==================== block 1
Block 1, wiring by layer:
The bar under the picture is 20 µm long.
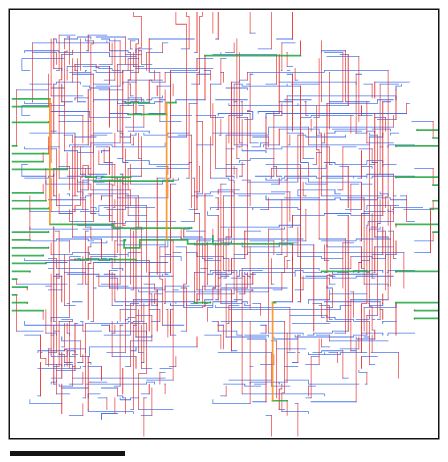

## config.mk

```make
export PLATFORM = sky130hd
export DESIGN_NAME = lector_fifo
export DESIGN_NICKNAME = d
export VERILOG_FILES = /design/src/rtl/lector_fifo_pkg.sv /design/src/rtl/buffer_salida_lector.sv /design/src/rtl/lector_fifo.sv
export SDC_FILE = /design/constraint.sdc
export NUM_CORES = 1
export LEC_CHECK = 0
export CAP_MARGIN = 20
export CORE_MARGIN = 2
export CORE_UTILIZATION = 57
export DETAILED_ROUTE_END_ITERATION = 7
export PLACE_DENSITY = 0.89
export SYNTH_ARGS = -nofsm -noshare
export SYNTH_HDL_FRONTEND = slang
export SYNTH_HIERARCHICAL = 1
export SYNTH_SLANG_ARGS = --single-unit
```

## constraint.sdc

```tcl
create_clock -name clk -period 3.45 [get_ports clk]
set_input_delay 0.5175 -clock clk [delete_from_list [all_inputs] [get_ports clk]]
set_output_delay 0.5175 -clock clk [all_outputs]
set_load 0.01 [all_outputs]
```

## src/rtl/lector_fifo_pkg.sv

```systemverilog
// Shared constants for the FIFO consumer: state encoding, skid depth and the
// data/address defaults used together with the `fifo` block.
package lector_fifo_pkg;

  localparam int TAMANO_DATOS_DEF    = 10;
  localparam int TAMANO_DIRECION_DEF = 3;

  localparam int PROF_SKID  = 3;
  localparam int ANCHO_PTR  = $clog2(PROF_SKID);
  localparam int ANCHO_OCUP = $clog2(PROF_SKID + 1);

  localparam logic [1:0] IDLE    = 2'd0;
  localparam logic [1:0] ESPERA  = 2'd1;
  localparam logic [1:0] LECTURA = 2'd2;

  // Circular pointer advance over the skid entries.
  function automatic logic [ANCHO_PTR-1:0] sig_ptr(input logic [ANCHO_PTR-1:0] p);
    return (p == ANCHO_PTR'(PROF_SKID - 1)) ? '0 : p + ANCHO_PTR'(1);
  endfunction

endpackage

```

## src/rtl/buffer_salida_lector.sv

```systemverilog
// In-order skid buffer between the FIFO read port and the downstream handshake.
// Head entry drives the outputs straight from registers.
module buffer_salida_lector
  import lector_fifo_pkg::*;
#(
  parameter int W = TAMANO_DATOS_DEF
) (
  input  logic                  clk,
  input  logic                  reset,
  input  logic                  push,
  input  logic [W-1:0]          din,
  input  logic                  pop,
  output logic                  valid,
  output logic [W-1:0]          dout,
  output logic [ANCHO_OCUP-1:0] ocupacion
);

  logic [PROF_SKID-1:0][W-1:0] mem;
  logic [ANCHO_PTR-1:0]        rd_ptr, wr_ptr;
  logic                        do_push, do_pop;

  assign do_pop  = pop && (ocupacion != '0);
  // A full buffer still accepts a word when the head leaves on the same edge.
  assign do_push = push && ((ocupacion != ANCHO_OCUP'(PROF_SKID)) || do_pop);

  always_ff @(posedge clk) begin
    if (reset) begin
      mem       <= '0;
      rd_ptr    <= '0;
      wr_ptr    <= '0;
      ocupacion <= '0;
    end else begin
      if (do_push) begin
        mem[wr_ptr] <= din;
        wr_ptr      <= sig_ptr(wr_ptr);
      end
      if (do_pop) rd_ptr <= sig_ptr(rd_ptr);
      case ({do_push, do_pop})
        2'b10:   ocupacion <= ocupacion + ANCHO_OCUP'(1);
        2'b01:   ocupacion <= ocupacion - ANCHO_OCUP'(1);
        default: ocupacion <= ocupacion;
      endcase
    end
  end

  assign valid = (ocupacion != '0);
  assign dout  = mem[rd_ptr];

endmodule

```

## src/rtl/lector_fifo.sv

```systemverilog
// Consumer end of the `fifo` block: issues pops, captures read data into a
// skid buffer and re-presents it on a valid/ready handshake.
module lector_fifo
  import lector_fifo_pkg::*;
#(
  parameter int tamano_datos    = TAMANO_DATOS_DEF,
  parameter int tamano_direcion = TAMANO_DIRECION_DEF,
  parameter int TIMEOUT         = 16,
  parameter int ANCHO_CONT      = 16
) (
  input  logic                    clk,
  input  logic                    reset,
  input  logic                    enable,
  input  logic                    modo_rafaga,
  input  logic                    fifo_empty,
  input  logic                    fifo_almost_empty,
  input  logic [tamano_datos-1:0] fifo_data_out,
  output logic                    fifo_read_enable,
  output logic                    valid_out,
  output logic [tamano_datos-1:0] data_out,
  input  logic                    ready_in,
  output logic [1:0]              estado,
  output logic [ANCHO_CONT-1:0]   palabras_leidas
);

  localparam int CW = $clog2(TIMEOUT + 1);

  if (TIMEOUT < 1) begin : g_chk_timeout
    $error("lector_fifo: TIMEOUT must be at least 1");
  end
  if (tamano_direcion < 1) begin : g_chk_dir
    $error("lector_fifo: tamano_direcion must be at least 1");
  end

  logic                  en_vuelo;
  logic [CW-1:0]         cont;
  logic [1:0]            estado_sig;
  logic [ANCHO_OCUP-1:0] ocupacion;
  logic                  transfer;

  assign transfer = valid_out && ready_in;

  // Buffered plus in-flight words must fit the skid, so ready_in never reaches the pop.
  assign fifo_read_enable = (estado == LECTURA) && enable && !fifo_empty &&
                            ((ANCHO_OCUP'(ocupacion) + ANCHO_OCUP'(en_vuelo)) <
                             ANCHO_OCUP'(PROF_SKID));

  always_comb begin
    estado_sig = estado;
    if (!enable) begin
      estado_sig = IDLE;
    end else begin
      case (estado)
        IDLE:    estado_sig = modo_rafaga ? ESPERA : LECTURA;
        ESPERA:  if (!fifo_empty && (!fifo_almost_empty || cont == CW'(TIMEOUT - 1)))
                   estado_sig = LECTURA;
        LECTURA: if (modo_rafaga && fifo_empty) estado_sig = ESPERA;
        default: estado_sig = IDLE;
      endcase
    end
  end

  always_ff @(posedge clk) begin
    if (reset) begin
      estado          <= IDLE;
      en_vuelo        <= 1'b0;
      cont            <= '0;
      palabras_leidas <= '0;
    end else begin
      estado   <= estado_sig;
      en_vuelo <= fifo_read_enable;
      if (estado == ESPERA && estado_sig == ESPERA && !fifo_empty)
        cont <= cont + CW'(1);
      else
        cont <= '0;
      if (transfer) palabras_leidas <= palabras_leidas + ANCHO_CONT'(1);
    end
  end

  buffer_salida_lector #(.W(tamano_datos)) u_buf (
    .clk       (clk),
    .reset     (reset),
    .push      (en_vuelo),
    .din       (fifo_data_out),
    .pop       (transfer),
    .valid     (valid_out),
    .dout      (data_out),
    .ocupacion (ocupacion)
  );

endmodule
```

==================== block 2
[src/rtl/mem_arbiter.sv]
// Round-robin arbiter sharing one single-port memory between instruction fetch
// and load/store. Each access is strobe -> fixed read latency -> one-cycle ready.
module mem_arbiter #(
  parameter int ADDR_WIDTH  = 32,
  parameter int DATA_WIDTH  = 32,
  parameter int MEM_LATENCY = 1
) (
  input  logic                    clock,
  input  logic                    reset_n,
  input  logic                    if_req,
  input  logic [ADDR_WIDTH-1:0]   if_addr,
  output logic                    if_ready,
  output logic [DATA_WIDTH-1:0]   if_rdata,
  input  logic                    ls_req,
  input  logic                    ls_we,
  input  logic [ADDR_WIDTH-1:0]   ls_addr,
  input  logic [DATA_WIDTH-1:0]   ls_wdata,
  input  logic [DATA_WIDTH/8-1:0] ls_wstrb,
  output logic                    ls_ready,
  output logic [DATA_WIDTH-1:0]   ls_rdata,
  output logic                    mem_en,
  output logic                    mem_we,
  output logic [DATA_WIDTH/8-1:0] mem_wstrb,
  output logic [ADDR_WIDTH-1:0]   mem_addr,
  output logic [DATA_WIDTH-1:0]   mem_wdata,
  input  logic [DATA_WIDTH-1:0]   mem_rdata,
  output logic                    busy
);
  localparam int CNT_WIDTH = (MEM_LATENCY > 1) ? $clog2(MEM_LATENCY) : 1;
  localparam logic [CNT_WIDTH-1:0] CNT_LOAD = CNT_WIDTH'(MEM_LATENCY - 1);

  typedef enum logic [1:0] {IDLE, ISSUE, WAIT, RESP} state_t;

  state_t               state, state_next;
  logic                 grant_ls;
  logic                 last_ls;
  logic                 pick_ls;
  logic [CNT_WIDTH-1:0] cnt;

  // On a tie the side not served last wins; a lone requester always wins.
  assign pick_ls = ls_req & (~if_req | ~last_ls);

  always_ff @(posedge clock or negedge reset_n) begin
    if (!reset_n) state <= IDLE;
    else          state <= state_next;
  end

  // mem_we is only ever set for a granted store, so it selects the no-WAIT path.
  always_comb begin
    state_next = state;
    unique case (state)
      IDLE:    if (if_req | ls_req) state_next = ISSUE;
      ISSUE:   state_next = mem_we ? RESP : WAIT;
      WAIT:    if (cnt == '0) state_next = RESP;
      RESP:    state_next = IDLE;
      default: state_next = IDLE;
    endcase
  end

  always_ff @(posedge clock or negedge reset_n) begin
    if (!reset_n) begin
      grant_ls  <= 1'b0;
      last_ls   <= 1'b1;
      cnt       <= '0;
      mem_en    <= 1'b0;
      mem_we    <= 1'b0;
      mem_wstrb <= '0;
      mem_addr  <= '0;
      mem_wdata <= '0;
      if_rdata  <= '0;
      ls_rdata  <= '0;
    end else begin
      mem_en    <= 1'b0;
      mem_we    <= 1'b0;
      mem_wstrb <= '0;
      case (state)
        IDLE: if (if_req | ls_req) begin
          grant_ls <= pick_ls;
          last_ls  <= pick_ls;
          mem_en   <= 1'b1;
          if (pick_ls) begin
            mem_we    <= ls_we;
            mem_wstrb <= ls_we ? ls_wstrb : '0;
            mem_addr  <= ls_addr;
            mem_wdata <= ls_wdata;
          end else begin
            mem_addr  <= if_addr;
          end
        end
        ISSUE: cnt <= CNT_LOAD;
        WAIT: begin
          if (cnt == '0) begin
            if (grant_ls) ls_rdata <= mem_rdata;
            else          if_rdata <= mem_rdata;
          end else begin
            cnt <= cnt - CNT_WIDTH'(1);
          end
        end
        default: ;
      endcase
    end
  end

  assign if_ready = (state == RESP) & ~grant_ls;
  assign ls_ready = (state == RESP) &  grant_ls;
  assign busy     = (state != IDLE);

endmodule

[config.mk]
export PLATFORM = sky130hd
export DESIGN_NAME = mem_arbiter
export DESIGN_NICKNAME = d
export VERILOG_FILES = /design/src/rtl/mem_arbiter.sv
export SDC_FILE = /design/constraint.sdc
export NUM_CORES = 1
export LEC_CHECK = 0
export CORE_MARGIN = 10
export CORE_UTILIZATION = 25
export DETAILED_ROUTE_END_ITERATION = 10
export PLACE_DENSITY = 0.52
export SETUP_SLACK_MARGIN = 0.15
export SKIP_LAST_GASP = 1
export SYNTH_ARGS = -nofsm -noshare
export SYNTH_HDL_FRONTEND = slang
export SYNTH_SLANG_ARGS = --single-unit
[constraint.sdc]
create_clock -name clock -period 2.3 [get_ports clock]
set_input_delay 0.345 -clock clock [delete_from_list [all_inputs] [get_ports clock]]
set_output_delay 0.345 -clock clock [all_outputs]
set_load 0.02 [all_outputs]
==================== block 3
==> src/rtl/sync_manager.sv <==
// Measures active width/height from registered DE/VSYNC and emits delayed row/frame pulses.
// Optional SYNC_MANAGER_STABILITY_CHECK_EN: valid flags need two equal consecutive measurements.
module sync_manager #(
  parameter int MAX_WIDTH  = 1920,
  parameter int MAX_HEIGHT = 1080,
  parameter int DELAY      = 10
) (
  input  logic                          I_rgb_clk,
  input  logic                          I_rst,
  input  logic                          I_rgb_de,
  input  logic                          I_rgb_hsync,
  input  logic                          I_rgb_vsync,
  output logic [$clog2(MAX_WIDTH)-1:0]  O_image_width,
  output logic [$clog2(MAX_HEIGHT)-1:0] O_image_height,
  output logic                          O_width_valid,
  output logic                          O_height_valid,
  output logic                          O_new_row,
  output logic                          O_new_frame
);

  localparam int WW = $clog2(MAX_WIDTH);
  localparam int HW = $clog2(MAX_HEIGHT);
  localparam logic [WW:0] W_LIM = (WW+1)'(MAX_WIDTH);
  localparam logic [HW:0] H_LIM = (HW+1)'(MAX_HEIGHT);

  typedef enum logic {
    L_IDLE,
    L_ACTIVE
  } line_e;

  typedef enum logic {
    F_WAIT,
    F_RUN
  } frame_e;

  logic de_r;
  logic de_p;
  logic vs_r;
  logic vs_p;
  logic prime1;
  logic prime2;
  logic de_rise;
  logic de_fall;
  logic vs_rise;

  line_e  line_q;
  line_e  line_d;
  frame_e frame_q;
  frame_e frame_d;
  logic   load_w;
  logic   load_h;

  logic [WW-1:0] wcnt;
  logic [HW-1:0] hcnt;
  logic          w_in;
  logic          h_in;
  logic          w_ok;
  logic          h_ok;

  logic [DELAY-1:0] row_sr;
  logic [DELAY-1:0] frm_sr;

  logic hsync_unused;

  assign hsync_unused = I_rgb_hsync;

  always_ff @(posedge I_rgb_clk or posedge I_rst) begin
    if (I_rst) begin
      de_r   <= 1'b0;
      de_p   <= 1'b0;
      vs_r   <= 1'b0;
      vs_p   <= 1'b0;
      prime1 <= 1'b0;
      prime2 <= 1'b0;
    end else begin
      de_r   <= I_rgb_de;
      de_p   <= de_r;
      vs_r   <= I_rgb_vsync;
      vs_p   <= vs_r;
      prime1 <= 1'b1;
      prime2 <= prime1;
    end
  end

  // No edge is reported until two post-reset samples exist to compare.
  assign de_rise = prime2 & de_r & ~de_p;
  assign de_fall = prime2 & ~de_r & de_p;
  assign vs_rise = prime2 & vs_r & ~vs_p;

  always_ff @(posedge I_rgb_clk or posedge I_rst) begin
    if (I_rst) begin
      line_q  <= L_IDLE;
      frame_q <= F_WAIT;
    end else begin
      line_q  <= line_d;
      frame_q <= frame_d;
    end
  end

  always_comb begin
    line_d = line_q;
    load_w = 1'b0;
    if (de_rise) begin
      line_d = L_ACTIVE;
    end else if (de_fall) begin
      line_d = L_IDLE;
      load_w = (line_q == L_ACTIVE);
    end
  end

  always_comb begin
    frame_d = frame_q;
    load_h  = 1'b0;
    if (vs_rise) begin
      frame_d = F_RUN;
      load_h  = (frame_q == F_RUN);
    end
  end

  assign w_in = (wcnt != '0) && ({1'b0, wcnt} <= W_LIM);
  assign h_in = (hcnt != '0) && ({1'b0, hcnt} <= H_LIM);

`ifdef SYNC_MANAGER_STABILITY_CHECK_EN
  assign w_ok = w_in && (wcnt == O_image_width);
  assign h_ok = h_in && (hcnt == O_image_height);
`else
  assign w_ok = w_in;
  assign h_ok = h_in;
`endif

  always_ff @(posedge I_rgb_clk or posedge I_rst) begin
    if (I_rst) begin
      wcnt          <= '0;
      O_image_width <= '0;
      O_width_valid <= 1'b0;
    end else begin
      if (de_rise) begin
        wcnt <= WW'(1);
      end else if (de_r && line_q == L_ACTIVE && wcnt != '1) begin
        wcnt <= wcnt + WW'(1);
      end
      if (load_w) begin
        O_image_width <= wcnt;
        O_width_valid <= w_ok;
      end
    end
  end

  // A DE rise coincident with VSYNC rise belongs to the new frame.
  always_ff @(posedge I_rgb_clk or posedge I_rst) begin
    if (I_rst) begin
      hcnt           <= '0;
      O_image_height <= '0;
      O_height_valid <= 1'b0;
    end else begin
      if (vs_rise) begin
        hcnt <= de_rise ? HW'(1) : '0;
      end else if (de_rise && hcnt != '1) begin
        hcnt <= hcnt + HW'(1);
      end
      if (load_h) begin
        O_image_height <= hcnt;
        O_height_valid <= h_ok;
      end
    end
  end

  always_ff @(posedge I_rgb_clk or posedge I_rst) begin
    if (I_rst) begin
      row_sr <= '0;
      frm_sr <= '0;
    end else begin
      row_sr[0] <= de_fall;
      frm_sr[0] <= vs_rise;
      for (int i = 1; i < DELAY; i++) begin
        row_sr[i] <= row_sr[i-1];
        frm_sr[i] <= frm_sr[i-1];
      end
    end
  end

  assign O_new_row   = row_sr[DELAY-1];
  assign O_new_frame = frm_sr[DELAY-1];

endmodule

==> config.mk <==
export PLATFORM = sky130hd
export DESIGN_NAME = sync_manager
export DESIGN_NICKNAME = d
export VERILOG_FILES = /design/src/rtl/sync_manager.sv
export SDC_FILE = /design/constraint.sdc
export NUM_CORES = 1
export LEC_CHECK = 0
export CAP_MARGIN = 10
export CORE_ASPECT_RATIO = 0.5
export CORE_UTILIZATION = 40
export DETAILED_ROUTE_END_ITERATION = 8
export GPL_ROUTABILITY_DRIVEN = 0
export HOLD_SLACK_MARGIN = 0.03
export PLACE_DENSITY = 0.56
export SLEW_MARGIN = 20
export SYNTH_ARGS = -nofsm -noshare
export SYNTH_HDL_FRONTEND = slang
export SYNTH_SLANG_ARGS = --single-unit
==> constraint.sdc <==
create_clock -name I_rgb_clk -period 5.8 [get_ports I_rgb_clk]
set_clock_uncertainty 0.15 [all_clocks]
set_input_delay 0.87 -clock I_rgb_clk [delete_from_list [all_inputs] [get_ports I_rgb_clk]]
set_output_delay 0.87 -clock I_rgb_clk [all_outputs]
set_load 0.01 [all_outputs]
Block 1, placement by cell class:
The bar under the picture is 20 µm long. Fill, decap, tap and diode cells in gray.
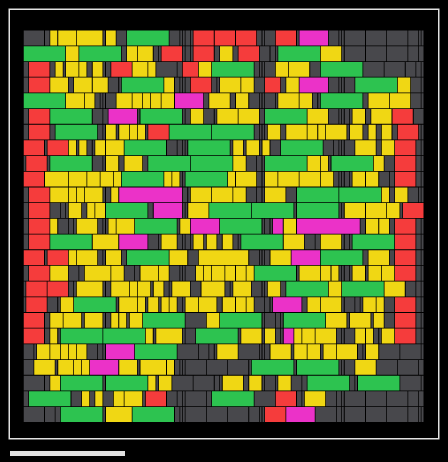
legend:
  flops:
    color: green
    cells: 60
  clock drivers and dummy loads:
    color: magenta
    cells: 16
  combinational and other logic:
    color: yellow
    cells: 223
  other buffers and delay cells:
    color: red
    cells: 48
sequential cell area share: 34.1%
Final Cell Area: 3520 µm²
utilization after layout: 74.6%
core area: 4720 µm²
row cnt: 25

About 'wiring by layer' of block 1:
legend:
  metal 3:
    color: green
    wire_length: 283 µm
  metal 4:
    color: orange
    wire_length: 62.6 µm
  metal 1:
    color: blue
    wire_length: 2660 µm
  metal 2:
    color: red
    wire_length: 2860 µm

==> out/metrics.yaml, block 1 <==
drt_iter0_markers: 70
fmax_ghz: 0.346
post_cts.repair.setup_buffers: 0
whs_ps: 453
met1_usage_pct: 28.7
vias: 2208
ys_cells: 300
run_status: "complete, no violations"
startpoint_type: "flip-flop"
required_ps: 2930
grt_pass1_wl_um: 9720
floorplan.nets: 322
met3_length_um: 283
p_per_area_nw_per_um2: 424
top_usage_layer: "met2"
clock_power_share_pct: 49.1
block 1: sequential cells by signal, indices dropped and copies added (netlist names):
signal,count
u_buf/mem,30
en_vuelo,1
estado,2
cont,5
u_buf/ocupacion,2
u_buf/rd_ptr,2
u_buf/wr_ptr,2
palabras_leidas,16
block 1: power groups by stage:
stage | clock (mW) | combinational [mW] | sequential [mW]
global placement | 0 | 0.0602 | 0.714
floorplan | 0 | 0.0299 | 0.714
global route | 0.776 | 0.0666 | 0.698
CTS | 0.744 | 0.0614 | 0.698
detailed placement | 0 | 0.0606 | 0.714
finish | 0.732 | 0.0612 | 0.698
block 1: how the worst min path moves through the flow:
stage,from,to,slack [ps],depth (start not counted)
2_1_floorplan,cont[0],cont[0],420,1
3_3_place_gp,cont[0],cont[0],430,1
3_5_place_dp,cont[0],cont[0],450,1
4_1_cts,cont[0],cont[0],460,1
5_1_grt,cont[0],cont[0],480,1
6_report,cont[0],cont[0],450,1
block 1: cells by family after synthesis:
logic type,count (synthesis),share of synthesized area (%)
and+or+nand+nor,123,25.4
AOI/OAI and AO/OA,32,6.28
xor gates and xnor gates,16,4.99
muxes,41,14.6
adders and majority gates,5,2.23
buffers and inverters,23,3.74
DFF,60,42.7
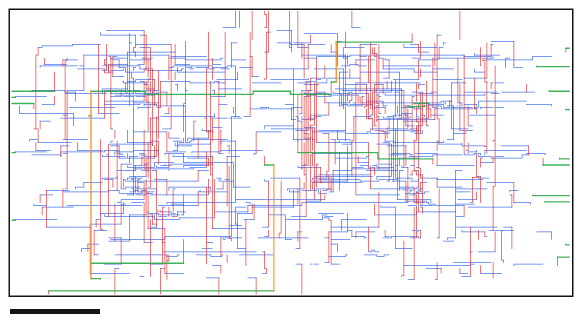
Block 3: wiring by layer
The bar under the picture is 20 µm long.
legend:
  metal 2:
    color: red
    wire_length: 2310 µm
  metal 4:
    color: orange
    wire_length: 78.2 µm
  metal 3:
    color: green
    wire_length: 240 µm
  metal 1:
    color: blue
    wire_length: 2640 µm
final wirelength: 5270 µm
Routed WL per cell: 14.2 µm

==> out/metrics.yaml, block 3 <==
drc: 0
run_status: "complete, no violations"
cts_root_buf: "clkbuf_16"
synthToLayoutAreaGrowth_pct: 23.6
finalSetupTns_ps: 0
path_buffers: 1
die_h_um: 63.2
setup_viol: 0
vias: 1932
warning_count: 29
simple_gate_share_pct: 15.7
final_nets: 284
top_area_share_pct: 61.8
area_leaders: "dfrtp_1 (62%), mux2_2 (5.6%), nand2_1 (3.0%)"
path_delay_family: "buffers and inverters"
ys_area_um2: 3000
inverters: 10
pwr-share-seq_pct: 43.1
nNonClkBuffers: 30
ant_nets: 0
startpoint_type: "flip-flop"
-- block 3: cell usage in the layout, fill, tap and decap left out, types with 7 or more instances in the layout --
master / synthesis / layout
mux2_2: 15 / 15
nand2_1: 24 / 24
clkbuf_16: 0 / 9
or4_1: 7 / 7
nor2_1: 9 / 9
o21ai_0: 11 / 11
clkdlybuf4s50_1: 0 / 29
nand3_1: 10 / 10
dfrtp_1: 74 / 74
inv_1: 9 / 8
-- block 3: metal layers --
layer	part of all wire, %	track usage, %	wire length, µm	vias to the layer above
met5	0	0	0	-
met4	1.5	6.78	78	0
met3	4.5	6.37	239	8
met2	44	22.7	2310	32
met1	50	19.8	2640	945
li1	-	-	-	947
-- block 3: path summary, 6_finish.rpt --
kind / slack [ps] / cells after the start / end
hold / removal: 190 / 0 / row_sr[1]
setup / recovery: 3550 / 1 / O_width_valid
hold reg to reg: 190 / 0 / row_sr[1]
setup reg to reg: 3620 / 5 / hcnt[8]
max in group asynchronous: 3940 / 3 / line_q
min in group asynchronous: 990 / 3 / row_sr[3]
-- block 3: flip-flops by register name, summed over array words and instances (netlist names), 10 cells and up --
register and flops:
row_sr 10, O_image_height 11, hcnt 11, frm_sr 10, O_image_width 11, wcnt 11
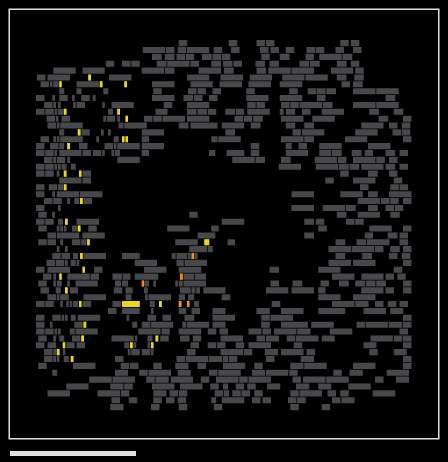
Block 2: selected gate families
The bar under the picture is 50 µm long.
legend:
  NOR gates:
    color: yellow
    cells: 34
  inverters:
    color: orange
    cells: 5

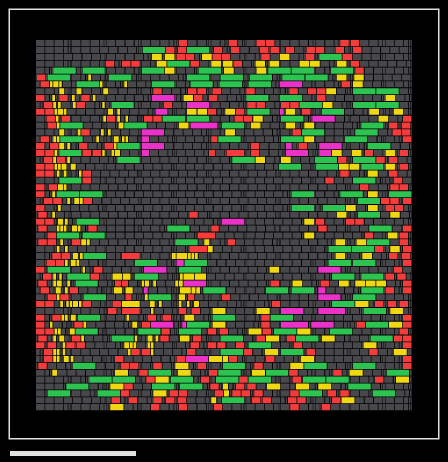
Block 2: placement by cell class
The bar under the picture is 50 µm long. Fill, decap, tap and diode cells in gray.
legend:
  combinational and other logic:
    color: yellow
    cells: 255
  other buffers and delay cells:
    color: red
    cells: 285
  flops:
    color: green
    cells: 138
  clock drivers and dummy loads:
    color: magenta
    cells: 30

==> out/metrics.yaml, block 2 <==
grt_pass1_wl_um: 28500
run_status: "complete, no violations"
edf_count: 0
ys_seq_elements: 138
fin_crit_sh_pct: 88.6
pwr-share-seq_pct: 30.6
ant_nets: 0
clkbuf_count: 19
fp.dieW_um: 170
num_antenna_cells: 0
routed.top_layer: "met4"
lay_top_count: "clkdlybuf4s50_1"
final_cells: 988
netlist-cell-type-count: 24
io_buffers: 273
comb_cells: 250
hold_viol: 0
cts_buffers: 17
dr_wl_met2_um: 9110
gp_congestion: 0.745
drt_iter0_markers: 152
simple_gate_share_pct: 8.01
rows: 54
clock_power_share_pct: 19.7
worst_pin_slew_ps: 397
p_leak_nw: 3.91
period_minus_slack_ps: 2040
ff2ff_path_depth: 7
ctsHtreeMaxLevel: 4
setup_viol: 0
n_fill_cell: 2092
floorplan.nets: 557
taps: 280
vias: 4208
hpwlAfterDp_um: 14200
grt_use_met2_pct: 21.3
p_per_area_nw_per_um2: 1530
ys_area_um2: 5590
warning_count: 29
aoi_share_pct: 4.68
cts_root_buf: "clkbuf_16"
area_leaders: "dfrtp_1 (61%), mux2_2 (13%), mux2_4 (8.1%)"
crit_chain: "inv_1 > ha_1 > inv_1 > dlygate4sd2_1"
core_um2: 21900
p_comb_share_pct: 49.7
crit_path_end_kind: "output port"
synthToLayoutAreaGrowth_pct: 65.7
layout_top_cells: "clkdlybuf4s50_1 (269), dfrtp_1 (137), nand2_1 (68), mux2_2 (66)"
top_usage_layer: "met2"
top_area_cell: "dfrtp_1"
cts_max_path_buffers: 2
slew-limit-headroom_pct: 73.6
regToRegEndpoint: "mem_addr[26]"
startpoint_type: "flip-flop"
async_flop_share_pct: 100
met1_usage_pct: 14.4
slowest_stage: "dlygate4sd2_1"
design.seq.count: 138
required_ps: 1960
critPathLaunch: "state[0]"
block 2: sequential cells by signal, indices dropped and copies added, names as in the netlist:
register,count
state,2
grant_ls,1
mem_en,1
mem_we,1
mem_wstrb,4
if_rdata,32
mem_addr,32
ls_rdata,32
mem_wdata,32
last_ls,1
block 2: metrics by stage:
| step | cell area [µm²] | hold slack, ps | total power [mW] | setup slack, ps |
|---|---|---|---|---|
| finish | 9260 | 329 | 14.1 | 262 |
| global route | 9260 | 338 | 15.0 | 162 |
| CTS | 9260 | 309 | 14.4 | 206 |
| detailed placement | 8660 | 191 | 11.5 | 266 |
| global placement | 8660 | 190 | 11.4 | 293 |
| floorplan | 5590 | 49.4 | 8.02 | 610 |
block 2: power by group through the flow:
stage          registers [mW]  clock network [mW]  logic (mW)
5_1_grt                  4.50                3.00        7.49
4_1_cts                  4.34                2.88        7.19
2_1_floorplan            5.73                   0        2.29
3_5_place_dp             4.36                   0        7.19
3_3_place_gp             4.30                   0        7.12
6_report                 4.32                2.79        7.02
block 2: repair_timing:
| action | CTS | global route |
|---|---|---|
| resized | 3 | 0 |
| endpoints found under the setup margin | 3 | 0 |
| hold buffers | 1 | 0 |
| hold endpoints to repair | 15 | 0 |

## Gallery

Placed standard cells.
(a)
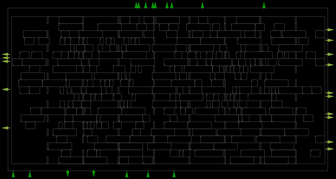
(b)
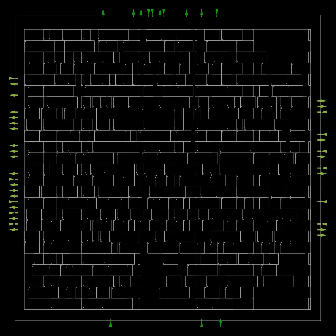
(c)
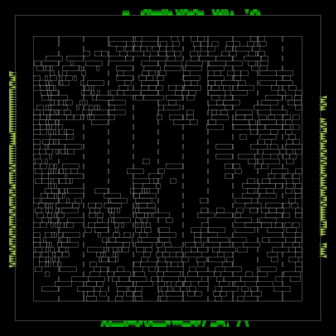
The one with the most sequential cells is (c).
(c): block 2
(a): block 3
(b): block 1


==================== block 4
Block 4, selected gate families:
The bar under the picture is 20 µm long.
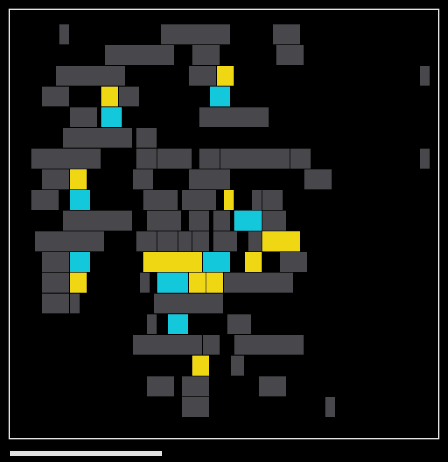

<file path="src/rtl/edge_event_arbiter_if.sv">
// Event handshake between edge_event_arbiter (master) and its consumer (slave):
// one channel index per valid/ready transfer.
interface edge_event_arbiter_if #(
  parameter int N_CH = 4
) ();
  localparam int CH_W = $clog2(N_CH);

  logic            evt_valid;
  logic            evt_ready;
  logic [CH_W-1:0] evt_ch;

  modport master (output evt_valid, output evt_ch, input evt_ready);
  modport slave  (input evt_valid, input evt_ch, output evt_ready);
endinterface

</file>
<file path="src/rtl/edge_event_arbiter.sv">
// Rising-edge event collector with round-robin serialisation onto one valid/ready port.
// Optional sticky overflow flags: define EDGE_EVT_OVERFLOW_EN.
module edge_event_arbiter_lane (
  input  logic clk,
  input  logic rst,
  input  logic sig_i,
  input  logic en_i,
  input  logic grant_i,
  input  logic ovf_clr_i,
  output logic pend_o,
  output logic ovf_o
);
  logic prev_q, pend_q, pend_d, edge_w;

  // prev tracks the input even while disabled, so re-enabling on a high level is not an edge
  assign edge_w = sig_i & ~prev_q & en_i;
  assign pend_d = en_i & (edge_w | (pend_q & ~grant_i));

  always_ff @(posedge clk or posedge rst) begin
    if (rst) begin
      prev_q <= 1'b0;
      pend_q <= 1'b0;
    end else begin
      prev_q <= sig_i;
      pend_q <= pend_d;
    end
  end

  assign pend_o = pend_q;

`ifdef EDGE_EVT_OVERFLOW_EN
  logic ovf_q, ovf_d;

  // a fresh set beats a simultaneous clear
  always_comb begin
    ovf_d = ovf_q;
    if (ovf_clr_i) ovf_d = 1'b0;
    if (edge_w & pend_q & ~grant_i) ovf_d = 1'b1;
  end

  always_ff @(posedge clk or posedge rst) begin
    if (rst) ovf_q <= 1'b0;
    else     ovf_q <= ovf_d;
  end

  assign ovf_o = ovf_q;
`else
  logic unused_ovf_clr;
  assign unused_ovf_clr = ovf_clr_i;
  assign ovf_o          = 1'b0;
`endif
endmodule

module edge_event_arbiter #(
  parameter int N_CH = 4,
  parameter int CH_W = $clog2(N_CH)
) (
  input  logic                 clk,
  input  logic                 rst,
  input  logic [N_CH-1:0]      sig_in,
  input  logic [N_CH-1:0]      ch_en,
  output logic [N_CH-1:0]      pend,
  output logic [N_CH-1:0]      ovf,
  input  logic                 ovf_clr,
  edge_event_arbiter_if.master evt
);
  logic [N_CH-1:0] grant;
  logic [CH_W-1:0] rr_q, rr_d, ch_q, ch_d, win, hi_idx, lo_idx;
  logic            valid_q, valid_d, hi_found, lo_found, load;

  edge_event_arbiter_lane u_lane [N_CH-1:0] (
    .clk      (clk),
    .rst      (rst),
    .sig_i    (sig_in),
    .en_i     (ch_en),
    .grant_i  (grant),
    .ovf_clr_i(ovf_clr),
    .pend_o   (pend),
    .ovf_o    (ovf)
  );

  // Descending scan so the last hit is the lowest index: lo over all, hi at/above rr_q
  always_comb begin
    hi_found = 1'b0;
    lo_found = 1'b0;
    hi_idx   = '0;
    lo_idx   = '0;
    for (int i = N_CH - 1; i >= 0; i--) begin
      if (pend[i]) begin
        lo_found = 1'b1;
        lo_idx   = CH_W'(i);
        if (i >= int'(rr_q)) begin
          hi_found = 1'b1;
          hi_idx   = CH_W'(i);
        end
      end
    end
  end

  assign win  = hi_found ? hi_idx : lo_idx;
  assign load = (~valid_q | evt.evt_ready) & lo_found;

  always_comb begin
    grant   = '0;
    rr_d    = rr_q;
    ch_d    = ch_q;
    valid_d = valid_q & ~evt.evt_ready;
    if (load) begin
      grant      = N_CH'(1) << win;
      ch_d       = win;
      valid_d    = 1'b1;
      rr_d       = (win == CH_W'(N_CH - 1)) ? '0 : win + CH_W'(1);
    end
  end

  always_ff @(posedge clk or posedge rst) begin
    if (rst) begin
      valid_q <= 1'b0;
      ch_q    <= '0;
      rr_q    <= '0;
    end else begin
      valid_q <= valid_d;
      ch_q    <= ch_d;
      rr_q    <= rr_d;
    end
  end

  assign evt.evt_valid = valid_q;
  assign evt.evt_ch    = ch_q;
endmodule

</file>
<file path="src/flat_wrapper.sv">
// flat-port wrapper written by rule: the top's interface ports become plain ports
module edge_event_arbiter_flat 
#(
  parameter int N_CH = 4,
  parameter int CH_W = $clog2(N_CH)
)
  (clk, rst, sig_in, ch_en, pend, ovf, ovf_clr, evt_evt_valid, evt_evt_ch, evt_evt_ready);
  edge_event_arbiter_if #(.N_CH(N_CH)) evt_i ();
  input  logic clk;
  input  logic rst;
  input  logic [N_CH-1:0] sig_in;
  input  logic [N_CH-1:0] ch_en;
  output logic [N_CH-1:0] pend;
  output logic [N_CH-1:0] ovf;
  input  logic ovf_clr;
  output wire logic [$bits(evt_i.evt_valid)-1:0] evt_evt_valid;
  output wire logic [$bits(evt_i.evt_ch)-1:0] evt_evt_ch;
  input wire logic [$bits(evt_i.evt_ready)-1:0] evt_evt_ready;
  assign evt_evt_valid = evt_i.evt_valid;
  assign evt_evt_ch = evt_i.evt_ch;
  assign evt_i.evt_ready = evt_evt_ready;
  edge_event_arbiter #(.N_CH(N_CH), .CH_W(CH_W)) u_core (.clk(clk), .rst(rst), .sig_in(sig_in), .ch_en(ch_en), .pend(pend), .ovf(ovf), .ovf_clr(ovf_clr), .evt(evt_i));
endmodule
</file>
<file path="config.mk">
export PLATFORM = sky130hd
export DESIGN_NAME = edge_event_arbiter_flat
export DESIGN_NICKNAME = d
export VERILOG_FILES = /design/src/rtl/edge_event_arbiter_if.sv /design/src/rtl/edge_event_arbiter.sv /design/src/flat_wrapper.sv
export SDC_FILE = /design/constraint.sdc
export NUM_CORES = 1
export LEC_CHECK = 0
export CORE_UTILIZATION = 25
export DETAILED_ROUTE_END_ITERATION = 16
export GPL_ROUTABILITY_DRIVEN = 0
export PLACE_DENSITY = 0.55
export SYNTH_ARGS = -nofsm -noshare
export SYNTH_HDL_FRONTEND = slang
export SYNTH_SLANG_ARGS = --single-unit
</file>
<file path="constraint.sdc">
create_clock -name clk -period 2.66 [get_ports clk]
set_clock_uncertainty 0.2 [all_clocks]
set_input_delay 0.798 -clock clk [delete_from_list [all_inputs] [get_ports clk]]
set_output_delay 0.798 -clock clk [all_outputs]
set_load 0.02 [all_outputs]
</file>
==================== block 5
--- config.mk ---
export PLATFORM = sky130hd
export DESIGN_NAME = vga_frame_sequencer_flat
export DESIGN_NICKNAME = d
export VERILOG_FILES = /design/src/rtl/vga_frame_sequencer_if.sv /design/src/rtl/vga_frame_sequencer.sv /design/src/flat_wrapper.sv
export SDC_FILE = /design/constraint.sdc
export NUM_CORES = 1
export LEC_CHECK = 0
export ABC_CLOCK_PERIOD_IN_PS = 3800
export CAP_MARGIN = 30
export CORE_MARGIN = 5
export CORE_UTILIZATION = 45
export CTS_CLUSTER_SIZE = 30
export DETAILED_ROUTE_END_ITERATION = 6
export PLACE_DENSITY = 0.68
export SLEW_MARGIN = 20
export SYNTH_ARGS = -nofsm -noshare
export SYNTH_HDL_FRONTEND = slang
export SYNTH_SLANG_ARGS = --single-unit
export TNS_END_PERCENT = 50
--- constraint.sdc ---
create_clock -name clock -period 3.8 [get_ports clock]
set_input_delay 0.76 -clock clock [delete_from_list [all_inputs] [get_ports clock]]
set_output_delay 0.76 -clock clock [all_outputs]
set_load 0.01 [all_outputs]
--- src/rtl/vga_frame_sequencer_if.sv ---
// Pixel-enable, update handshake and frame timing outputs of vga_frame_sequencer.
interface vga_frame_sequencer_if;
  logic       pixel_en;
  logic       update_done;
  logic       clear_overrun;
  logic [9:0] column_count;
  logic [9:0] row_count;
  logic       hsync;
  logic       vsync;
  logic       active;
  logic       update_req;
  logic       overrun;
  logic [7:0] frame_count;

  modport master (
    output pixel_en, update_done, clear_overrun,
    input  column_count, row_count, hsync, vsync, active, update_req, overrun, frame_count
  );

  modport slave (
    input  pixel_en, update_done, clear_overrun,
    output column_count, row_count, hsync, vsync, active, update_req, overrun, frame_count
  );
endinterface

--- src/rtl/vga_frame_sequencer.sv ---
// VGA frame timing master: pixel counters, registered syncs/active, and the
// vertical-blanking game-update handshake with sticky overrun detection.
module vga_frame_sequencer #(
  parameter int TOTAL_COLS    = 800,
  parameter int TOTAL_ROWS    = 525,
  parameter int ACTIVE_COLS   = 640,
  parameter int ACTIVE_ROWS   = 480,
  parameter int H_FRONT_PORCH = 16,
  parameter int H_SYNC_WIDTH  = 96,
  parameter int V_FRONT_PORCH = 10,
  parameter int V_SYNC_WIDTH  = 2
) (
  input logic                   clock,
  input logic                   reset_n,
  vga_frame_sequencer_if.slave  bus
);

  localparam logic [9:0] COL_LAST     = 10'(TOTAL_COLS - 1);
  localparam logic [9:0] ROW_LAST     = 10'(TOTAL_ROWS - 1);
  localparam logic [9:0] ROW_ACT_LAST = 10'(ACTIVE_ROWS - 1);
  localparam logic [9:0] COL_ACT      = 10'(ACTIVE_COLS);
  localparam logic [9:0] ROW_ACT      = 10'(ACTIVE_ROWS);
  localparam logic [9:0] HS_FIRST     = 10'(ACTIVE_COLS + H_FRONT_PORCH);
  localparam logic [9:0] HS_LAST      = 10'(ACTIVE_COLS + H_FRONT_PORCH + H_SYNC_WIDTH - 1);
  localparam logic [9:0] VS_FIRST     = 10'(ACTIVE_ROWS + V_FRONT_PORCH);
  localparam logic [9:0] VS_LAST      = 10'(ACTIVE_ROWS + V_FRONT_PORCH + V_SYNC_WIDTH - 1);

  typedef enum logic [1:0] {
    ST_IDLE = 2'd0,
    ST_REQ  = 2'd1,
    ST_DONE = 2'd2
  } state_e;

  state_e     state_q, state_d;
  logic [9:0] col_q, col_d;
  logic [9:0] row_q, row_d;
  logic       hsync_q, hsync_d;
  logic       vsync_q, vsync_d;
  logic       active_q, active_d;
  logic       req_q, req_d;
  logic       ovr_q, ovr_d;
  logic [7:0] frame_q, frame_d;
  logic       line_end_s;
  logic       frame_start_s;
  logic       blank_start_s;
  logic       ovr_set_s;

  // Counters and sync/active decode; decoding the next counts keeps them cycle-aligned.
  always_comb begin
    col_d         = col_q;
    row_d         = row_q;
    hsync_d       = hsync_q;
    vsync_d       = vsync_q;
    active_d      = active_q;
    frame_d       = frame_q;
    line_end_s    = (col_q == COL_LAST);
    frame_start_s = bus.pixel_en && line_end_s && (row_q == ROW_LAST);
    blank_start_s = bus.pixel_en && line_end_s && (row_q == ROW_ACT_LAST);
    if (bus.pixel_en) begin
      if (line_end_s) begin
        col_d = 10'd0;
        if (row_q == ROW_LAST) begin
          row_d = 10'd0;
        end else begin
          row_d = row_q + 10'd1;
        end
      end else begin
        col_d = col_q + 10'd1;
      end
      hsync_d  = !((col_d >= HS_FIRST) && (col_d <= HS_LAST));
      vsync_d  = !((row_d >= VS_FIRST) && (row_d <= VS_LAST));
      active_d = (col_d < COL_ACT) && (row_d < ROW_ACT);
      if (frame_start_s) begin
        frame_d = frame_q + 8'd1;
      end else begin
        frame_d = frame_q;
      end
    end else begin
      frame_d = frame_q;
    end
  end

  // Update handshake FSM; done on the frame-start edge still counts as in time.
  always_comb begin
    state_d   = state_q;
    ovr_set_s = 1'b0;
    case (state_q)
      ST_IDLE: begin
        if (blank_start_s) begin
          state_d = ST_REQ;
        end else begin
          state_d = ST_IDLE;
        end
      end
      ST_REQ: begin
        if (frame_start_s) begin
          state_d   = ST_IDLE;
          ovr_set_s = !bus.update_done;
        end else if (bus.update_done) begin
          state_d = ST_DONE;
        end else begin
          state_d = ST_REQ;
        end
      end
      ST_DONE: begin
        if (frame_start_s) begin
          state_d = ST_IDLE;
        end else begin
          state_d = ST_DONE;
        end
      end
      default: begin
        state_d = ST_IDLE;
      end
    endcase
    req_d = (state_d == ST_REQ);
    if (ovr_set_s) begin
      ovr_d = 1'b1;
    end else if (bus.clear_overrun) begin
      ovr_d = 1'b0;
    end else begin
      ovr_d = ovr_q;
    end
  end

  // State and output registers.
  always_ff @(posedge clock or negedge reset_n) begin
    if (!reset_n) begin
      state_q  <= ST_IDLE;
      col_q    <= COL_LAST;
      row_q    <= ROW_LAST;
      hsync_q  <= 1'b1;
      vsync_q  <= 1'b1;
      active_q <= 1'b0;
      req_q    <= 1'b0;
      ovr_q    <= 1'b0;
      frame_q  <= 8'd0;
    end else begin
      state_q  <= state_d;
      col_q    <= col_d;
      row_q    <= row_d;
      hsync_q  <= hsync_d;
      vsync_q  <= vsync_d;
      active_q <= active_d;
      req_q    <= req_d;
      ovr_q    <= ovr_d;
      frame_q  <= frame_d;
    end
  end

  assign bus.column_count = col_q;
  assign bus.row_count    = row_q;
  assign bus.hsync        = hsync_q;
  assign bus.vsync        = vsync_q;
  assign bus.active       = active_q;
  assign bus.update_req   = req_q;
  assign bus.overrun      = ovr_q;
  assign bus.frame_count  = frame_q;

endmodule

--- src/flat_wrapper.sv ---
// flat-port wrapper written by rule: the top's interface ports become plain ports
module vga_frame_sequencer_flat 
#(
  parameter int TOTAL_COLS    = 800,
  parameter int TOTAL_ROWS    = 525,
  parameter int ACTIVE_COLS   = 640,
  parameter int ACTIVE_ROWS   = 480,
  parameter int H_FRONT_PORCH = 16,
  parameter int H_SYNC_WIDTH  = 96,
  parameter int V_FRONT_PORCH = 10,
  parameter int V_SYNC_WIDTH  = 2
)
  (clock, reset_n, bus_pixel_en, bus_update_done, bus_clear_overrun, bus_column_count, bus_row_count, bus_hsync, bus_vsync, bus_active, bus_update_req, bus_overrun, bus_frame_count);
  vga_frame_sequencer_if bus_i ();
  input logic clock;
  input logic reset_n;
  input wire logic [$bits(bus_i.pixel_en)-1:0] bus_pixel_en;
  input wire logic [$bits(bus_i.update_done)-1:0] bus_update_done;
  input wire logic [$bits(bus_i.clear_overrun)-1:0] bus_clear_overrun;
  output wire logic [$bits(bus_i.column_count)-1:0] bus_column_count;
  output wire logic [$bits(bus_i.row_count)-1:0] bus_row_count;
  output wire logic [$bits(bus_i.hsync)-1:0] bus_hsync;
  output wire logic [$bits(bus_i.vsync)-1:0] bus_vsync;
  output wire logic [$bits(bus_i.active)-1:0] bus_active;
  output wire logic [$bits(bus_i.update_req)-1:0] bus_update_req;
  output wire logic [$bits(bus_i.overrun)-1:0] bus_overrun;
  output wire logic [$bits(bus_i.frame_count)-1:0] bus_frame_count;
  assign bus_i.pixel_en = bus_pixel_en;
  assign bus_i.update_done = bus_update_done;
  assign bus_i.clear_overrun = bus_clear_overrun;
  assign bus_column_count = bus_i.column_count;
  assign bus_row_count = bus_i.row_count;
  assign bus_hsync = bus_i.hsync;
  assign bus_vsync = bus_i.vsync;
  assign bus_active = bus_i.active;
  assign bus_update_req = bus_i.update_req;
  assign bus_overrun = bus_i.overrun;
  assign bus_frame_count = bus_i.frame_count;
  vga_frame_sequencer #(.TOTAL_COLS(TOTAL_COLS), .TOTAL_ROWS(TOTAL_ROWS), .ACTIVE_COLS(ACTIVE_COLS), .ACTIVE_ROWS(ACTIVE_ROWS), .H_FRONT_PORCH(H_FRONT_PORCH), .H_SYNC_WIDTH(H_SYNC_WIDTH), .V_FRONT_PORCH(V_FRONT_PORCH), .V_SYNC_WIDTH(V_SYNC_WIDTH)) u_core (.clock(clock), .reset_n(reset_n), .bus(bus_i));
endmodule
==================== block 6
### src/rtl/multicycle_controller.sv
// Multicycle sequencing controller: walks the datapath through fetch, decode,
// execute, memory and writeback, pacing memory waits and holding the NZCV flags.
module multicycle_controller #(
  parameter int MEM_TIMEOUT = 15,
  parameter int CNT_W       = 16
) (
  input  logic             clk,
  input  logic             rst,
  input  logic             start,
  input  logic [3:0]       cond,
  input  logic [1:0]       op,
  input  logic [5:0]       funct,
  input  logic [3:0]       alu_flags,
  input  logic             imem_ack,
  input  logic             dmem_ack,
  output logic             imem_req,
  output logic             dmem_req,
  output logic             mem_we,
  output logic             ir_we,
  output logic             pc_we,
  output logic             pc_src,
  output logic             reg_we,
  output logic             result_src,
  output logic             alu_src_b,
  output logic [1:0]       alu_ctrl,
  output logic [3:0]       flags,
  output logic             busy,
  output logic             halted,
  output logic             error,
  output logic [CNT_W-1:0] retired
);

  typedef enum logic [3:0] {
    S_IDLE, S_FETCH, S_DECODE, S_EXEC_DP, S_WB_ALU, S_EXEC_MEM,
    S_MEM, S_WB_MEM, S_BRANCH, S_HALT, S_ERROR
  } state_t;

  localparam logic [3:0] CMD_AND = 4'b0000;
  localparam logic [3:0] CMD_SUB = 4'b0010;
  localparam logic [3:0] CMD_ADD = 4'b0100;
  localparam logic [3:0] CMD_CMP = 4'b1010;
  localparam logic [3:0] CMD_ORR = 4'b1100;
  // Last wait cycle index (counter starts at 0) in which an ack is still accepted.
  localparam logic [7:0] WAIT_LAST = 8'(MEM_TIMEOUT - 1);

  state_t           state_q, state_d;
  logic [3:0]       flags_q, flags_d;
  logic [CNT_W-1:0] retired_q, retired_d;
  logic [7:0]       wait_q, wait_d;
  logic             imem_req_q, imem_req_d, dmem_req_q, dmem_req_d;
  logic             mem_we_q, mem_we_d, pc_we_q, pc_we_d, pc_src_q, pc_src_d;
  logic             reg_we_q, reg_we_d, result_src_q, result_src_d;
  logic             alu_src_b_q, alu_src_b_d;
  logic [1:0]       alu_ctrl_q, alu_ctrl_d;
  logic             busy_q, busy_d, halted_q, halted_d, error_q, error_d;

  logic [3:0] cmd;
  logic       cmd_valid, cmd_cmp, cond_pass, retire;
  logic       fn, fz, fc, fv;

  assign cmd     = funct[4:1];
  assign cmd_cmp = (cmd == CMD_CMP);
  assign {fn, fz, fc, fv} = flags_q;

  function automatic logic [1:0] dp_alu(input logic [3:0] c);
    case (c)
      CMD_ADD: dp_alu = 2'b00;
      CMD_SUB: dp_alu = 2'b01;
      CMD_AND: dp_alu = 2'b10;
      CMD_ORR: dp_alu = 2'b11;
      CMD_CMP: dp_alu = 2'b01;
      default: dp_alu = 2'b00;
    endcase
  endfunction

  always_comb begin
    cmd_valid = (cmd == CMD_ADD) || (cmd == CMD_SUB) || (cmd == CMD_AND) ||
                (cmd == CMD_ORR) || (cmd == CMD_CMP);
  end

  always_comb begin
    case (cond)
      4'h0:    cond_pass = fz;
      4'h1:    cond_pass = !fz;
      4'h2:    cond_pass = fc;
      4'h3:    cond_pass = !fc;
      4'h4:    cond_pass = fn;
      4'h5:    cond_pass = !fn;
      4'h6:    cond_pass = fv;
      4'h7:    cond_pass = !fv;
      4'h8:    cond_pass = fc && !fz;
      4'h9:    cond_pass = !fc || fz;
      4'hA:    cond_pass = (fn == fv);
      4'hB:    cond_pass = (fn != fv);
      4'hC:    cond_pass = !fz && (fn == fv);
      4'hD:    cond_pass = fz || (fn != fv);
      default: cond_pass = 1'b1;
    endcase
  end

  always_comb begin
    state_d = state_q;
    flags_d = flags_q;
    wait_d  = wait_q;
    retire  = 1'b0;
    case (state_q)
      S_IDLE: if (start) state_d = S_FETCH;
      S_FETCH: begin
        if (imem_ack)                 state_d = S_DECODE;
        else if (wait_q >= WAIT_LAST) state_d = S_ERROR;
        else                          wait_d  = wait_q + 8'd1;
      end
      S_DECODE: begin
        if (op == 2'b11) state_d = S_HALT;
        else if (!cond_pass) begin
          state_d = S_FETCH;
          retire  = 1'b1;
        end else begin
          case (op)
            2'b00:   state_d = S_EXEC_DP;
            2'b01:   state_d = S_EXEC_MEM;
            default: state_d = S_BRANCH;
          endcase
        end
      end
      S_EXEC_DP: begin
        if (!cmd_valid) state_d = S_ERROR;
        else begin
          if (funct[0] || cmd_cmp) flags_d = alu_flags;
          if (cmd_cmp) begin
            state_d = S_FETCH;
            retire  = 1'b1;
          end else begin
            state_d = S_WB_ALU;
          end
        end
      end
      S_EXEC_MEM: state_d = S_MEM;
      S_MEM: begin
        if (dmem_ack) begin
          if (funct[0]) state_d = S_WB_MEM;
          else begin
            state_d = S_FETCH;
            retire  = 1'b1;
          end
        end else if (wait_q >= WAIT_LAST) begin
          state_d = S_ERROR;
        end else begin
          wait_d = wait_q + 8'd1;
        end
      end
      S_WB_ALU, S_WB_MEM, S_BRANCH: begin
        state_d = S_FETCH;
        retire  = 1'b1;
      end
      S_HALT:  state_d = S_HALT;
      S_ERROR: state_d = S_ERROR;
      default: state_d = S_ERROR;
    endcase
    if ((state_d != state_q) && ((state_d == S_FETCH) || (state_d == S_MEM))) wait_d = '0;
    retired_d = retired_q + {{(CNT_W-1){1'b0}}, retire};
  end

  // Moore outputs are decoded from the next state so they come straight off flops.
  always_comb begin
    imem_req_d   = (state_d == S_FETCH);
    dmem_req_d   = (state_d == S_MEM);
    mem_we_d     = (state_d == S_MEM) && !funct[0];
    pc_we_d      = (state_d == S_BRANCH);
    pc_src_d     = (state_d == S_BRANCH);
    reg_we_d     = (state_d == S_WB_ALU) || (state_d == S_WB_MEM);
    result_src_d = (state_d == S_WB_MEM);
    alu_src_b_d  = 1'b0;
    alu_ctrl_d   = 2'b00;
    case (state_d)
      S_EXEC_DP: begin
        alu_src_b_d = funct[5];
        alu_ctrl_d  = dp_alu(cmd);
      end
      S_EXEC_MEM, S_MEM: begin
        alu_src_b_d = 1'b1;
        alu_ctrl_d  = 2'b00;
      end
      default: ;
    endcase
    busy_d   = !((state_d == S_IDLE) || (state_d == S_HALT) || (state_d == S_ERROR));
    halted_d = (state_d == S_HALT);
    error_d  = (state_d == S_ERROR);
  end

  always_ff @(posedge clk) begin
    if (rst) begin
      state_q      <= S_IDLE;
      flags_q      <= '0;
      retired_q    <= '0;
      wait_q       <= '0;
      imem_req_q   <= 1'b0;
      dmem_req_q   <= 1'b0;
      mem_we_q     <= 1'b0;
      pc_we_q      <= 1'b0;
      pc_src_q     <= 1'b0;
      reg_we_q     <= 1'b0;
      result_src_q <= 1'b0;
      alu_src_b_q  <= 1'b0;
      alu_ctrl_q   <= 2'b00;
      busy_q       <= 1'b0;
      halted_q     <= 1'b0;
      error_q      <= 1'b0;
    end else begin
      state_q      <= state_d;
      flags_q      <= flags_d;
      retired_q    <= retired_d;
      wait_q       <= wait_d;
      imem_req_q   <= imem_req_d;
      dmem_req_q   <= dmem_req_d;
      mem_we_q     <= mem_we_d;
      pc_we_q      <= pc_we_d;
      pc_src_q     <= pc_src_d;
      reg_we_q     <= reg_we_d;
      result_src_q <= result_src_d;
      alu_src_b_q  <= alu_src_b_d;
      alu_ctrl_q   <= alu_ctrl_d;
      busy_q       <= busy_d;
      halted_q     <= halted_d;
      error_q      <= error_d;
    end
  end

  // Fetch acceptance loads IR and advances PC in the ack cycle itself.
  assign ir_we      = (state_q == S_FETCH) && imem_ack;
  assign pc_we      = pc_we_q || ir_we;
  assign pc_src     = pc_src_q;
  assign imem_req   = imem_req_q;
  assign dmem_req   = dmem_req_q;
  assign mem_we     = mem_we_q;
  assign reg_we     = reg_we_q;
  assign result_src = result_src_q;
  assign alu_src_b  = alu_src_b_q;
  assign alu_ctrl   = alu_ctrl_q;
  assign flags      = flags_q;
  assign busy       = busy_q;
  assign halted     = halted_q;
  assign error      = error_q;
  assign retired    = retired_q;

endmodule
### config.mk
export PLATFORM = sky130hd
export DESIGN_NAME = multicycle_controller
export DESIGN_NICKNAME = d
export VERILOG_FILES = /design/src/rtl/multicycle_controller.sv
export SDC_FILE = /design/constraint.sdc
export NUM_CORES = 1
export LEC_CHECK = 0
export CORE_MARGIN = 10
export CORE_UTILIZATION = 54
export CTS_CLUSTER_SIZE = 24
export DETAILED_ROUTE_END_ITERATION = 6
export PLACE_DENSITY = 0.86
export SKIP_CTS_REPAIR_TIMING = 1
export SLEW_MARGIN = 20
export SYNTH_ARGS = -nofsm -noshare
export SYNTH_HDL_FRONTEND = slang
export SYNTH_SLANG_ARGS = --single-unit
### constraint.sdc
create_clock -name clk -period 6.5 [get_ports clk]
set_clock_uncertainty 0.05 [all_clocks]
set_input_delay 0.975 -clock clk [delete_from_list [all_inputs] [get_ports clk]]
set_output_delay 0.975 -clock clk [all_outputs]
set_load 0.05 [all_outputs]
==================== block 7
--- src/rtl/clic_arbiter.sv ---
// Sequential CLIC arbiter: scans one source per cycle and presents the best one above threshold.
// Request rises N cycles after sweep start; no backpressure, it holds until ack or withdraw.
module clic_arbiter #(
  parameter int clic_sources = 7
) (
  input  logic                          clk,
  input  logic                          rst,
  input  logic [(2**clic_sources)-1:0]   clic_int_ip,
  input  logic [(2**clic_sources)-1:0]   clic_int_ie,
  input  logic [8*(2**clic_sources)-1:0] clic_int_ctl,
  input  logic [7:0]                     clic_mth,
  input  logic                           clic_ack,
  output logic                           clic_meip,
  output logic [clic_sources-1:0]        clic_id,
  output logic [7:0]                     clic_level,
  output logic                           clic_clear,
  output logic [clic_sources-1:0]        clic_clear_id
);

  localparam logic [clic_sources-1:0] IDX_MAX = '1;
  localparam logic [clic_sources-1:0] IDX_ONE = 1;

  typedef enum logic {SCAN, PRESENT} state_t;

  state_t                  state;
  logic [clic_sources-1:0] idx;
  logic                    cand_vld;
  logic [clic_sources-1:0] cand_id;
  logic [7:0]              cand_lvl;

  logic                    scan_elig;
  logic [7:0]              scan_lvl;
  logic                    take;
  logic                    nxt_vld;
  logic [clic_sources-1:0] nxt_id;
  logic [7:0]              nxt_lvl;
  logic [7:0]              pres_lvl;
  logic                    withdraw;

  always_comb begin
    scan_lvl  = clic_int_ctl[{idx, 3'b000} +: 8];
    scan_elig = clic_int_ip[idx] & clic_int_ie[idx];
    // Ascending scan with strict compare keeps the lower id on ties.
    take      = scan_elig && (!cand_vld || (scan_lvl > cand_lvl));
    nxt_vld   = cand_vld | take;
    nxt_id    = take ? idx : cand_id;
    nxt_lvl   = take ? scan_lvl : cand_lvl;
    pres_lvl  = clic_int_ctl[{clic_id, 3'b000} +: 8];
    withdraw  = !clic_int_ip[clic_id] || !clic_int_ie[clic_id] || (pres_lvl <= clic_mth);
  end

  always_ff @(posedge clk) begin
    if (rst) begin
      state         <= SCAN;
      idx           <= '0;
      cand_vld      <= 1'b0;
      cand_id       <= '0;
      cand_lvl      <= 8'd0;
      clic_meip     <= 1'b0;
      clic_id       <= '0;
      clic_level    <= 8'd0;
      clic_clear    <= 1'b0;
      clic_clear_id <= '0;
    end else begin
      clic_clear <= 1'b0;
      if (state == SCAN) begin
        if (idx == IDX_MAX) begin
          if (nxt_vld && (nxt_lvl > clic_mth)) begin
            state      <= PRESENT;
            clic_meip  <= 1'b1;
            clic_id    <= nxt_id;
            clic_level <= nxt_lvl;
          end
          idx      <= '0;
          cand_vld <= 1'b0;
        end else begin
          idx      <= idx + IDX_ONE;
          cand_vld <= nxt_vld;
          cand_id  <= nxt_id;
          cand_lvl <= nxt_lvl;
        end
      end else begin
        // Withdraw wins over a coincident ack; neither path preempts for a new source.
        if (withdraw) begin
          state     <= SCAN;
          clic_meip <= 1'b0;
          idx       <= '0;
          cand_vld  <= 1'b0;
        end else if (clic_ack) begin
          state         <= SCAN;
          clic_meip     <= 1'b0;
          clic_clear    <= 1'b1;
          clic_clear_id <= clic_id;
          idx           <= '0;
          cand_vld      <= 1'b0;
        end
      end
    end
  end

endmodule

--- config.mk ---
export PLATFORM = sky130hd
export DESIGN_NAME = clic_arbiter
export DESIGN_NICKNAME = d
export VERILOG_FILES = /design/src/rtl/clic_arbiter.sv
export SDC_FILE = /design/constraint.sdc
export NUM_CORES = 1
export LEC_CHECK = 0
export CORE_AREA = 2 2 509 511
export CTS_BUF_LIST = sky130_fd_sc_hd__clkbuf_2 sky130_fd_sc_hd__clkbuf_4 sky130_fd_sc_hd__clkbuf_8
export DETAILED_ROUTE_END_ITERATION = 7
export DIE_AREA = 0 0 511 513
export PLACE_DENSITY = 0.3
export SYNTH_ARGS = -nofsm -noshare
export SYNTH_HDL_FRONTEND = slang
export SYNTH_SLANG_ARGS = --single-unit
--- constraint.sdc ---
create_clock -name clk -period 7 [get_ports clk]
set_clock_uncertainty 0.1 [all_clocks]
set_input_delay 1.4 -clock clk [delete_from_list [all_inputs] [get_ports clk]]
set_output_delay 1.4 -clock clk [all_outputs]
set_load 0.01 [all_outputs]
Block 7, met4 routing:
The bar under the picture is 200 µm long.
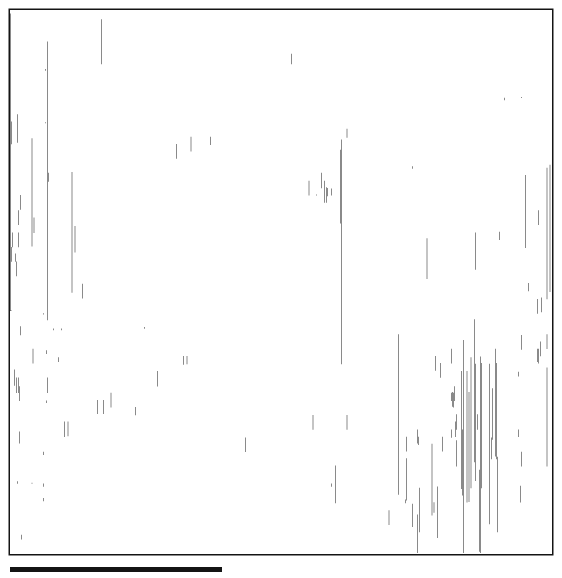
nets with wire on the layer: 126
longest straight run: 280 µm
wire length on this layer: 4850 µm
share of all routed wire: 2.0%
main direction: vertical

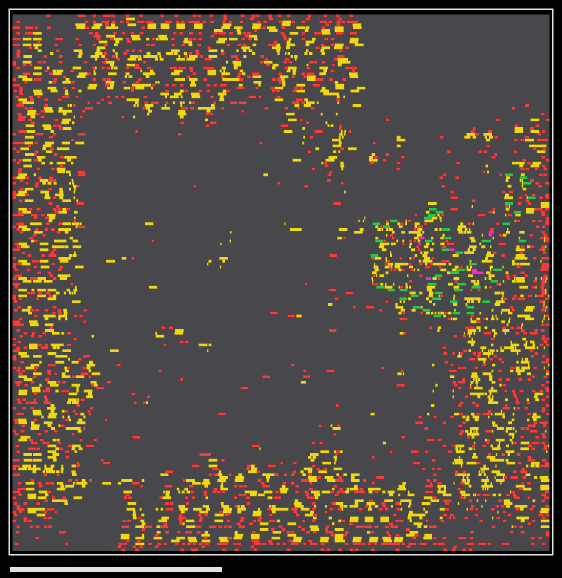
Block 7: placement by cell class
The bar under the picture is 200 µm long. Fill, decap, tap and diode cells in gray.
legend:
  combinational and other logic:
    color: yellow
    cells: 1692
  flops:
    color: green
    cells: 48
  other buffers and delay cells:
    color: red
    cells: 1571
  clock drivers and dummy loads:
    color: magenta
    cells: 8

==> out/metrics.yaml, block 7 <==
fmax_ghz: 0.147
ir_drop_mv: 0.0789
yosysWarnings: 0
run_status: "complete, no violations"
ys_cells: 1974
slew-limit-headroom_pct: 34.1
antenna_found_initial: 143
edf_count: 0
hpwlAfterDp_um: 214000
hold_depth: 2
cp.arrival_ps: 6920
drt-total-wl_um: 247000
cts_root_buf: "clkbuf_8"
startpoint_type: "input pin"
final_cells: 6736
layout_top_cells: "clkdlybuf4s50_1 (1306), mux4_2 (506), mux2i_1 (266), buf_4 (209), nand2_1 (171)"
overflow: 0
worstHoldEndpoint: "clic_clear_id[2]"
cts_resized: 12
hold_path_class: "flip-flop to flip-flop"
drtPass1Iterations: 5
path_buffers: 4
total_power_mw: 3.01
netlist_area_um2: 21900
final_area_um2: 41200
worst_pin_slew_ps: 987
hold_start: "clic_clear_id[2]"
dr_wl_met2_um: 131000
fin_ws_ps: 217
io_buffers: 1314
ys_seq_elements: 48
most_common_cell: "mux4_2"
rows: 186
cpMostUsedCell: "buf_4"
top_area_share_pct: 51.9
avgSynthCellArea_um2: 11.1
place_ws_ps: -908
avgRoutedWirePerCell_um: 36.7
reg_top3: "cand_lvl (8), clic_level (8)"
floorplan.nets: 3290
ys_area_um2: 21900
slowest_stage: "or4_4"
insertion_delay_ps: 330
regToRegEndpoint: "clic_id[4]"
## block 7: where the power goes
group          switching [mW]  internal (mW)
registers              0.0203          0.282
clock network           0.119          0.106
logic                    1.08           1.40
total                    1.22           1.79
## block 7: worst reg2reg max path, cell delays in order (launching register included)
cell and delay [ps]:
dfxtp_2 840, and2_4 720, nand2_2 170, buf_4 250, o22ai_1 260, nor4_1 100
or4_4 660, ha_4 310, nor2b_2 120, o21a_1 120, o21a_1 110, o21ai_0 70
a21oi_1 200, o21ai_1 90, buf_4 150, or3_4 370, and2_1 150, ha_1 300
nor2b_4 140, o211ai_1 90, a21oi_1 180, a211o_1 130, o2111ai_2 100, buf_4 160
o21ba_4 250, o31ai_2 100, o221a_2 250
## block 7: logic make-up after synthesis
logic type / synth area share [%]
multiplexers: 64.8
AND-OR/OR-AND: 13.8
AND/OR/NAND/NOR: 9.53
buffers and inverters: 6.13
flip-flops: 4.38
adder cells (fa/ha/maj): 1.43
## block 7: layout make-up
type	count	area, µm²
antenna	33	82.6
clock buffer	5	68.8
clock inverter	3	42.5
fill	28600	215000
inverter	37	149
multi-input combinational	1655	19900
sequential	48	993
tap	3384	4230
timing repair buffer	1571	15700
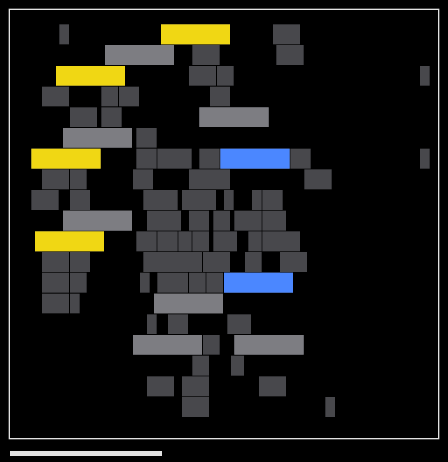
Block 4: sequential cells grouped by signal name
The bar under the picture is 20 µm long. Other sequential cells in the stronger gray, the rest of the logic in the fainter gray.
legend:
  u_core.rr_q:
    color: blue
    placed_flops: 2
  u_core.u_lane.prev_q:
    color: yellow
    placed_flops: 4
not colored: 7
Seq group: 0.263 mW
sequential cell area share: 35.3%
utilization after layout: 33.2%

Notes on 'selected gate families' of block 4 above:
legend:
  AND-OR and OR-AND gates:
    color: cyan
    cells: 8
  NOR gates:
    color: yellow
    cells: 11
Commonest Layout Cell: clkdlybuf4s50_1
logic share of the area: 38.8%

==> out/metrics.yaml, block 4 <==
run_status: "complete, no violations"
hold_depth: 2
internal-power_mw: 0.400
use_met3_pct: 1.86
reg2reg_from: "u_core.u_lane[1].pend_o"
vias: 522
fp.dieW_um: 56.2
hpwlAfterDp_um: 1020
netlist_area_um2: 736
fp_util_pct: 26.5
cp_max_fo: 6
top_usage_layer: "met2"
n_fill_cell: 289
overflow: 0
place_ws_ps: 411
drt-total-wl_um: 1290
cts_root_buf: "clkbuf_4"
warning_count: 30
post_cts.repair.setup_buffers: 0
io_buffers: 17
adder_share_pct: 6.80
top_area_share_pct: 44.2
final_nets: 98
whs_ps: 323
synth_seq_share_pct: 44.2
cts_buffers: 3
hold_start: "u_core.evt.evt_ch[1]"
ctsHtreeMaxLevel: 1
ff2ff_path_depth: 5
core_um2: 2780
synthFlopType: "dfrtp_1"
clkSinkCount: 13
synth_cells: 65
synthTopCellsByCount: "dfrtp_1 (13), buf_4 (8), nor2b_1 (7)"
die_area_um2: 3160
grt_max_degree: 14
insertion_delay_ps: 270
r2r_setup_slack_ps: 600
p_comb_share_pct: 34.5
routed.top_layer: "met4"
drtPass1Iterations: 4
drv_slew: 0
final_area_um2: 922
## block 4: cells in the final DEF, fill, tap and decap left out, types with 2 or more instances in the layout
master | Yosys | layout
a21boi_0 | 4 | 4
clkbuf_4 | 0 | 3
clkdlybuf4s50_1 | 0 | 17
conb_1 | 1 | 4
dfrtp_1 | 13 | 13
ha_1 | 4 | 4
nand2_1 | 2 | 2
nor2b_1 | 7 | 7
o21a_1 | 5 | 5
o21ba_2 | 2 | 2
## block 4: kinds of logic after synthesis
logic type | count (synthesis)
flip-flops | 13
buffers and inverters | 9
AND/OR/NAND/NOR | 19
adder cells (fa/ha/maj) | 4
other | 1
multiplexers | 1
AND-OR/OR-AND | 18
## block 4: power groups by stage
stage	Sequential, mW	Clock, mW	Combinational [mW]
6_report	0.263	0.120	0.202
5_1_grt	0.271	0.137	0.222
4_1_cts	0.265	0.126	0.205
3_5_place_dp	0.269	0	0.203
3_3_place_gp	0.267	0	0.202
2_1_floorplan	0.277	0	0.129
## block 4: area by class of cell
class | count | share of cell area (%)
inverter | 1 | 0.407
multi-input combinational | 46 | 38.8
tap | 31 | 4.21
timing repair buffer | 17 | 18.5
sequential | 13 | 35.3
clock buffer | 4 | 2.85
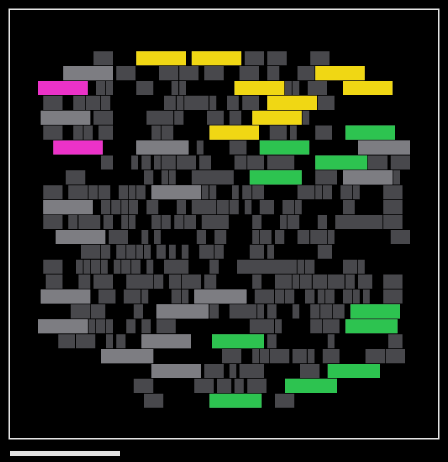
Block 5: sequential cells grouped by signal name
The bar under the picture is 20 µm long. Other sequential cells in the stronger gray, the rest of the logic in the fainter gray.
legend:
  u_core.state_q:
    color: magenta
    placed_flops: 2
  u_core.bus.frame_count:
    color: yellow
    placed_flops: 8
  u_core.bus.column_count:
    color: green
    placed_flops: 10
Reg area: 891 µm²
Seq group: 0.503 mW
sequential cell area share: 34.3%
utilization after layout: 58.5%

==> out/metrics.yaml, block 5 <==
final_cells: 325
hpwlAfterDp_um: 3470
fmax_ghz: 0.359
rsz0062_at_grt: "false"
ys_seq_elements: 35
met3_length_um: 269
crit_type: "flip-flop to flip-flop"
synthTopLogicFamily: "simple AND/OR/NAND/NOR gates"
ant_nets: 0
async_flop_share_pct: 100
drt_iter0_markers: 98
inverters: 9
vias: 1862
avgRoutedWirePerCell_um: 15.1
ys_cells: 238
run_status: "complete, no violations"
whs_ps: 475
adder_share_pct: 2.99
viasPerCell: 5.73
grt_max_degree: 36
met1_usage_pct: 24.2
drt-total-wl_um: 4900
pin_count: 38
grt_pass1_vias: 1755
insertion_delay_ps: 290
comb_cells: 182
gp_congestion: 0.854
ys_area_um2: 2090
cp-endpoint: "u_core.bus.overrun"
top_usage_layer: "met2"
block 5: worst max-delay path, cell delays in order, from the launching register on:
cell     delay (ps)
dfstp_2         590
ha_1            300
and4_1          350
and3_1          400
and2_1          370
nand2_2         130
or4b_1          480
o21ai_1          90
block 5: cell usage after synthesis (all sizes together), types with 2 or more instances:
cell | count | area, µm²
a211oi | 2 | 15.0
a21oi | 16 | 80.1
a31oi | 7 | 43.8
and2 | 2 | 12.5
and3 | 4 | 25.0
buf | 6 | 32.5
clkbuf | 6 | 22.5
dfrtp | 23 | 576
dfstp | 12 | 315
ha | 5 | 62.6
inv | 9 | 33.8
mux2i | 2 | 20.0
nand2 | 29 | 111
nand2b | 3 | 18.8
nand3 | 14 | 70.1
nand3b | 3 | 22.5
nand4 | 6 | 37.5
nor2 | 22 | 82.6
nor3 | 9 | 45.0
nor3b | 2 | 15.0
o21ai | 17 | 85.1
o22ai | 3 | 18.8
or4 | 2 | 18.8
xnor2 | 11 | 96.3
xor2 | 4 | 35.0
block 5: report_power, final:
group          internal [mW]  switching (mW)  total, mW
combinational          0.114          0.0902      0.204
sequential             0.423          0.0800      0.503
clock                  0.195           0.144      0.339
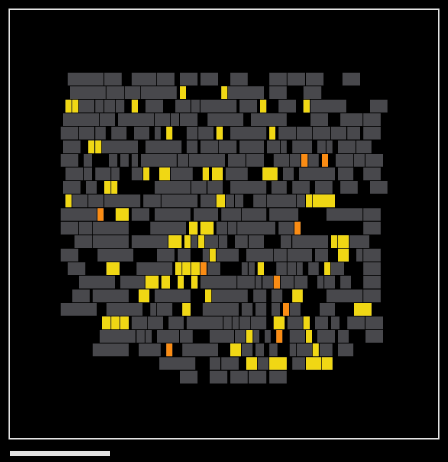
Block 6: selected gate families
The bar under the picture is 20 µm long.
legend:
  NOR gates:
    color: yellow
    cells: 61
  inverters:
    color: orange
    cells: 9
fin cells: 367
Commonest Layout Cell: clkdlybuf4s50_1

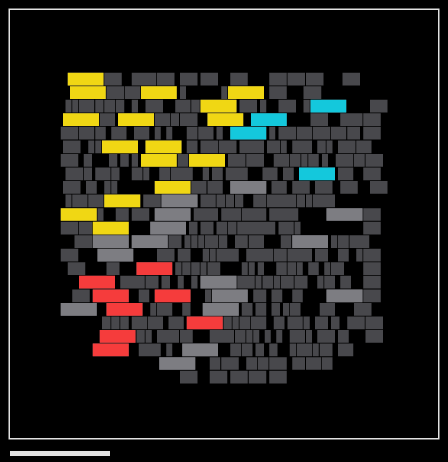
Block 6: sequential cells grouped by signal name
The bar under the picture is 20 µm long. Other sequential cells in the stronger gray, the rest of the logic in the fainter gray.
legend:
  flags:
    color: cyan
    placed_flops: 4
  wait_q:
    color: red
    placed_flops: 8
  retired:
    color: yellow
    placed_flops: 16
utilization after layout: 72.5%
Reg area: 881 µm²
sequential cell area share: 29.5%

==> out/metrics.yaml, block 6 <==
hold_start: "wait_q[5]"
io_buffers: 54
setup_viol: 0
synth_cells: 268
fmax_ghz: 0.260
grtUsageTotal_pct: 15.6
netlist-cell-type-count: 65
hold_path_class: "flip-flop to flip-flop"
inverters: 9
fin_crit_sh_pct: 59.2
ff2ff_path_depth: 9
crit_chain: "clkdlybuf4s50_1 > and2_1 > and3_1 > o311ai_2 > nand3_1 > o41ai_2 > nand3_1 > or4b_4 > nor4_2"
hpwlAfterDp_um: 4270
dr_wl_met2_um: 2660
critPathLaunch: "cond[3]"
pwr-share-seq_pct: 49.0
adder_share_pct: 2.13
die_area_um2: 7390
met3_length_um: 509
required_ps: 6660
final_nets: 341
clock_power_share_pct: 30.9
drt-total-wl_um: 5840
synthToLayoutAreaGrowth_pct: 27.1
cp_max_fo: 10
taps: 50
rows: 23
comb_area_share_pct: 45.7
overflow: 0
avgSynthCellArea_um2: 8.76
p_seq_mw: 0.284
comb-power_mw: 0.116
switching_share_pct: 29.5
whs_ps: 429
startpoint_type: "input pin"
async_flop_share_pct: 0
run_status: "complete, no violations"
cts_tree: "yes"
grt_pass1_vias: 1994
cp.arrival_ps: 4000
netlist_area_um2: 2350
synthTopLogicFamily: "simple AND/OR/NAND/NOR gates"
internal-power_mw: 0.409
antenna_found_initial: 0
==> block 6: synthesized netlist by cell type, types with 2 or more instances <==
cell type  count  area, µm²
nor4_1         2       12.5
a41oi_1        2       17.5
a21oi_1        5       25.0
and4_1         2       17.5
and2_1         3       18.8
a21o_1         3       22.5
inv_1          9       33.8
nor2b_1        8       50.1
a31oi_1        5       31.3
o21a_1         2       15.0
nor4bb_1       2       20.0
ha_1           4       50.1
nand2b_1       4       25.0
nand3b_1       2       15.0
a211oi_1       2       15.0
nor4b_1        2       17.5
buf_6          2       22.5
nand4_1        5       31.3
o211ai_1       2       15.0
nor2_1        32        120
nor3b_1        5       37.5
dfxtp_1       44        881
o21ai_0        2       10.0
nand2_1       17       63.8
nand3_1       15       75.1
and3_1         7       43.8
xnor2_1        4       35.0
nor3_1         9       45.0
clkbuf_1      10       37.5
mux2i_1        6       60.1
o21bai_1       2       15.0
xor2_1        16        140
==> block 6: registers in the layout, summed over array words and instances, names as in the netlist, 2 cells and up <==
register / cells
alu_ctrl: 2
flags: 4
retired: 16
state_q: 4
wait_q: 8

==> gallery <==
Placed standard cells.
panel A
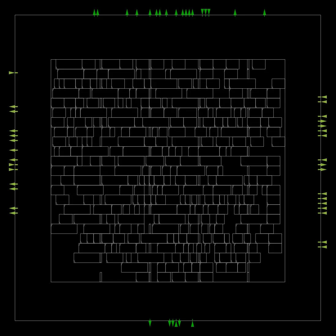
panel B
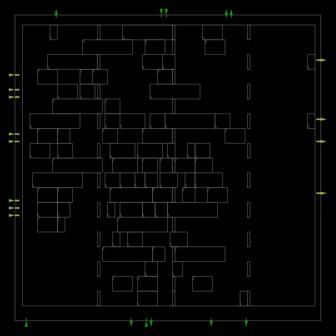
panel C
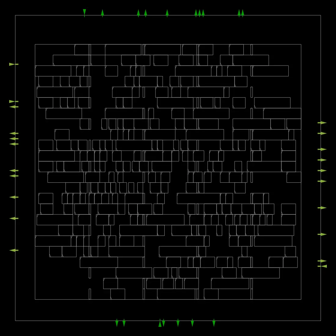
panel D
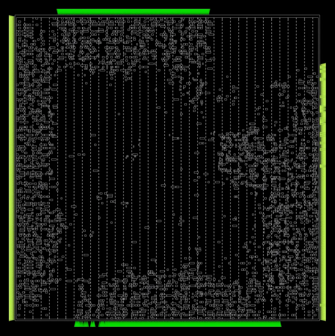
panel B: block 4
panel D: block 7
panel A: block 6
panel C: block 5
The one with the fewest cells is panel B.
The one with the lowest utilization is panel D.



## Gallery

Wiring by layer.
picture 1
The bar under the picture is 200 µm long.
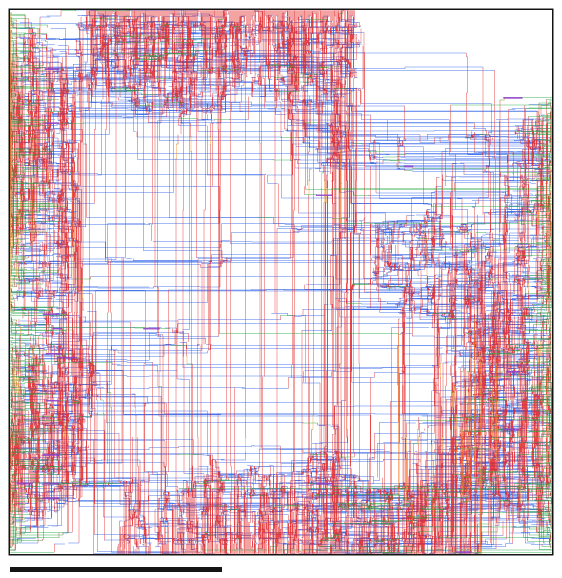
picture 2
The bar under the picture is 50 µm long.
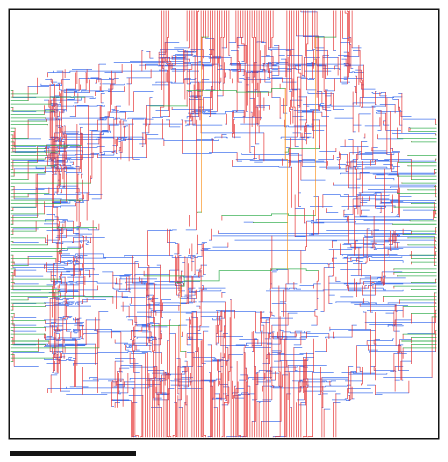
picture 3
The bar under the picture is 20 µm long.
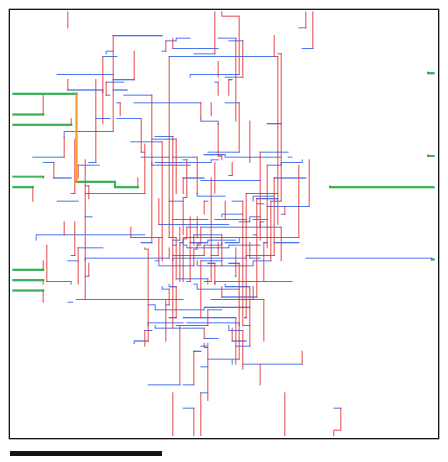
picture 4
The bar under the picture is 20 µm long.
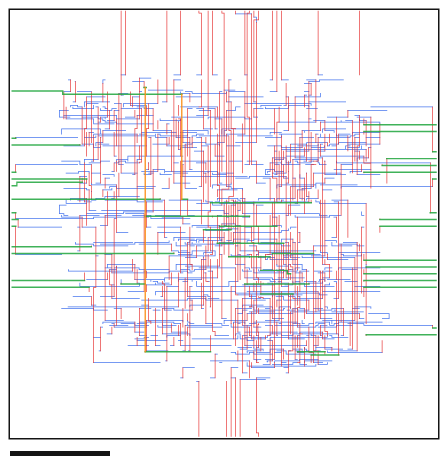
picture 5
The bar under the picture is 20 µm long.
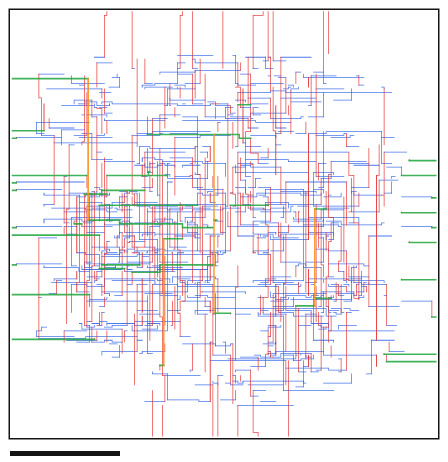
Block 4 is picture 3.
Block 5 is picture 5.
Block 2 is picture 2.
Block 6 is picture 4.
Block 7 is picture 1.


==> screenshots <==
Selected gate families.
The bar under the picture is 20 µm long.
image #1
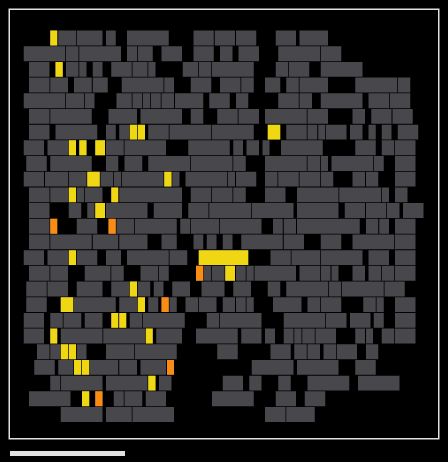
image #2
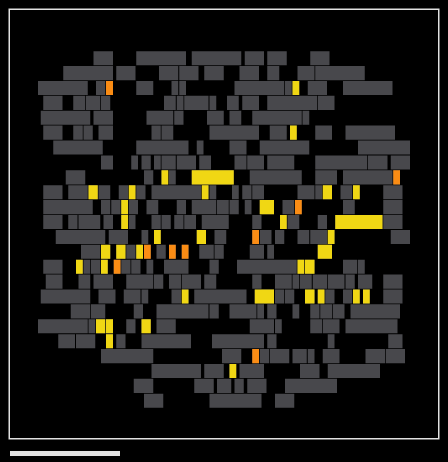
image #3
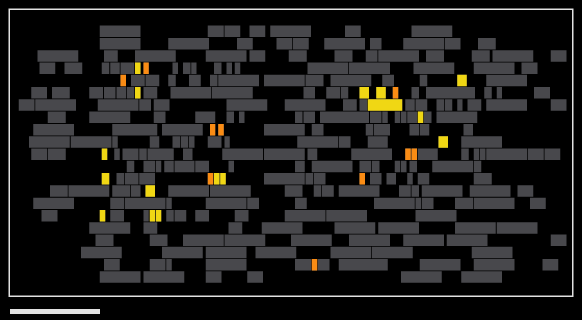
image #1 -> block 1
image #3 -> block 3
image #2 -> block 5

Power is estimated from default activity; no workload was simulated.
